# block 1

`config.mk`:
```
export PLATFORM = sky130hd
export DESIGN_NAME = sevenseg_scan_driver
export DESIGN_NICKNAME = d
export VERILOG_FILES = /design/src/rtl/sevenseg_scan_driver_pkg.sv /design/src/rtl/sevenseg_scan_driver_hex.sv /design/src/rtl/sevenseg_scan_driver.sv
export SDC_FILE = /design/constraint.sdc
export NUM_CORES = 1
export LEC_CHECK = 0
export CAP_MARGIN = 10
export CORE_AREA = 2 2 96 98
export CTS_CLUSTER_SIZE = 28
export DETAILED_ROUTE_END_ITERATION = 8
export DIE_AREA = 0 0 98 100
export PLACE_DENSITY_LB_ADDON = 0.15
export SLEW_MARGIN = 20
export SYNTH_ARGS = -nofsm -noshare
export SYNTH_HDL_FRONTEND = slang
export SYNTH_SLANG_ARGS = --single-unit
```
`constraint.sdc`:
```
create_clock -name clk -period 3.9 [get_ports clk]
set_input_delay 0.78 -clock clk [delete_from_list [all_inputs] [get_ports clk]]
set_output_delay 0.78 -clock clk [all_outputs]
set_load 0.01 [all_outputs]
```
`src/rtl/sevenseg_scan_driver_pkg.sv`:
```
// Shared definitions for the 7-segment display blocks.
//   state_t   : scan FSM encoding (S_BLANK, S_ON)
//   SEG_BLANK : all segments dark (active-low)
//   AN_OFF    : all anodes disabled (active-low)
package sevenseg_scan_driver_pkg;

  // Two-bit one-hot-style encoding so the unused codes (00, 11) exist and
  // are provably steered back to S_BLANK by the FSM default branch.
  typedef enum logic [1:0] {
    S_BLANK = 2'b01,
    S_ON    = 2'b10
  } state_t;

  localparam logic [6:0] SEG_BLANK = 7'h7F;
  localparam logic [3:0] AN_OFF    = 4'hF;

endpackage

```
`src/rtl/sevenseg_scan_driver_hex.sv`:
```
// hex_to_sevenseg: purely combinational hex-digit decoder.
//   nibble : 4-bit hex value
//   seg    : {g,f,e,d,c,b,a}, active-low
module hex_to_sevenseg (
  input  logic [3:0] nibble,
  output logic [6:0] seg
);

  always_comb begin
    // NOTE: every variable assigned in always_comb gets a value on every
    // path (here via the default branch) so no latch is inferred.
    unique case (nibble)
      4'h0:    seg = 7'h40;
      4'h1:    seg = 7'h79;
      4'h2:    seg = 7'h24;
      4'h3:    seg = 7'h30;
      4'h4:    seg = 7'h19;
      4'h5:    seg = 7'h12;
      4'h6:    seg = 7'h02;
      4'h7:    seg = 7'h78;
      4'h8:    seg = 7'h00;
      4'h9:    seg = 7'h10;
      4'hA:    seg = 7'h08;
      4'hB:    seg = 7'h03;
      4'hC:    seg = 7'h46;
      4'hD:    seg = 7'h21;
      4'hE:    seg = 7'h06;
      default: seg = 7'h0E;
    endcase
  end

endmodule

```
`src/rtl/sevenseg_scan_driver.sv`:
```
// sevenseg_scan_driver: time-multiplexed driver for a 4-digit common-anode
// 7-segment display, with a blanking gap between digits and a frame latch
// so a changing input never tears mid-scan.
//   clk         : system clock
//   reset       : synchronous active-low reset
//   data_in     : four hex nibbles, [15:12] = digit 3 (leftmost)
//   dp_in       : per-digit decimal point request, active-high
//   blank_n     : 0 forces the display dark; scanning continues
//   an          : anode enables, active-low
//   seg         : {g,f,e,d,c,b,a}, active-low
//   dp          : decimal point, active-low
//   frame_start : one-cycle pulse on the first lit cycle of digit 3
module sevenseg_scan_driver
  import sevenseg_scan_driver_pkg::*;
#(
  parameter int DWELL_CYCLES = 50000,
  parameter int BLANK_CYCLES = 1000,
  parameter int CNT_W        = 16
) (
  input  logic        clk,
  input  logic        reset,
  input  logic [15:0] data_in,
  input  logic [3:0]  dp_in,
  input  logic        blank_n,
  output logic [3:0]  an,
  output logic [6:0]  seg,
  output logic        dp,
  output logic        frame_start
);

  localparam logic [CNT_W-1:0] BLANK_LAST = CNT_W'(BLANK_CYCLES - 1);
  localparam logic [CNT_W-1:0] DWELL_LAST = CNT_W'(DWELL_CYCLES - 1);

  state_t           state, state_d;
  logic [CNT_W-1:0] cnt, cnt_d;
  logic [1:0]       digit, digit_d;
  logic [15:0]      frame_data, frame_data_d;
  logic [3:0]       frame_dp, frame_dp_d;

  logic [3:0] an_d;
  logic [6:0] seg_d, seg_dec;
  logic       dp_d, frame_start_d, lit;

  // Next-state logic. In S_BLANK, digit already names the digit about to
  // light, so the latch fires on the blank that precedes digit 3.
  always_comb begin
    state_d      = state;
    cnt_d        = cnt + 1'b1;
    digit_d      = digit;
    frame_data_d = frame_data;
    frame_dp_d   = frame_dp;
    unique case (state)
      S_BLANK: begin
        // >= keeps the counter bounded even if it were ever corrupted.
        if (cnt >= BLANK_LAST) begin
          state_d = S_ON;
          cnt_d   = '0;
          if (digit == 2'd3) begin
            frame_data_d = data_in;
            frame_dp_d   = dp_in;
          end
        end
      end
      S_ON: begin
        if (cnt >= DWELL_LAST) begin
          state_d = S_BLANK;
          cnt_d   = '0;
          digit_d = digit - 2'd1;  // 0 wraps to 3
        end
      end
      default: begin
        state_d = S_BLANK;
        cnt_d   = '0;
        digit_d = 2'd3;
      end
    endcase
  end

  // Outputs are computed from the next state so the registered outputs
  // line up cycle-for-cycle with the registered state.
  hex_to_sevenseg u_dec (
    .nibble (frame_data_d[4*digit_d +: 4]),
    .seg    (seg_dec)
  );

  always_comb begin
    lit           = (state_d == S_ON) && blank_n;
    an_d          = lit ? ~(4'b0001 << digit_d) : AN_OFF;
    seg_d         = lit ? seg_dec : SEG_BLANK;
    dp_d          = lit ? ~frame_dp_d[digit_d] : 1'b1;
    frame_start_d = (state_d == S_ON) && (cnt_d == '0) && (digit_d == 2'd3);
  end

  always_ff @(posedge clk) begin
    // NOTE: sequential state uses non-blocking (<=) so every register
    // samples pre-edge values regardless of statement order.
    if (!reset) begin
      state       <= S_BLANK;
      cnt         <= '0;
      digit       <= 2'd3;
      // NOTE: the frame latch is reset too; it is a handful of flops, not
      // a memory, and the first frame must not show X.
      frame_data  <= 16'h0000;
      frame_dp    <= 4'b0000;
      an          <= AN_OFF;
      seg         <= SEG_BLANK;
      dp          <= 1'b1;
      frame_start <= 1'b0;
    end else begin
      state       <= state_d;
      cnt         <= cnt_d;
      digit       <= digit_d;
      frame_data  <= frame_data_d;
      frame_dp    <= frame_dp_d;
      an          <= an_d;
      seg         <= seg_d;
      dp          <= dp_d;
      frame_start <= frame_start_d;
    end
  end

endmodule

```
==> block_1/final_clocks.png <==
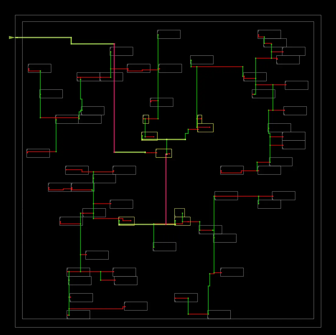
Num CTS Buffers: 5
Final Skew: 0.0128 ns

==> results.yml <==
# generated from flow reports
run_status:
  outcome: "completed"
drt:
  postRouteAntennaNets: 0
  dr.pass1.iters: 4
  drc_errors: 0
  finalWirelength_mm: 7.04
critical_path:
  r2r_end: "seg[3]"
  rr_worst_depth: 13
  crit_path_end: "seg[3]"
  startpoint_type: "register"
clocking:
  clock_latency_ns: 0.31
  cts.sinks: 53
  cts_tree: "built"
  post_cts_resized: 0
  htree_num_levels: 2
  cts-root-buf: "clkbuf_8"
synthesis:
  synthFlopType: "dfxtp_1"
  ys_sh_simple: 0.271
  ys_types: 63
  postSynthAreaPerCell_um2: 8.19
  synth.top_cells.by_area: "dfxtp_1, nand2_1, a21boi_0, nor2_1, ha_1"
final_timing:
  final_max_slew_viol_count: 0
  period_needed_ns: 3.50
  tns_ns: 0
finish:
  reg.largest.list: "cnt (16), frame_data (16), seg (7)"
  clkbuf_count: 6
  sh_seq_area: 0.306
  nMultiInputCombCells: 278
  final_cell_mix: "nand2_1, dfxtp_1, clkdlybuf4s50_1"
  lay_top_count: "nand2_1"
  fillers: 934
  inv_count: 10
  buffer_area_frac: 0.112
power:
  p_comb_frac: 0.184
  pg_clk_w: 0.000316
  cellLeakagePower_nw: 1.21
  cell_internal_pwr_w: 0.000756
grt:
  grt_overflow: 0
through the flow:
step	power (W)	util	hold WS (ns)	area (um^2)
after floorplan	0.000701	-	0.440	2970
after global placement	0.000770	0.380	0.451	3380
after detailed placement	0.000769	0.380	0.458	3380
after CTS	0.00109	0.390	0.473	3470
after global routing	0.00113	0.390	0.485	3470
final	0.00107	0.390	0.469	3470
layer usage:
metal,wire [um],vias to the layer above,GRT usage,part of all wire
met5,0,-,0,0
met4,85,0,0.0385,0.012
met3,217,6,0.0279,0.031
met2,3100,49,0.224,0.44
met1,3640,1173,0.212,0.52
li1,-,1327,-,-

# block 2

[config.mk]
export PLATFORM = sky130hd
export DESIGN_NAME = exception_ctrl
export DESIGN_NICKNAME = d
export VERILOG_FILES = /design/src/rtl/exception_ctrl.sv
export SDC_FILE = /design/constraint.sdc
export NUM_CORES = 1
export LEC_CHECK = 0
export ABC_AREA = 1
export CORE_MARGIN = 2
export CORE_UTILIZATION = 42
export CTS_CLUSTER_DIAMETER = 60
export DETAILED_ROUTE_END_ITERATION = 7
export PLACE_DENSITY = 0.86
export SLEW_MARGIN = 20
export SYNTH_ARGS = -nofsm -noshare
export SYNTH_HDL_FRONTEND = slang
export SYNTH_SLANG_ARGS = --single-unit
[constraint.sdc]
create_clock -name clk -period 6.7 [get_ports clk]
set_input_delay 2.01 -clock clk [delete_from_list [all_inputs] [get_ports clk]]
set_output_delay 2.01 -clock clk [all_outputs]
set_load 0.02 [all_outputs]
[src/rtl/exception_ctrl.sv]
// Commit-point exception/interrupt arbiter: picks the highest-priority event in
// writeback, pulses exception/eret to CP0, flushes, and holds a redirect for fetch.
module exception_ctrl #(
    parameter logic [31:0] EXC_VECTOR = 32'hBFC00380
) (
    input  logic        clk,
    input  logic        reset,
    input  logic        wb_valid,
    input  logic [31:0] wb_pc,
    input  logic        wb_is_delay_slot,
    input  logic [6:0]  wb_exc,
    input  logic        wb_eret,
    input  logic [31:0] wb_data_addr,
    input  logic [31:0] cp0_status,
    input  logic [31:0] cp0_cause,
    input  logic [31:0] cp0_epc,
    output logic        exception,
    output logic        eret,
    output logic [4:0]  excode,
    output logic [31:0] exc_pc,
    output logic        exc_is_delay_slot,
    output logic [31:0] badvaddr,
    output logic        flush,
    output logic        redirect_valid,
    output logic [31:0] redirect_pc,
    input  logic        redirect_ready
);

    typedef enum logic [1:0] {
        S_IDLE,
        S_ISSUE,
        S_REDIRECT
    } state_t;

    state_t      state_q;
    logic        exception_q;
    logic        eret_q;
    logic [4:0]  excode_q;
    logic [31:0] exc_pc_q;
    logic        exc_ds_q;
    logic [31:0] badvaddr_q;
    logic        redirect_valid_q;
    logic [31:0] redirect_pc_q;

    logic        int_pend;
    logic        trap;
    logic        ret;
    logic [4:0]  excode_d;
    logic [31:0] badvaddr_d;

    logic        unused_cp0_bits;
    assign unused_cp0_bits = ^{cp0_status[31:16], cp0_status[7:2], cp0_cause[31:16], cp0_cause[7:0]};

    always_comb begin
        int_pend = cp0_status[0] & ~cp0_status[1] & (|(cp0_cause[15:8] & cp0_status[15:8]));
        trap     = (state_q == S_IDLE) & wb_valid & (int_pend | (|wb_exc));
        ret      = (state_q == S_IDLE) & wb_valid & wb_eret & ~trap;

        excode_d   = 5'd0;
        badvaddr_d = '0;
        if (int_pend) begin
            excode_d = 5'd0;
        end else if (wb_exc[0]) begin
            excode_d   = 5'd4;
            badvaddr_d = wb_pc;
        end else if (wb_exc[1]) begin
            excode_d = 5'd10;
        end else if (wb_exc[2]) begin
            excode_d = 5'd12;
        end else if (wb_exc[3]) begin
            excode_d = 5'd8;
        end else if (wb_exc[4]) begin
            excode_d = 5'd9;
        end else if (wb_exc[5]) begin
            excode_d   = 5'd4;
            badvaddr_d = wb_data_addr;
        end else if (wb_exc[6]) begin
            excode_d   = 5'd5;
            badvaddr_d = wb_data_addr;
        end
    end

    always_ff @(posedge clk) begin
        if (reset) begin
            state_q          <= S_IDLE;
            exception_q      <= 1'b0;
            eret_q           <= 1'b0;
            excode_q         <= '0;
            exc_pc_q         <= '0;
            exc_ds_q         <= 1'b0;
            badvaddr_q       <= '0;
            redirect_valid_q <= 1'b0;
            redirect_pc_q    <= '0;
        end else begin
            case (state_q)
                S_IDLE: begin
                    exception_q <= 1'b0;
                    eret_q      <= 1'b0;
                    if (trap || ret) begin
                        state_q       <= S_ISSUE;
                        exception_q   <= trap;
                        eret_q        <= ret;
                        excode_q      <= excode_d;
                        exc_pc_q      <= wb_pc;
                        exc_ds_q      <= wb_is_delay_slot;
                        badvaddr_q    <= badvaddr_d;
                        redirect_pc_q <= trap ? EXC_VECTOR : cp0_epc;
                    end
                end
                S_ISSUE: begin
                    exception_q      <= 1'b0;
                    eret_q           <= 1'b0;
                    redirect_valid_q <= 1'b1;
                    state_q          <= S_REDIRECT;
                end
                S_REDIRECT: begin
                    if (redirect_ready) begin
                        redirect_valid_q <= 1'b0;
                        state_q          <= S_IDLE;
                    end
                end
                default: begin
                    state_q          <= S_IDLE;
                    exception_q      <= 1'b0;
                    eret_q           <= 1'b0;
                    redirect_valid_q <= 1'b0;
                end
            endcase
        end
    end

    // Flush is combinational in the event cycle so the committing write is killed.
    assign flush             = (state_q != S_IDLE) | trap | ret;
    assign exception         = exception_q;
    assign eret              = eret_q;
    assign excode            = excode_q;
    assign exc_pc            = exc_pc_q;
    assign exc_is_delay_slot = exc_ds_q;
    assign badvaddr          = badvaddr_q;
    assign redirect_valid    = redirect_valid_q;
    assign redirect_pc       = redirect_pc_q;

endmodule

==> block_2/final_clocks.png <==
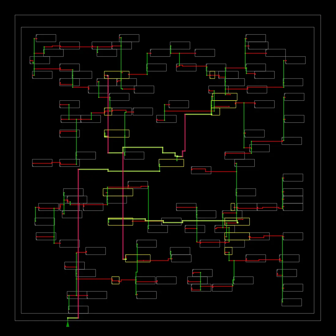
Num CTS Buffers: 9
flop count: 106

==> block_2/metal_stack.png <==
(2 px per um)
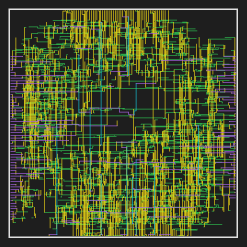
color	layer	wire length
purple	met3	1190 um
green	met1	6460 um
cyan	met4	472 um
yellow	met2	7690 um

==> block_2/met3.png <==
(4 px per um)
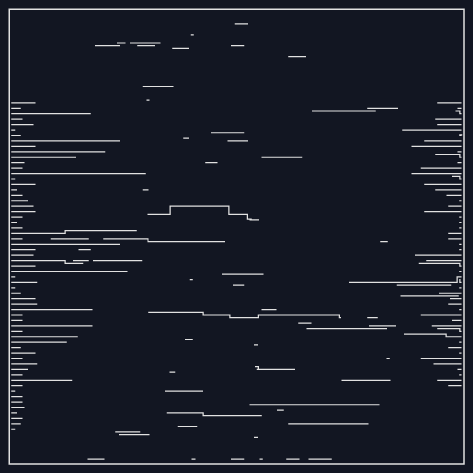
main direction	horizontal
nets with wire on the layer	148
longest straight run	33.4 um
share of all routed wire	7.5%

==> results.yml <==
# generated from flow reports
synthesis:
  topCombFamilyByArea: "simple AND/OR/NAND/NOR gates"
  syn_area_mm2: 0.00502
  synth.top_cells.by_area: "dfxtp_1, nand2_1, nand3b_1, nor2_1, nand3_1"
  adder_share: 0
  ys_sh_simple: 0.471
  common_cells: "nand2_1, nor2_1, dfxtp_1"
  top_area_cell: "dfxtp_1"
  synthFlopType: "dfxtp_1"
  postSynthAreaPerCell_um2: 6.82
  mappedNetlistNets: 909
  synth-async-reset-ratio: 0
  edf_count: 0
clocking:
  post_cts_resized: 0
  post-cts-setup-buffer-count: 0
run_status:
  outcome: "completed"
critical_path:
  crit_arrival_ns: 3.83
  rr_startpoint: "state_q[1]"
  r2r_end: "excode[0]"
  slowest_stage: "clkdlybuf4s50_1"
  crit_path_end: "flush"
  cp_top_family: "buffers and inverters"
  startpoint_type: "input pin"
  cp.required_ns: 4.69
  critPathMaxStageDelay_ns: 0.55
  worst-path-buf-inv: 2
power:
  power.total_w: 0.00165
finish:
  lay_top_count: "clkdlybuf4s50_1"
  fin_nets: 1108
  fillers: 1046
floorplan:
  num_io_pins: 279
  core-area_mm2: 0.0115
  fp_util: 0.436
final_timing:
  fin_hold_ws_ns: 0.462
  period_needed_ns: 5.84
  finalClockPeriodUsage: 0.872
drt:
  wl_met1_mm: 6.46
  met2_length_mm: 7.69
  dr.pass1.iters: 5
  viasPerCell: 4.98
  dr.first_iter.drc_count: 532
grt:
  grt_busiest_layer: "met2"
  grt_pass1_wl_mm: 25.1
  grt_usage: 0.245
  grt_pass1_vias: 5095
  grt_start_max_net_pins: 69
  met3_usage: 0.0557
job:
  drv_cap: 0
place:
  placed_cells: 1067
## where the power goes
| part | switching [W] | internal, W | leakage (nW) |
|---|---|---|---|
| Combinational | 0.000221 | 0.000205 | 2.36 |
| Clock | 0.000238 | 0.000291 | 0.135 |
| Sequential | 0.0000211 | 0.000677 | 0.874 |
## area by class of cell
type,instances,area (um^2),share of cell area
Multi-Input combinational cell,549,2530,0.332
Timing Repair Buffer,244,2410,0.316
Sequential cell,106,2120,0.278
Clock buffer,10,229,0.0300
Tap cell,143,179,0.0234
Inverter,25,93.8,0.0123
Clock inverter,6,66.3,0.00869

# block 3

==> block_3/gate_families.png <==
(2 px per um)
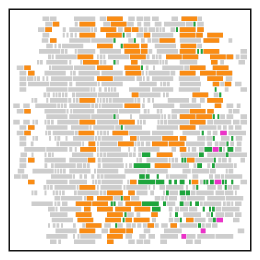
===== src/rtl/sort_scheduler.sv =====
// Serial odd-even transposition sorter driving one shared external compare/swap unit.
// Latency: N load beats, N phases of issue plus result drain, then N output beats.
// Backpressure: in_ready only in LOAD; outputs hold while out_ready is low; CAS results counted, never timed.
module sort_scheduler #(
  parameter int DATA_WIDTH  = 8,
  parameter int LABEL_WIDTH = 4,
  parameter int N           = 8
) (
  input  logic                   clk,
  input  logic                   rst,
  input  logic                   in_valid,
  output logic                   in_ready,
  input  logic [DATA_WIDTH-1:0]  in_data,
  input  logic [LABEL_WIDTH-1:0] in_label,
  output logic                   out_valid,
  input  logic                   out_ready,
  output logic [DATA_WIDTH-1:0]  out_data,
  output logic [LABEL_WIDTH-1:0] out_label,
  output logic                   out_last,
  output logic                   busy,
  output logic                   err,
  output logic                   cas_x_valid,
  output logic [DATA_WIDTH-1:0]  cas_x_0,
  output logic [DATA_WIDTH-1:0]  cas_x_1,
  output logic [LABEL_WIDTH-1:0] cas_x_label_0,
  output logic [LABEL_WIDTH-1:0] cas_x_label_1,
  input  logic                   cas_y_valid,
  input  logic [DATA_WIDTH-1:0]  cas_y_0,
  input  logic [DATA_WIDTH-1:0]  cas_y_1,
  input  logic [LABEL_WIDTH-1:0] cas_y_label_0,
  input  logic [LABEL_WIDTH-1:0] cas_y_label_1
);

  localparam int CW = $clog2(N) + 1;
  localparam int IW = $clog2(N);

  typedef enum logic [1:0] {S_LOAD, S_ISSUE, S_DRAIN, S_OUT} state_t;

  state_t                 r_state;
  state_t                 w_next_state;
  logic [CW-1:0]          r_wr_cnt;
  logic [CW-1:0]          r_rd_cnt;
  logic [CW-1:0]          r_phase;
  logic [CW-1:0]          r_iss;
  logic [CW-1:0]          r_ret;
  logic                   r_err;
  logic [DATA_WIDTH-1:0]  r_data  [N];
  logic [LABEL_WIDTH-1:0] r_label [N];

  logic [CW-1:0] w_pcnt;
  logic [IW-1:0] w_iss_lo;
  logic [IW-1:0] w_iss_hi;
  logic [IW-1:0] w_ret_lo;
  logic [IW-1:0] w_ret_hi;
  logic [IW-1:0] w_wr_idx;
  logic [IW-1:0] w_rd_idx;
  logic          w_in_fire;
  logic          w_out_fire;
  logic          w_wb;
  logic          w_spurious;
  logic          w_last_phase;
  logic          w_rd_last;
  logic          w_load_done;
  logic          w_phase_end;

  // Even phases compare (2p,2p+1) over N/2 pairs; odd phases (2p+1,2p+2) over N/2-1 pairs.
  assign w_pcnt       = r_phase[0] ? CW'(N/2 - 1) : CW'(N/2);
  assign w_iss_lo     = IW'((r_iss << 1) + CW'(r_phase[0]));
  assign w_iss_hi     = w_iss_lo + IW'(1);
  assign w_ret_lo     = IW'((r_ret << 1) + CW'(r_phase[0]));
  assign w_ret_hi     = w_ret_lo + IW'(1);
  assign w_wr_idx     = IW'(r_wr_cnt);
  assign w_rd_idx     = IW'(r_rd_cnt);
  assign w_last_phase = (r_phase == CW'(N-1));
  assign w_rd_last    = (r_rd_cnt == CW'(N-1));
  assign w_in_fire    = in_valid && (r_state == S_LOAD);
  assign w_load_done  = w_in_fire && (r_wr_cnt == CW'(N-1));
  assign w_out_fire   = out_ready && (r_state == S_OUT);
  // A result is only legal while a pair of the current phase is still outstanding.
  assign w_wb         = cas_y_valid && ((r_state == S_ISSUE) || (r_state == S_DRAIN)) && (r_ret < w_pcnt);
  assign w_spurious   = cas_y_valid && !w_wb;
  assign err          = r_err;

  // Data outputs are zeroed whenever their valid is low so idle/reset ports read 0.
  assign cas_x_0       = cas_x_valid ? r_data[w_iss_lo]  : '0;
  assign cas_x_1       = cas_x_valid ? r_data[w_iss_hi]  : '0;
  assign cas_x_label_0 = cas_x_valid ? r_label[w_iss_lo] : '0;
  assign cas_x_label_1 = cas_x_valid ? r_label[w_iss_hi] : '0;
  assign out_data      = out_valid   ? r_data[w_rd_idx]  : '0;
  assign out_label     = out_valid   ? r_label[w_rd_idx] : '0;

  // State register.
  always_ff @(posedge clk or negedge rst) begin
    if (!rst) r_state <= S_LOAD;
    else      r_state <= w_next_state;
  end

  // Next-state and per-state outputs; phase end is decided here so counters follow the FSM.
  always_comb begin
    w_next_state = r_state;
    in_ready     = 1'b0;
    out_valid    = 1'b0;
    out_last     = 1'b0;
    busy         = 1'b0;
    cas_x_valid  = 1'b0;
    w_phase_end  = 1'b0;
    case (r_state)
      S_LOAD: begin
        in_ready = 1'b1;
        if (w_load_done) w_next_state = S_ISSUE;
      end
      S_ISSUE: begin
        busy = 1'b1;
        if (w_pcnt == '0) begin
          // Empty phase (odd phase with N=2) finishes without issuing.
          w_phase_end  = 1'b1;
          w_next_state = w_last_phase ? S_OUT : S_ISSUE;
        end else begin
          cas_x_valid = 1'b1;
          if (r_iss == w_pcnt - CW'(1)) w_next_state = S_DRAIN;
        end
      end
      S_DRAIN: begin
        busy = 1'b1;
        if (r_ret == w_pcnt) begin
          w_phase_end  = 1'b1;
          w_next_state = w_last_phase ? S_OUT : S_ISSUE;
        end
      end
      S_OUT: begin
        out_valid = 1'b1;
        out_last  = w_rd_last;
        if (out_ready && w_rd_last) w_next_state = S_LOAD;
      end
      default: w_next_state = S_LOAD;
    endcase
  end

  // Job counters, phase tracking and the sticky error flag.
  always_ff @(posedge clk or negedge rst) begin
    if (!rst) begin
      r_wr_cnt <= '0;
      r_rd_cnt <= '0;
      r_phase  <= '0;
      r_iss    <= '0;
      r_ret    <= '0;
      r_err    <= 1'b0;
    end else begin
      if (w_in_fire) r_wr_cnt <= w_load_done ? '0 : r_wr_cnt + CW'(1);
      if (w_load_done) begin
        r_phase <= '0;
        r_iss   <= '0;
        r_ret   <= '0;
      end
      if (cas_x_valid) r_iss <= r_iss + CW'(1);
      if (w_wb)        r_ret <= r_ret + CW'(1);
      if (w_phase_end) begin
        r_iss <= '0;
        r_ret <= '0;
        if (w_last_phase) r_rd_cnt <= '0;
        else              r_phase  <= r_phase + CW'(1);
      end
      if (w_out_fire) r_rd_cnt <= w_rd_last ? '0 : r_rd_cnt + CW'(1);
      if (w_spurious) r_err <= 1'b1;
    end
  end

  // Element buffer: filled in LOAD, rewritten pairwise by compare/swap results.
  always_ff @(posedge clk) begin
    if (w_in_fire) begin
      r_data[w_wr_idx]  <= in_data;
      r_label[w_wr_idx] <= in_label;
    end
    if (w_wb) begin
      r_data[w_ret_lo]  <= cas_y_0;
      r_data[w_ret_hi]  <= cas_y_1;
      r_label[w_ret_lo] <= cas_y_label_0;
      r_label[w_ret_hi] <= cas_y_label_1;
    end
  end

endmodule

===== config.mk =====
export PLATFORM = sky130hd
export DESIGN_NAME = sort_scheduler
export DESIGN_NICKNAME = d
export VERILOG_FILES = /design/src/rtl/sort_scheduler.sv
export SDC_FILE = /design/constraint.sdc
export NUM_CORES = 1
export LEC_CHECK = 0
export CORE_UTILIZATION = 59
export CTS_BUF_LIST = sky130_fd_sc_hd__clkbuf_16
export CTS_CLUSTER_DIAMETER = 40
export DETAILED_ROUTE_END_ITERATION = 16
export PLACE_DENSITY = 0.82
export RECOVER_POWER = 100
export SYNTH_ARGS = -nofsm -noshare
export SYNTH_HDL_FRONTEND = slang
export SYNTH_SLANG_ARGS = --single-unit

===== constraint.sdc =====
create_clock -name clk -period 8.1 [get_ports clk]
set_clock_uncertainty 0.15 [all_clocks]
set_input_delay 1.62 -clock clk [delete_from_list [all_inputs] [get_ports clk]]
set_output_delay 1.62 -clock clk [all_outputs]
set_load 0.02 [all_outputs]

==> results.yml <==
# generated from flow reports
drt:
  postRouteAntennaNets: 0
  finalWirelength_mm: 22.4
  wl_met1_mm: 8.07
synthesis:
  ys_sh_mux: 0.270
  ys_sh_xor: 0.00838
  common_cells: "a21oi_1, nor2_1, edfxtp_1"
  ys_seq_frac: 0.421
  topCombFamilyByArea: "multiplexers"
  yosys_area_mm2: 0.00821
  top_area_frac: 0.351
  most_common_cell: "a21oi_1"
clocking:
  cts_buffers: 17
  cts_tree: "built"
  cts-root-buf: "clkbuf_16"
finish:
  sh_seq_area: 0.369
  syn_to_final_growth_pct: 14.3
  final_util: 0.700
  largest_class: "multi-input combinational cells"
  ff_latch_area_mm2: 0.00346
floorplan:
  fp_util: 0.613
  core-area_mm2: 0.0134
  num_io_pins: 83
  std_cell_rows: 42
final_timing:
  hold_viol: 0
  finalSetupViolations: 0
  final_max_slew_viol_count: 65
  fmax_mhz: 165
  slew_headroom: -0.512
job:
  drv_cap: 5
power:
  power.total_w: 0.00404
  p_comb_frac: 0.518
  pg_clk_w: 0.000773
grt:
  grt_pass1_wl_mm: 35.0
  grtUsageMet2: 0.526
  grt_usage: 0.331
hold_path:
  min_path_cells: 1
run_status:
  outcome: "finished, violations left"
  violations: "capacitance limit, slew limit"
critical_path:
  crit_path_end_kind: "register"
  worstSetupPathType: "register to register"
  startpoint_type: "register"
  cp_cell_sequence: "buf_4, inv_1, ha_1, nor2b_1, o21ai_4, nand2_1, mux2_1, o21ai_0"
Notes on block_3/gate_families.png above:
color	family	cells
orange	multiplexers	116
magenta	AND-OR and OR-AND gates	6
green	NAND gates	72

[state kept, by name (all words and copies together) (netlist names)]
name	cells
r_iss	4
r_phase	4
err	1
r_wr_cnt	4
r_ret	4
r_label	32
r_data	64
r_rd_cnt	4
r_state	2
[per-stage QoR]
stage | std cells | setup WS (ns)
floorplan | 687 | 4.22
global placement | 891 | 3.08
detailed placement | 891 | 2.87
CTS | 923 | 2.72
global route | 923 | 1.65
finish | 923 | 2.05

# block 4

File: src/rtl/ir_decoder.sv
// NEC IR frame receiver: measures mark/space widths in prescaled ticks, validates the
// leader, 32 data bits and stop mark, and hands the frame out on valid/ready.
// Define IR_DECODER_REPEAT_EN to accept the 2.25 ms repeat code and pulse rpt.
module ir_decoder #(
   parameter int TICK_DIV = 250,
   parameter int LEAD_MIN = 800,
   parameter int LEAD_MAX = 1000,
   parameter int HDR_MIN  = 400,
   parameter int HDR_MAX  = 500,
   parameter int BIT_MIN  = 40,
   parameter int BIT_MAX  = 75,
   parameter int ONE_MIN  = 140,
   parameter int ONE_MAX  = 200,
   parameter bit INVERT   = 1'b0
) (
   input  logic        clk,
   input  logic        rst_n,
   input  logic        ir_in,
   output logic [31:0] cmd,
   output logic        valid,
   input  logic        ready,
   output logic        err,
   output logic        overrun,
   output logic        busy,
   output logic        rpt
);

   localparam logic [2:0] S_IDLE       = 3'd0;
   localparam logic [2:0] S_LEAD_MARK  = 3'd1;
   localparam logic [2:0] S_LEAD_SPACE = 3'd2;
   localparam logic [2:0] S_BIT_MARK   = 3'd3;
   localparam logic [2:0] S_BIT_SPACE  = 3'd4;
   localparam logic [2:0] S_STOP_MARK  = 3'd5;

   localparam int          PW       = (TICK_DIV > 1) ? $clog2(TICK_DIV) : 1;
   localparam logic [PW-1:0] PRE_LAST = PW'(TICK_DIV - 1);
   localparam logic [10:0] W_SAT    = 11'h7FF;

`ifdef IR_DECODER_REPEAT_EN
   localparam int REP_MIN = 180;
   localparam int REP_MAX = 270;
`endif

   function automatic logic in_rng(input logic [10:0] w, input int lo, input int hi);
      return (int'(w) >= lo) && (int'(w) <= hi);
   endfunction

   logic          sync1_q, sync1_d;
   logic          sync2_q, sync2_d;
   logic          lvl_q, lvl_d;
   logic [PW-1:0] pre_q, pre_d;
   logic [10:0]   width_q, width_d;
   logic [2:0]    state_q, state_d;
   logic [4:0]    idx_q, idx_d;
   logic [31:0]   sh_q, sh_d;
   logic [31:0]   cmd_q, cmd_d;
   logic          valid_q, valid_d;
   logic          overrun_q, overrun_d;
   logic          err_q, err_d;

   logic          lvl;
   logic          lvl_edge;
   logic          tick;
   logic [10:0]   meas;
   logic          fail;
   logic          done;

`ifdef IR_DECODER_REPEAT_EN
   logic          rep_q, rep_d;
   logic          rpt_q, rpt_d;
`endif

   assign lvl      = sync2_q ^ INVERT;
   assign lvl_edge = lvl ^ lvl_q;
   assign tick     = (pre_q == PRE_LAST);
   // meas is the width including the current cycle, so an edge sees the whole interval
   assign meas     = (tick && width_q != W_SAT) ? width_q + 11'd1 : width_q;

   always_comb begin
      sync1_d = ir_in;
      sync2_d = sync1_q;
      lvl_d   = lvl;
      pre_d   = tick ? '0 : pre_q + 1'b1;
      width_d = meas;
      if (lvl_edge) begin
         pre_d   = '0;
         width_d = '0;
      end
   end

   always_comb begin
      state_d = state_q;
      idx_d   = idx_q;
      sh_d    = sh_q;
      fail    = 1'b0;
      done    = 1'b0;
`ifdef IR_DECODER_REPEAT_EN
      rep_d   = rep_q;
      rpt_d   = 1'b0;
`endif
      if (state_q == S_IDLE) begin
         if (lvl_edge && lvl) state_d = S_LEAD_MARK;
      end else if (lvl_edge) begin
         case (state_q)
            S_LEAD_MARK: begin
               if (in_rng(meas, LEAD_MIN, LEAD_MAX)) state_d = S_LEAD_SPACE;
               else fail = 1'b1;
            end
            S_LEAD_SPACE: begin
               if (in_rng(meas, HDR_MIN, HDR_MAX)) begin
                  state_d = S_BIT_MARK;
                  idx_d   = 5'd0;
`ifdef IR_DECODER_REPEAT_EN
                  rep_d   = 1'b0;
               end else if (in_rng(meas, REP_MIN, REP_MAX)) begin
                  state_d = S_STOP_MARK;
                  rep_d   = 1'b1;
`endif
               end else begin
                  fail = 1'b1;
               end
            end
            S_BIT_MARK: begin
               if (in_rng(meas, BIT_MIN, BIT_MAX)) state_d = S_BIT_SPACE;
               else fail = 1'b1;
            end
            S_BIT_SPACE: begin
               if (in_rng(meas, BIT_MIN, BIT_MAX) || in_rng(meas, ONE_MIN, ONE_MAX)) begin
                  // LSB arrives first: shift right so bit 0 ends up as the first bit on air
                  sh_d    = {in_rng(meas, ONE_MIN, ONE_MAX), sh_q[31:1]};
                  idx_d   = idx_q + 5'd1;
                  state_d = (idx_q == 5'd31) ? S_STOP_MARK : S_BIT_MARK;
               end else begin
                  fail = 1'b1;
               end
            end
            S_STOP_MARK: begin
               state_d = S_IDLE;
               if (in_rng(meas, BIT_MIN, BIT_MAX)) begin
`ifdef IR_DECODER_REPEAT_EN
                  if (rep_q) rpt_d = 1'b1;
                  else done = 1'b1;
`else
                  done = 1'b1;
`endif
               end else begin
                  fail = 1'b1;
               end
            end
            default: fail = 1'b1;
         endcase
      end else if (meas == W_SAT) begin
         fail = 1'b1;
      end
      if (fail) state_d = S_IDLE;
      err_d = fail;
   end

   always_comb begin
      cmd_d     = cmd_q;
      valid_d   = valid_q;
      overrun_d = overrun_q;
      if (valid_q && ready) begin
         valid_d   = 1'b0;
         overrun_d = 1'b0;
      end
      if (done) begin
         if (!valid_q || ready) begin
            cmd_d   = sh_q;
            valid_d = 1'b1;
         end else begin
            overrun_d = 1'b1;
         end
      end
   end

   always_ff @(posedge clk or negedge rst_n) begin
      if (!rst_n) begin
         sync1_q   <= INVERT;
         sync2_q   <= INVERT;
         lvl_q     <= 1'b0;
         pre_q     <= '0;
         width_q   <= '0;
         state_q   <= S_IDLE;
         idx_q     <= '0;
         sh_q      <= '0;
         cmd_q     <= '0;
         valid_q   <= 1'b0;
         overrun_q <= 1'b0;
         err_q     <= 1'b0;
      end else begin
         sync1_q   <= sync1_d;
         sync2_q   <= sync2_d;
         lvl_q     <= lvl_d;
         pre_q     <= pre_d;
         width_q   <= width_d;
         state_q   <= state_d;
         idx_q     <= idx_d;
         sh_q      <= sh_d;
         cmd_q     <= cmd_d;
         valid_q   <= valid_d;
         overrun_q <= overrun_d;
         err_q     <= err_d;
      end
   end

`ifdef IR_DECODER_REPEAT_EN
   always_ff @(posedge clk or negedge rst_n) begin
      if (!rst_n) begin
         rep_q <= 1'b0;
         rpt_q <= 1'b0;
      end else begin
         rep_q <= rep_d;
         rpt_q <= rpt_d;
      end
   end
   assign rpt = rpt_q;
`else
   assign rpt = 1'b0;
`endif

   assign cmd     = cmd_q;
   assign valid   = valid_q;
   assign overrun = overrun_q;
   assign err     = err_q;
   assign busy    = (state_q != S_IDLE);

endmodule
File: config.mk
export PLATFORM = sky130hd
export DESIGN_NAME = ir_decoder
export DESIGN_NICKNAME = d
export VERILOG_FILES = /design/src/rtl/ir_decoder.sv
export SDC_FILE = /design/constraint.sdc
export NUM_CORES = 1
export LEC_CHECK = 0
export CAP_MARGIN = 20
export CORE_ASPECT_RATIO = 2
export CORE_UTILIZATION = 62
export CTS_CLUSTER_DIAMETER = 120
export CTS_CLUSTER_SIZE = 30
export DETAILED_ROUTE_END_ITERATION = 8
export PLACE_DENSITY_LB_ADDON = 0.12
export SYNTH_ARGS = -nofsm -noshare
export SYNTH_HDL_FRONTEND = slang
export SYNTH_SLANG_ARGS = --single-unit
File: constraint.sdc
create_clock -name clk -period 8.4 [get_ports clk]
set_clock_uncertainty 0.1 [all_clocks]
set_input_delay 1.68 -clock clk [delete_from_list [all_inputs] [get_ports clk]]
set_output_delay 1.68 -clock clk [all_outputs]
set_load 0.02 [all_outputs]
==> block_4/clock_map.png <==
(4 px per um)
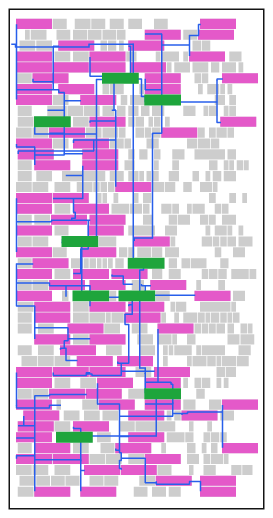
[blue] clock wires | length: 1070 um
[magenta] flip-flops | count: 97
[green] cells driving clock nets | count: 9
routed clock nets	10

==> block_4/metal_stack.png <==
(3 px per um)
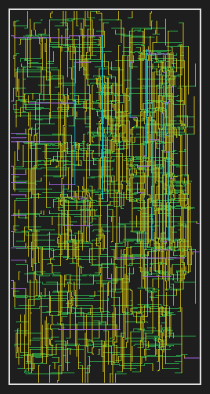
color	layer	wire length
cyan	met4	398 um
purple	met3	236 um
yellow	met2	5690 um
green	met1	3780 um

==> results.yml <==
# generated from flow reports
grt:
  grt_overflow: 0
floorplan:
  tapCellCount: 92
  core-area_mm2: 0.00727
job:
  warnings: 27
finish:
  clock_area_frac: 0.0564
  fillers: 522
  clkbuf_count: 11
drt:
  postRouteAntennaNets: 0
  finalWirelength_mm: 10.1
critical_path:
  cp.required_ns: 8.52
  path_depth: 11
  crit_fanout: 35
final_timing:
  period_needed_ns: 4.09
  slew_headroom: 0.495
  final_max_slew_viol_count: 0
clocking:
  post_cts_resized: 0
place:
  gp_congestion: 0.921
run_status:
  outcome: "completed"
==> block_4/met3.png <==
(4 px per um)
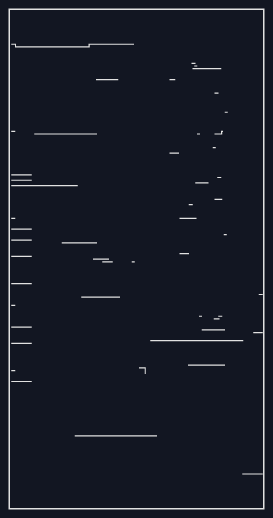
wire length on this layer	236 um
longest straight run	23.0 um

[power by group]
part | total [W] | internal (W) | switching, W
logic | 0.0000920 | 0.0000366 | 0.0000554
registers | 0.000497 | 0.000479 | 0.0000183
clock network | 0.000413 | 0.000241 | 0.000171
[flip-flops by register name (all words and copies together) (netlist names)]
register and count:
overrun 1, width_q 11, sync1_q 1, sh_q 32, pre_q 8, valid 1, err 1, lvl 1
state_q 3, cmd 32, lvl_q 1, idx_q 5

# block 5

==> block_5/met3.png <==
(4 px per um)
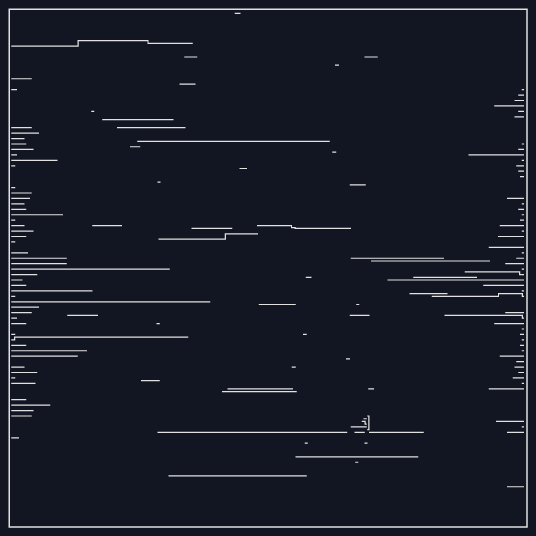
==> block_5/gate_families.png <==
(2 px per um)
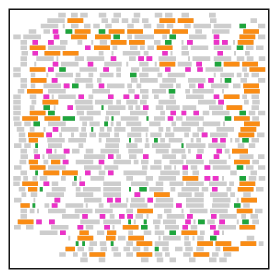
$ cat src/rtl/ex_pipe_pkg.sv
// Shared types and helpers for the EX->MEM->WB pipeline register chain.
// The stage record describes the contents of one pipeline register at the default widths.
package ex_pipe_pkg;

  localparam int DATA_W_DEF = 38;
  localparam int DEST_W_DEF = 3;

  typedef struct packed {
    logic                  valid;
    logic                  wr;
    logic                  load;
    logic [DEST_W_DEF-1:0] dest;
    logic [DATA_W_DEF-1:0] data;
  } ex_stage_t;

  // Width of a stage index that also encodes "no stage" as 0.
  function automatic int stage_idx_w(input int stages);
    return $clog2(stages + 1);
  endfunction

endpackage

$ cat src/rtl/ex_pipe_slot.sv
// One pipeline stage register with async clear, hold, flush and a bubble-cleaning load.
// Flush beats hold, and hold beats a new load.
module ex_pipe_slot
  import ex_pipe_pkg::*;
#(
  parameter int DATA_W = DATA_W_DEF,
  parameter int DEST_W = DEST_W_DEF
) (
  input  logic              clk,
  input  logic              rst,
  input  logic              i_hold,
  input  logic              i_flush,
  input  logic              i_valid,
  input  logic              i_wr,
  input  logic              i_load,
  input  logic [DEST_W-1:0] i_dest,
  input  logic [DATA_W-1:0] i_data,
  output logic              o_valid,
  output logic              o_wr,
  output logic              o_load,
  output logic [DEST_W-1:0] o_dest,
  output logic [DATA_W-1:0] o_data
);

  logic              r_valid;
  logic              r_wr;
  logic              r_load;
  logic [DEST_W-1:0] r_dest;
  logic [DATA_W-1:0] r_data;

  // NOTE: state uses non-blocking assignments so every stage samples its
  // upstream neighbour's pre-edge value; blocking here would collapse the chain.
  always_ff @(posedge clk or negedge rst) begin
    if (!rst) begin
      r_valid <= 1'b0;
      r_wr    <= 1'b0;
      r_load  <= 1'b0;
      r_dest  <= '0;
      r_data  <= '0;
    end else if (i_flush) begin
      r_valid <= 1'b0;
      r_wr    <= 1'b0;
      r_load  <= 1'b0;
      r_dest  <= '0;
      r_data  <= '0;
    end else if (!i_hold) begin
      // An invalid entry is stored with all fields zero so it can never forward.
      r_valid <= i_valid;
      r_wr    <= i_valid & i_wr;
      r_load  <= i_valid & i_load;
      r_dest  <= i_valid ? i_dest : '0;
      r_data  <= i_valid ? i_data : '0;
    end
  end

  assign o_valid = r_valid;
  assign o_wr    = r_wr;
  assign o_load  = r_load;
  assign o_dest  = r_dest;
  assign o_data  = r_data;

endmodule

$ cat src/rtl/ex_pipe_chain.sv
// EX->MEM->WB pipeline register chain with freeze, per-stage flush, forwarding
// lookup (youngest producer wins) and load-use stall detection.
module ex_pipe_chain
  import ex_pipe_pkg::*;
#(
  parameter int DATA_W     = DATA_W_DEF,
  parameter int DEST_W     = DEST_W_DEF,
  parameter int STAGES     = 2,
  parameter int NUM_SRC    = 2,
  parameter bit ZERO_NOFWD = 1'b1
) (
  input  logic                                    clk,
  input  logic                                    rst,
  input  logic                                    freeze,
  input  logic [STAGES-1:0]                       flush_mask,
  input  logic                                    in_valid,
  input  logic [DATA_W-1:0]                       in_data,
  input  logic [DEST_W-1:0]                       in_dest,
  input  logic                                    in_wr,
  input  logic                                    in_load,
  output logic                                    out_valid,
  output logic [DATA_W-1:0]                       out_data,
  output logic [DEST_W-1:0]                       out_dest,
  output logic                                    out_wr,
  output logic                                    out_load,
  input  logic [NUM_SRC*DEST_W-1:0]               src_id,
  output logic [NUM_SRC-1:0]                      fwd_hit,
  output logic [NUM_SRC*DATA_W-1:0]               fwd_data,
  output logic [NUM_SRC*stage_idx_w(STAGES)-1:0]  fwd_stage,
  output logic                                    load_use_stall
);

  localparam int SW = stage_idx_w(STAGES);

  logic              w_valid [STAGES];
  logic              w_wr    [STAGES];
  logic              w_load  [STAGES];
  logic [DEST_W-1:0] w_dest  [STAGES];
  logic [DATA_W-1:0] w_data  [STAGES];

  for (genvar k = 0; k < STAGES; k++) begin : g_stage
    if (k == 0) begin : g_head
      ex_pipe_slot #(.DATA_W(DATA_W), .DEST_W(DEST_W)) u_slot (
        .clk(clk), .rst(rst), .i_hold(freeze), .i_flush(flush_mask[k]),
        .i_valid(in_valid), .i_wr(in_wr), .i_load(in_load),
        .i_dest(in_dest), .i_data(in_data),
        .o_valid(w_valid[k]), .o_wr(w_wr[k]), .o_load(w_load[k]),
        .o_dest(w_dest[k]), .o_data(w_data[k])
      );
    end else begin : g_tail
      ex_pipe_slot #(.DATA_W(DATA_W), .DEST_W(DEST_W)) u_slot (
        .clk(clk), .rst(rst), .i_hold(freeze), .i_flush(flush_mask[k]),
        .i_valid(w_valid[k-1]), .i_wr(w_wr[k-1]), .i_load(w_load[k-1]),
        .i_dest(w_dest[k-1]), .i_data(w_data[k-1]),
        .o_valid(w_valid[k]), .o_wr(w_wr[k]), .o_load(w_load[k]),
        .o_dest(w_dest[k]), .o_data(w_data[k])
      );
    end
  end

  assign out_valid = w_valid[STAGES-1];
  assign out_data  = w_data[STAGES-1];
  assign out_dest  = w_dest[STAGES-1];
  assign out_wr    = w_wr[STAGES-1];
  assign out_load  = w_load[STAGES-1];

  // Scan oldest to youngest so the youngest matching producer overrides.
  // NOTE: every output gets a default first so this block cannot infer latches.
  always_comb begin
    fwd_hit        = '0;
    fwd_data       = '0;
    fwd_stage      = '0;
    load_use_stall = 1'b0;
    for (int i = 0; i < NUM_SRC; i++) begin
      for (int k = STAGES - 1; k >= 0; k--) begin
        if (w_valid[k] && w_wr[k] && (w_dest[k] == src_id[i*DEST_W +: DEST_W]) &&
            !(ZERO_NOFWD && (src_id[i*DEST_W +: DEST_W] == '0))) begin
          fwd_hit[i]                = 1'b1;
          fwd_data[i*DATA_W +: DATA_W] = w_data[k];
          fwd_stage[i*SW +: SW]     = SW'(k + 1);
        end
      end
      if (fwd_hit[i] && (fwd_stage[i*SW +: SW] == SW'(1)) && w_load[0]) begin
        load_use_stall = 1'b1;
      end
    end
  end

endmodule

$ cat config.mk
export PLATFORM = sky130hd
export DESIGN_NAME = ex_pipe_chain
export DESIGN_NICKNAME = d
export VERILOG_FILES = /design/src/rtl/ex_pipe_pkg.sv /design/src/rtl/ex_pipe_slot.sv /design/src/rtl/ex_pipe_chain.sv
export SDC_FILE = /design/constraint.sdc
export NUM_CORES = 1
export LEC_CHECK = 0
export CAP_MARGIN = 25
export CELL_PAD_IN_SITES_DETAIL_PLACEMENT = 1
export CELL_PAD_IN_SITES_GLOBAL_PLACEMENT = 1
export CORE_UTILIZATION = 30
export CTS_CLUSTER_SIZE = 40
export DETAILED_ROUTE_END_ITERATION = 12
export GPL_ROUTABILITY_DRIVEN = 0
export PLACE_DENSITY_LB_ADDON = 0.1
export SYNTH_ARGS = -nofsm -noshare
export SYNTH_HDL_FRONTEND = slang
export SYNTH_SLANG_ARGS = --single-unit
export TNS_END_PERCENT = 5
$ cat constraint.sdc
create_clock -name clk -period 2.4 [get_ports clk]
set_clock_uncertainty 0.1 [all_clocks]
set_input_delay 0.6 -clock clk [delete_from_list [all_inputs] [get_ports clk]]
set_output_delay 0.6 -clock clk [all_outputs]
set_load 0.03 [all_outputs]
==> results.yml <==
# generated from flow reports
run_status:
  outcome: "finished, violations left"
  violations: "setup timing"
job:
  drv_cap: 0
drt:
  dr.pass1.iters: 4
final_timing:
  tns_ns: -36.01
  fin_hold_ws_ns: 0.164
  finalSetupViolations: 83
  setup_slack_ns: -0.546
grt:
  grt_usage: 0.258
  grtUsageMet2: 0.438
  grt_pass1_wl_mm: 32.1
synthesis:
  mappedNetlistNets: 512
  ys_sh_simple: 0.0643
  edf_count: 0
  syn_area_mm2: 0.00484
critical_path:
  cp_top_family: "buffers and inverters"
  crit_fanout: 9
  rr_startpoint: "g_stage[0].g_head.u_slot.o_valid"
  rr_worst_depth: 3
  worst-path-buf-inv: 3
  path_depth: 7
clocking:
  cts-root-buf: "clkbuf_16"
  cts.sinks: 88
  cts_buffers: 9
  clockBufferDepth: 2
place:
  dp_hpwl_mm: 13.5
finish:
  syn_to_final_growth_pct: 95.2
  final_util: 0.597
  drive_above_1_share: 0.463
  inv_count: 42
  final_cell_mix: "clkdlybuf4s50_1, a22o_1, buf_6, dfrtp_1, mux2i_4"
  clock_area_frac: 0.0352
  layout.cells.non_filler: 903
power:
  p_clk_frac: 0.442
floorplan:
  core-area_mm2: 0.0158
About block_5/met3.png:
nets with wire on the layer	125
wire length on this layer	1090 um
share of all routed wire	5.4%
main direction	horizontal
longest straight run	49.4 um

About block_5/gate_families.png:
color	family	cells	most used	where
orange	multiplexers	76	mux2i_4	all over the die
green	NAND gates	49	nand3_2	all over the die
magenta	AND-OR and OR-AND gates	88	a22o_1	all over the die

==> power groups by stage <==
stage / clock network, W / registers, W / logic, W
2_1_floorplan: 0 / 0.00157 / 0.000142
5_1_grt: 0.00165 / 0.00155 / 0.000454
4_1_cts: 0.00160 / 0.00155 / 0.000428
6_report: 0.00156 / 0.00155 / 0.000425
3_3_place_gp: 0 / 0.00157 / 0.000372
3_5_place_dp: 0 / 0.00157 / 0.000382
==> per-layer routing <==
metal  share of wire  vias to the layer above
li1                -                     2162
met1            0.43                     2467
met2            0.50                      165
met3           0.054                       33
met4           0.019                        0
met5               0                        -

# block 6

==> block_6/final_clocks.png <==
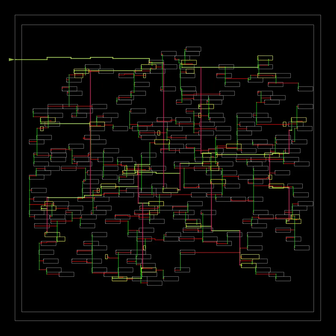
==> block_6/met3.png <==
(2 px per um)
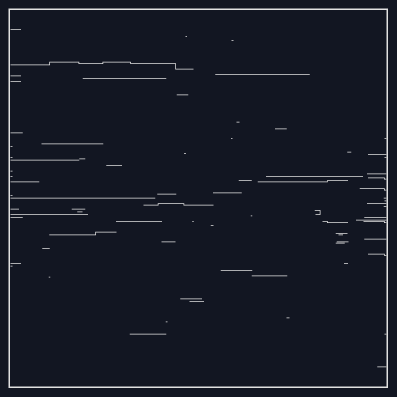
==> block_6/clock_map.png <==
(2 px per um)
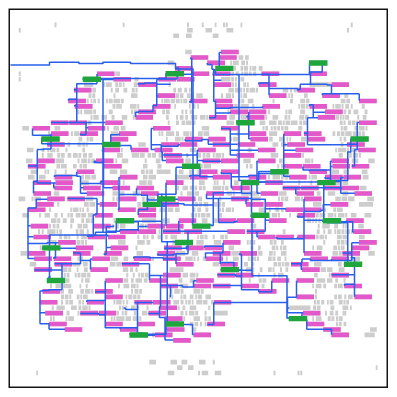
[config.mk]
export PLATFORM = sky130hd
export DESIGN_NAME = board_input_ctrl_flat
export DESIGN_NICKNAME = d
export VERILOG_FILES = /design/src/rtl/srv1_board_pkg.sv /design/src/rtl/board_input_ctrl_if.sv /design/src/rtl/board_input_ctrl_debouncer.sv /design/src/rtl/board_input_ctrl.sv /design/src/flat_wrapper.sv
export SDC_FILE = /design/constraint.sdc
export NUM_CORES = 1
export LEC_CHECK = 0
export CAP_MARGIN = 20
export CORE_MARGIN = 4
export CORE_UTILIZATION = 33
export DETAILED_ROUTE_END_ITERATION = 8
export HOLD_SLACK_MARGIN = 0.02
export PLACE_DENSITY = 0.59
export SLEW_MARGIN = 10
export SYNTH_ARGS = -nofsm -noshare
export SYNTH_HDL_FRONTEND = slang
export SYNTH_SLANG_ARGS = --single-unit
[constraint.sdc]
create_clock -name clk -period 1.9 [get_ports clk]
set_input_delay 0.38 -clock clk [delete_from_list [all_inputs] [get_ports clk]]
set_output_delay 0.38 -clock clk [all_outputs]
set_load 0.03 [all_outputs]
[src/rtl/srv1_board_pkg.sv]
// Shared definitions for the board input controller: register map,
// input count, bus geometry, CTRL layout and the bus FSM state encoding.
package srv1_board_pkg;

    localparam int N_INPUTS = 14;
    localparam int BUS_AW   = 2;
    localparam int BUS_DW   = 32;

    localparam logic [BUS_AW-1:0] REG_LEVEL = 2'd0;
    localparam logic [BUS_AW-1:0] REG_EDGE  = 2'd1;
    localparam logic [BUS_AW-1:0] REG_MASK  = 2'd2;
    localparam logic [BUS_AW-1:0] REG_CTRL  = 2'd3;

    typedef struct packed {
        logic [29:0] rsvd;
        logic        freeze;
        logic        enable;
    } ctrl_t;

    localparam ctrl_t CTRL_RESET = '{rsvd: '0, freeze: 1'b0, enable: 1'b1};

    typedef enum logic [0:0] {
        BUS_IDLE = 1'b0,
        BUS_ACK  = 1'b1
    } bus_state_t;

endpackage

[src/rtl/board_input_ctrl_if.sv]
// Register bus between the CPU side (master) and the board input
// controller (slave), plus the interrupt line back to the CPU.
//
// Handshake: bus_req is a single-cycle request sampled on the rising clock
// edge together with bus_we/bus_addr/bus_wdata. The slave answers with
// bus_ack high for exactly the following cycle, with bus_rdata valid in
// that cycle and zero otherwise. A new request may be issued in the ack
// cycle; it is acked in the cycle after. No request is ever held pending.
interface board_input_ctrl_if;
    import srv1_board_pkg::*;

    logic              bus_req;
    logic              bus_we;
    logic [BUS_AW-1:0] bus_addr;
    logic [BUS_DW-1:0] bus_wdata;
    logic [BUS_DW-1:0] bus_rdata;
    logic              bus_ack;
    logic              irq;

    modport master (
        output bus_req, bus_we, bus_addr, bus_wdata,
        input  bus_rdata, bus_ack, irq
    );

    modport slave (
        input  bus_req, bus_we, bus_addr, bus_wdata,
        output bus_rdata, bus_ack, irq
    );

endinterface

[src/rtl/board_input_ctrl_debouncer.sv]
// One-bit synchroniser + debouncer. The debounced level only follows the
// synchronised input after it has differed from it for DEBOUNCE_CYCLES
// consecutive cycles; rise_pulse marks a 0->1 change of that level.
module input_debouncer #(
    parameter int DEBOUNCE_CYCLES = 1000,
    parameter int SYNC_STAGES     = 2
) (
    input  logic clk,
    input  logic async_rst,
    input  logic din,
    output logic level,
    output logic rise_pulse
);

    localparam int CW = $clog2(DEBOUNCE_CYCLES);
    localparam logic [CW-1:0] CNT_MAX = CW'(DEBOUNCE_CYCLES - 1);

    logic [SYNC_STAGES-1:0] sync_q;
    logic                   sync_bit;
    logic                   stable_q;
    logic                   stable_d_q;
    logic [CW-1:0]          cnt_q;

    assign sync_bit = sync_q[SYNC_STAGES-1];

    // Synchroniser chain; resets to the inactive level.
    always_ff @(posedge clk or negedge async_rst) begin
        if (!async_rst) sync_q <= '0;
        else            sync_q <= {sync_q[SYNC_STAGES-2:0], din};
    end

    // Count consecutive disagreeing samples; adopt the new level at CNT_MAX,
    // so the counter restarts before it could wrap.
    always_ff @(posedge clk or negedge async_rst) begin
        if (!async_rst) begin
            stable_q <= 1'b0;
            cnt_q    <= '0;
        end else if (sync_bit == stable_q) begin
            cnt_q <= '0;
        end else if (cnt_q == CNT_MAX) begin
            stable_q <= sync_bit;
            cnt_q    <= '0;
        end else begin
            cnt_q <= cnt_q + 1'b1;
        end
    end

    // Delayed copy of the level for one-cycle rise detection.
    always_ff @(posedge clk or negedge async_rst) begin
        if (!async_rst) stable_d_q <= 1'b0;
        else            stable_d_q <= stable_q;
    end

    assign level      = stable_q;
    assign rise_pulse = stable_q & ~stable_d_q;

endmodule

[src/rtl/board_input_ctrl.sv]
// Board input controller: debounces switches and push buttons, latches
// rising edges in a sticky W1C register and exposes LEVEL/EDGE/MASK/CTRL
// on a single-cycle request/ack register bus.
// Optional feature macro: BOARD_INPUT_IRQ_EN (MASK register + level irq).
module board_input_ctrl
    import srv1_board_pkg::*;
#(
    parameter int DEBOUNCE_CYCLES   = 1000,
    parameter bit BUTTON_ACTIVE_LOW = 1'b1,
    parameter int SYNC_STAGES       = 2
) (
    input  logic               clk,
    input  logic               async_rst,
    input  logic [9:0]         switches,
    input  logic [3:0]         push_buttons,
    board_input_ctrl_if.slave  bus,
    output bus_state_t         dbg_state
);

    logic [N_INPUTS-1:0] raw_in;
    logic [N_INPUTS-1:0] stable_vec;
    logic [N_INPUTS-1:0] rise_vec;
    logic [N_INPUTS-1:0] frozen_q;
    logic [N_INPUTS-1:0] level_vec;
    logic [N_INPUTS-1:0] edge_q;
    logic [N_INPUTS-1:0] edge_clr;
    logic [N_INPUTS-1:0] mask_vec;
    ctrl_t               ctrl_q;
    bus_state_t          state_q, state_d;
    logic [BUS_DW-1:0]   rd_mux;
    logic [BUS_DW-1:0]   rdata_q;
    logic                wr_en;
    logic                unused_wdata;

    // Buttons are inverted ahead of the synchroniser so that a pressed
    // button is 1 and the reset value 0 is the inactive level.
    assign raw_in = {(BUTTON_ACTIVE_LOW ? ~push_buttons : push_buttons), switches};
    assign wr_en  = bus.bus_req & bus.bus_we;
    assign unused_wdata = ^bus.bus_wdata[BUS_DW-1:N_INPUTS];

    genvar g;
    generate
        for (g = 0; g < N_INPUTS; g++) begin : g_deb
            input_debouncer #(
                .DEBOUNCE_CYCLES (DEBOUNCE_CYCLES),
                .SYNC_STAGES     (SYNC_STAGES)
            ) u_deb (
                .clk        (clk),
                .async_rst  (async_rst),
                .din        (raw_in[g]),
                .level      (stable_vec[g]),
                .rise_pulse (rise_vec[g])
            );
        end
    endgenerate

    // Snapshot of the level while not frozen; LEVEL shows it when frozen.
    always_ff @(posedge clk or negedge async_rst) begin
        if (!async_rst)          frozen_q <= '0;
        else if (!ctrl_q.freeze) frozen_q <= stable_vec;
    end

    assign level_vec = ctrl_q.freeze ? frozen_q : stable_vec;
    assign edge_clr  = (wr_en && bus.bus_addr == REG_EDGE) ? bus.bus_wdata[N_INPUTS-1:0] : '0;

    // Sticky edge capture; a new rise in the clearing cycle survives.
    always_ff @(posedge clk or negedge async_rst) begin
        if (!async_rst) edge_q <= '0;
        else            edge_q <= (edge_q & ~edge_clr) | (rise_vec & {N_INPUTS{ctrl_q.enable}});
    end

    // CTRL register; reserved bits always hold zero.
    always_ff @(posedge clk or negedge async_rst) begin
        if (!async_rst)                                ctrl_q <= CTRL_RESET;
        else if (wr_en && bus.bus_addr == REG_CTRL)    ctrl_q <= ctrl_t'({30'h0, bus.bus_wdata[1:0]});
    end

`ifdef BOARD_INPUT_IRQ_EN
    logic [N_INPUTS-1:0] mask_q;
    logic                irq_q;

    // Interrupt mask register.
    always_ff @(posedge clk or negedge async_rst) begin
        if (!async_rst)                             mask_q <= '0;
        else if (wr_en && bus.bus_addr == REG_MASK) mask_q <= bus.bus_wdata[N_INPUTS-1:0];
    end

    // Registered level interrupt: one cycle behind the EDGE register.
    always_ff @(posedge clk or negedge async_rst) begin
        if (!async_rst) irq_q <= 1'b0;
        else            irq_q <= (|(edge_q & mask_q)) & ctrl_q.enable;
    end

    assign mask_vec = mask_q;
    assign bus.irq  = irq_q;
`else
    assign mask_vec = '0;
    assign bus.irq  = 1'b0;
`endif

    // Bus FSM state register; reset drops any access in flight.
    always_ff @(posedge clk or negedge async_rst) begin
        if (!async_rst) state_q <= BUS_IDLE;
        else            state_q <= state_d;
    end

    // Bus FSM next state: every request leads to exactly one ack cycle.
    always_comb begin
        state_d = state_q;
        case (state_q)
            BUS_IDLE: if (bus.bus_req) state_d = BUS_ACK;
            BUS_ACK:  state_d = bus.bus_req ? BUS_ACK : BUS_IDLE;
            default:  state_d = BUS_IDLE;
        endcase
    end

    // Read data selection for the addressed register.
    always_comb begin
        rd_mux = '0;
        case (bus.bus_addr)
            REG_LEVEL: rd_mux = {{(BUS_DW-N_INPUTS){1'b0}}, level_vec};
            REG_EDGE:  rd_mux = {{(BUS_DW-N_INPUTS){1'b0}}, edge_q};
            REG_MASK:  rd_mux = {{(BUS_DW-N_INPUTS){1'b0}}, mask_vec};
            REG_CTRL:  rd_mux = ctrl_q;
            default:   rd_mux = '0;
        endcase
    end

    // Read data is captured in the request cycle and is zero otherwise.
    always_ff @(posedge clk or negedge async_rst) begin
        if (!async_rst)       rdata_q <= '0;
        else if (bus.bus_req) rdata_q <= rd_mux;
        else                  rdata_q <= '0;
    end

    assign bus.bus_ack   = (state_q == BUS_ACK);
    assign bus.bus_rdata = rdata_q;
    assign dbg_state     = state_q;

endmodule
[src/flat_wrapper.sv]
// flat-port wrapper written by rule: the top's interface ports become plain ports
module board_input_ctrl_flat import srv1_board_pkg::*;
#(
    parameter int DEBOUNCE_CYCLES   = 1000,
    parameter bit BUTTON_ACTIVE_LOW = 1'b1,
    parameter int SYNC_STAGES       = 2
)
  (clk, async_rst, switches, push_buttons, dbg_state, bus_bus_req, bus_bus_we, bus_bus_addr, bus_bus_wdata, bus_bus_rdata, bus_bus_ack, bus_irq);
  board_input_ctrl_if bus_i ();
  input  logic clk;
  input  logic async_rst;
  input  logic [9:0] switches;
  input  logic [3:0] push_buttons;
  output bus_state_t dbg_state;
  input wire logic [$bits(bus_i.bus_req)-1:0] bus_bus_req;
  input wire logic [$bits(bus_i.bus_we)-1:0] bus_bus_we;
  input wire logic [$bits(bus_i.bus_addr)-1:0] bus_bus_addr;
  input wire logic [$bits(bus_i.bus_wdata)-1:0] bus_bus_wdata;
  output wire logic [$bits(bus_i.bus_rdata)-1:0] bus_bus_rdata;
  output wire logic [$bits(bus_i.bus_ack)-1:0] bus_bus_ack;
  output wire logic [$bits(bus_i.irq)-1:0] bus_irq;
  assign bus_i.bus_req = bus_bus_req;
  assign bus_i.bus_we = bus_bus_we;
  assign bus_i.bus_addr = bus_bus_addr;
  assign bus_i.bus_wdata = bus_bus_wdata;
  assign bus_bus_rdata = bus_i.bus_rdata;
  assign bus_bus_ack = bus_i.bus_ack;
  assign bus_irq = bus_i.irq;
  board_input_ctrl #(.DEBOUNCE_CYCLES(DEBOUNCE_CYCLES), .BUTTON_ACTIVE_LOW(BUTTON_ACTIVE_LOW), .SYNC_STAGES(SYNC_STAGES)) u_core (.clk(clk), .async_rst(async_rst), .switches(switches), .push_buttons(push_buttons), .bus(bus_i), .dbg_state(dbg_state));
endmodule
==> results.yml <==
# generated from flow reports
run_status:
  outcome: "completed"
floorplan:
  die_h_um: 188
  fp_util: 0.337
  tapCellCount: 435
  num_io_pins: 87
drt:
  top_layer: "met5"
  viasPerCell: 4.70
  dr.pass1.iters: 5
  vias: 7371
  postRouteAntennaNets: 0
  met2_length_mm: 9.07
  met3_length_um: 904
  wl_per_cell_um: 13.2
  finalWirelength_mm: 20.7
synthesis:
  edf_count: 0
  syn_area_mm2: 0.0107
  synth-async-reset-ratio: 1.00
  ys_warn_count: 0
  topCombFamilyByArea: "simple AND/OR/NAND/NOR gates"
  yosys_cells: 1027
  ys_sh_mux: 0.0336
  most_common_cell: "dfrtp_1"
  ys_types: 49
  ys_sh_xor: 0.0678
  adder_share: 0.0163
  numSynthFlops: 241
  yosys_area_mm2: 0.0107
  top_area_cell: "dfrtp_1"
  synth_cells: 1027
critical_path:
  path_depth: 1
  rr_startpoint: "u_core.g_deb[4].u_deb.cnt_q[2]"
  rr_worst_depth: 4
  startpoint_type: "register"
  cp_top_family: "buffers and inverters"
  cp_cell_sequence: "dlygate4sd2_1"
clocking:
  cts_buffers: 26
  post-cts-setup-buffer-count: 0
  clockBufferDepth: 3
  path_clk_slew_ns: 0.06
grt:
  grt_pass1_vias: 7328
  met1_usage: 0.165
  grtUsageMet2: 0.186
  grt_pass1_wl_mm: 35.7
  met3_usage: 0.0261
final_timing:
  worst_pin_slew_ns: 0.490
  fmax_mhz: 584
  hold_viol: 0
  period_needed_ns: 1.71
finish:
  largest_class: "sequential cells"
  n_all_buffers: 72
  final_util: 0.401
  sh_comb_area: 0.351
  largest_register_ffs: 140
  antennaDiodeCount: 0
  buffer_area_frac: 0.0569
power:
  peakVddDrop_uv: 588
  p_comb_frac: 0.061
  p_clk_frac: 0.451
  p_seq_w: 0.00548
  top_power_group: "registers"
  comb_cell_power_w: 0.000692
place:
  port_buffers: 49
hold_path:
  hp-class: "input pin to register"
About block_6/final_clocks.png:
clkbuf count: 41
clk latency of the worst-skew pair: 0.52 ns
flop count: 241
Final Skew: 0.00570 ns
P_clk: 0.00508 W

About block_6/met3.png:
nets with wire on the layer	52
share of all routed wire	4.4%
main direction	horizontal
longest straight run	72.0 um
wire length on this layer	904 um

About block_6/clock_map.png:
[blue] clock wires | length: 3170 um
[green] cells driving clock nets | count: 26
[magenta] flip-flops | count: 241
routed clock nets	27

[per-stage QoR]
stage / instances / cell area (um^2) / hold WS (ns) / worst slack, ns / total power [W]
2_1_floorplan: 1045 / 10800 / 0.0844 / 0.401 / 0.00593
3_3_place_gp: 1522 / 11900 / 0.312 / 0.173 / 0.00629
3_5_place_dp: 1522 / 11900 / 0.317 / 0.161 / 0.00630
4_1_cts: 1569 / 12800 / 0.267 / 0.143 / 0.0115
5_1_grt: 1569 / 12800 / 0.273 / 0.0146 / 0.0118
6_report: 1569 / 12800 / 0.295 / 0.189 / 0.0113

# block 7

==> block_7/final_clocks.png <==
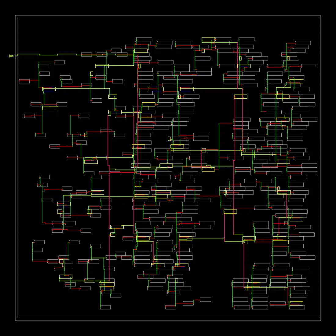
## config.mk

```make
export PLATFORM = sky130hd
export DESIGN_NAME = fetch_unit
export DESIGN_NICKNAME = d
export VERILOG_FILES = /design/src/rtl/fetch_unit.sv
export SDC_FILE = /design/constraint.sdc
export NUM_CORES = 1
export LEC_CHECK = 0
export ABC_AREA = 1
export CAP_MARGIN = 15
export CORE_UTILIZATION = 35
export DETAILED_ROUTE_END_ITERATION = 8
export PLACE_DENSITY = 0.57
export SLEW_MARGIN = 20
export SYNTH_ARGS = -nofsm -noshare
export SYNTH_HDL_FRONTEND = slang
export SYNTH_SLANG_ARGS = --single-unit
```

## constraint.sdc

```tcl
create_clock -name clk -period 6.3 [get_ports clk]
set_input_delay 1.26 -clock clk [delete_from_list [all_inputs] [get_ports clk]]
set_output_delay 1.26 -clock clk [all_outputs]
set_load 0.01 [all_outputs]
```

## src/rtl/fetch_unit.sv

```systemverilog
// Instruction-fetch front end: sequential PC generation, credit-limited imem requests,
// in-order response buffer and jump/flush redirect. Optional FETCH_PERF_CNT_EN adds flush_drop_cnt.
module fetch_unit #(
  parameter logic [31:0] RESET_PC = 32'h0000_0000,
  parameter int          DEPTH    = 4
) (
  input  logic        clk,
  input  logic        rst_sync,
  input  logic [31:0] jump_addr,
  input  logic        jump,
  input  logic        stall_n,
  input  logic        flush,
  output logic        imem_req_valid,
  input  logic        imem_req_ready,
  output logic [31:0] imem_req_addr,
  input  logic        imem_rsp_valid,
  input  logic [31:0] imem_rsp_data,
  output logic        if_valid,
  output logic [31:0] if_pc,
  output logic [31:0] if_inst
`ifdef FETCH_PERF_CNT_EN
  ,
  output logic [31:0] flush_drop_cnt
`endif
);
  localparam int AW = $clog2(DEPTH);
  localparam int CW = AW + 1;
  localparam logic [31:0] NOP = 32'h0000_0013;

  logic [31:0]   pc_q, pc_d, rsp_pc_q, rsp_pc_d;
  logic [CW-1:0] out_cnt_q, out_cnt_d, drop_cnt_q, drop_cnt_d, cnt_q, cnt_d;
  logic [AW-1:0] rd_ptr_q, rd_ptr_d, wr_ptr_q, wr_ptr_d;
  logic [31:0]   buf_pc_q   [DEPTH];
  logic [31:0]   buf_inst_q [DEPTH];

  logic        redirect, credit_ok, hs, drop, push, pop, has_head;
  logic [31:0] head_pc, target;

  assign redirect  = jump | flush;
  assign has_head  = (cnt_q != '0);
  assign head_pc   = buf_pc_q[rd_ptr_q];
  assign credit_ok = ({1'b0, out_cnt_q} + {1'b0, cnt_q}) < (CW+1)'(DEPTH);

  assign imem_req_valid = rst_sync && !redirect && credit_ok;
  assign imem_req_addr  = pc_q;
  assign hs             = imem_req_valid && imem_req_ready;

  assign drop = imem_rsp_valid && (drop_cnt_q != '0);
  assign push = imem_rsp_valid && !drop && !redirect;

  assign if_valid = rst_sync && has_head && !redirect;
  assign if_pc    = has_head ? head_pc : 32'h0;
  assign if_inst  = has_head ? buf_inst_q[rd_ptr_q] : NOP;
  assign pop      = if_valid && stall_n;

  // A plain flush refetches from the oldest instruction not yet handed to decode.
  assign target = jump ? (jump_addr & ~32'h3) : (has_head ? head_pc : rsp_pc_q);

  always_comb begin
    pc_d       = pc_q;
    rsp_pc_d   = rsp_pc_q;
    out_cnt_d  = out_cnt_q;
    drop_cnt_d = drop_cnt_q;
    cnt_d      = cnt_q;
    rd_ptr_d   = rd_ptr_q;
    wr_ptr_d   = wr_ptr_q;
    if (redirect) begin
      pc_d       = target;
      rsp_pc_d   = target;
      cnt_d      = '0;
      rd_ptr_d   = '0;
      wr_ptr_d   = '0;
      // Everything still in flight (minus this cycle's response) is stale.
      out_cnt_d  = out_cnt_q - CW'(imem_rsp_valid);
      drop_cnt_d = out_cnt_q - CW'(imem_rsp_valid);
    end else begin
      if (hs) pc_d = pc_q + 32'd4;
      out_cnt_d = out_cnt_q + CW'(hs) - CW'(imem_rsp_valid);
      if (drop) drop_cnt_d = drop_cnt_q - CW'(1);
      if (push) begin
        rsp_pc_d = rsp_pc_q + 32'd4;
        wr_ptr_d = wr_ptr_q + AW'(1);
      end
      if (pop) rd_ptr_d = rd_ptr_q + AW'(1);
      cnt_d = cnt_q + CW'(push) - CW'(pop);
    end
  end

  always_ff @(posedge clk) begin
    if (!rst_sync) begin
      pc_q       <= RESET_PC;
      rsp_pc_q   <= RESET_PC;
      out_cnt_q  <= '0;
      drop_cnt_q <= '0;
      cnt_q      <= '0;
      rd_ptr_q   <= '0;
      wr_ptr_q   <= '0;
    end else begin
      pc_q       <= pc_d;
      rsp_pc_q   <= rsp_pc_d;
      out_cnt_q  <= out_cnt_d;
      drop_cnt_q <= drop_cnt_d;
      cnt_q      <= cnt_d;
      rd_ptr_q   <= rd_ptr_d;
      wr_ptr_q   <= wr_ptr_d;
    end
  end

  always_ff @(posedge clk) begin
    if (push) begin
      buf_pc_q[wr_ptr_q]   <= rsp_pc_q;
      buf_inst_q[wr_ptr_q] <= imem_rsp_data;
    end
  end

`ifdef FETCH_PERF_CNT_EN
  logic [31:0] perf_q, perf_d, perf_inc;
  logic [32:0] perf_sum;

  // Counts dropped responses plus buffered entries thrown away by a redirect.
  always_comb begin
    perf_inc = 32'(imem_rsp_valid && (redirect || drop_cnt_q != '0));
    if (redirect) perf_inc = perf_inc + 32'(cnt_q);
    perf_sum = {1'b0, perf_q} + {1'b0, perf_inc};
    perf_d   = perf_sum[32] ? 32'hFFFF_FFFF : perf_sum[31:0];
  end

  always_ff @(posedge clk) begin
    if (!rst_sync) perf_q <= '0;
    else           perf_q <= perf_d;
  end

  assign flush_drop_cnt = perf_q;
`endif
endmodule

```

==> results.yml <==
# generated from flow reports
run_status:
  outcome: "completed"
final_timing:
  fin_hold_ws_ns: 0.475
  tns_ns: 0
finish:
  buffer_area_frac: 0.0920
  lay_top_count: "nand2_1"
  fin_nets: 2118
  logic_area_mm2: 0.00575
  clock_area_frac: 0.0646
  antennaDiodeCount: 0
critical_path:
  startpoint_type: "register"
  crit_arrival_ns: 3.75
place:
  dp_hpwl_mm: 28.7
  pre_cts_slack_ns: 1.68
power:
  p_clk_frac: 0.436
synthesis:
  ys_warn_count: 0
  top_area_frac: 0.476
  adder_share: 0.0149
  ys_sh_simple: 0.222
drt:
  dr.first_iter.drc_count: 787
floorplan:
  chip_area_mm2: 0.0471
About block_7/final_clocks.png:
clkbuf count: 41
flop count: 333

-- sequential cells by signal, indices dropped and copies added, names as in the netlist, named ones only --
register / count
buf_inst_q: 128
drop_cnt_q: 3
imem_req_addr: 31
cnt_q: 3
rd_ptr_q: 2
wr_ptr_q: 2
out_cnt_q: 3
buf_pc_q: 128
rsp_pc_q: 31
-- final timing paths --
check | end | slack (ns) | start | cells past startpoint
min | register | 0.48 | rd_ptr_q[1] | 2
max reg2reg | imem_req_addr[14] | 3.23 | register | 10
max | if_pc[18] | 1.29 | register | 8
min reg2reg | register | 0.48 | rd_ptr_q[1] | 2


==> gallery <==
Logic cells by family.
(a)
(1.5 px per um)
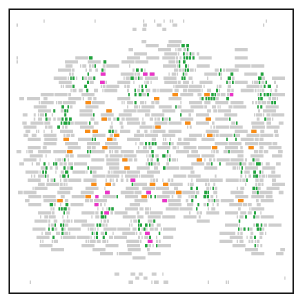
(b)
(3 px per um)
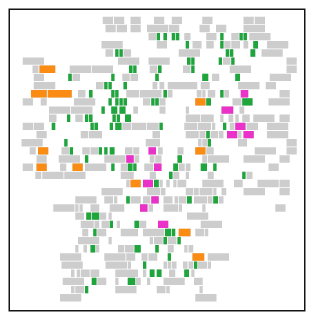
(c)
(2 px per um)
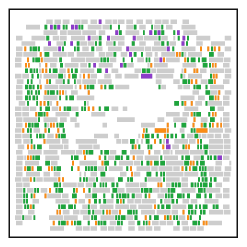
(d)
(3 px per um)
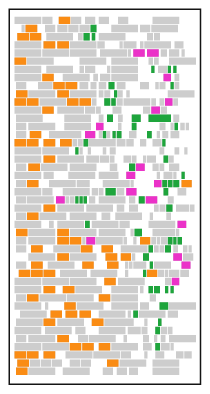
(a) is block 6.
(d) is block 4.
(b) is block 1.
(c) is block 2.
Of these, most cells: (a)
Of these, smallest die: (d)

Key to (c):
color	family	cells	most used
green	NAND gates	380	nand2_1
purple	inverting AOI/OAI gates	28	a21oi_1
orange	NOR gates	140	nor2_1


==> layout pictures side by side <==
Routed metal, one color a layer.
panel A
(3 px per um)
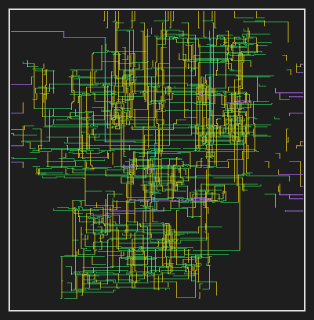
panel B
(2 px per um)
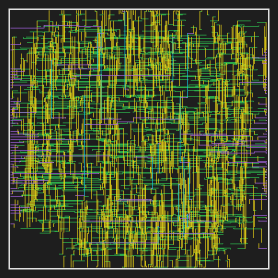
panel C
(1 px per um)
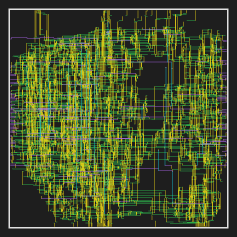
panel D
(2 px per um)
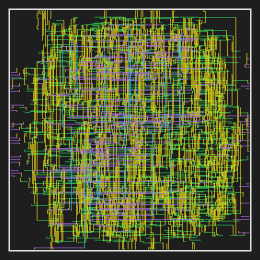
panel E
(1.5 px per um)
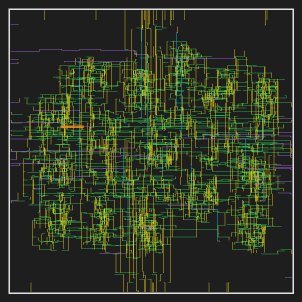
Of these, least wire: panel A
panel A: block 1
panel B: block 5
panel E: block 6
panel D: block 3
panel C: block 7

Power figures rest on the tool's default switching activity, not on a simulated workload.
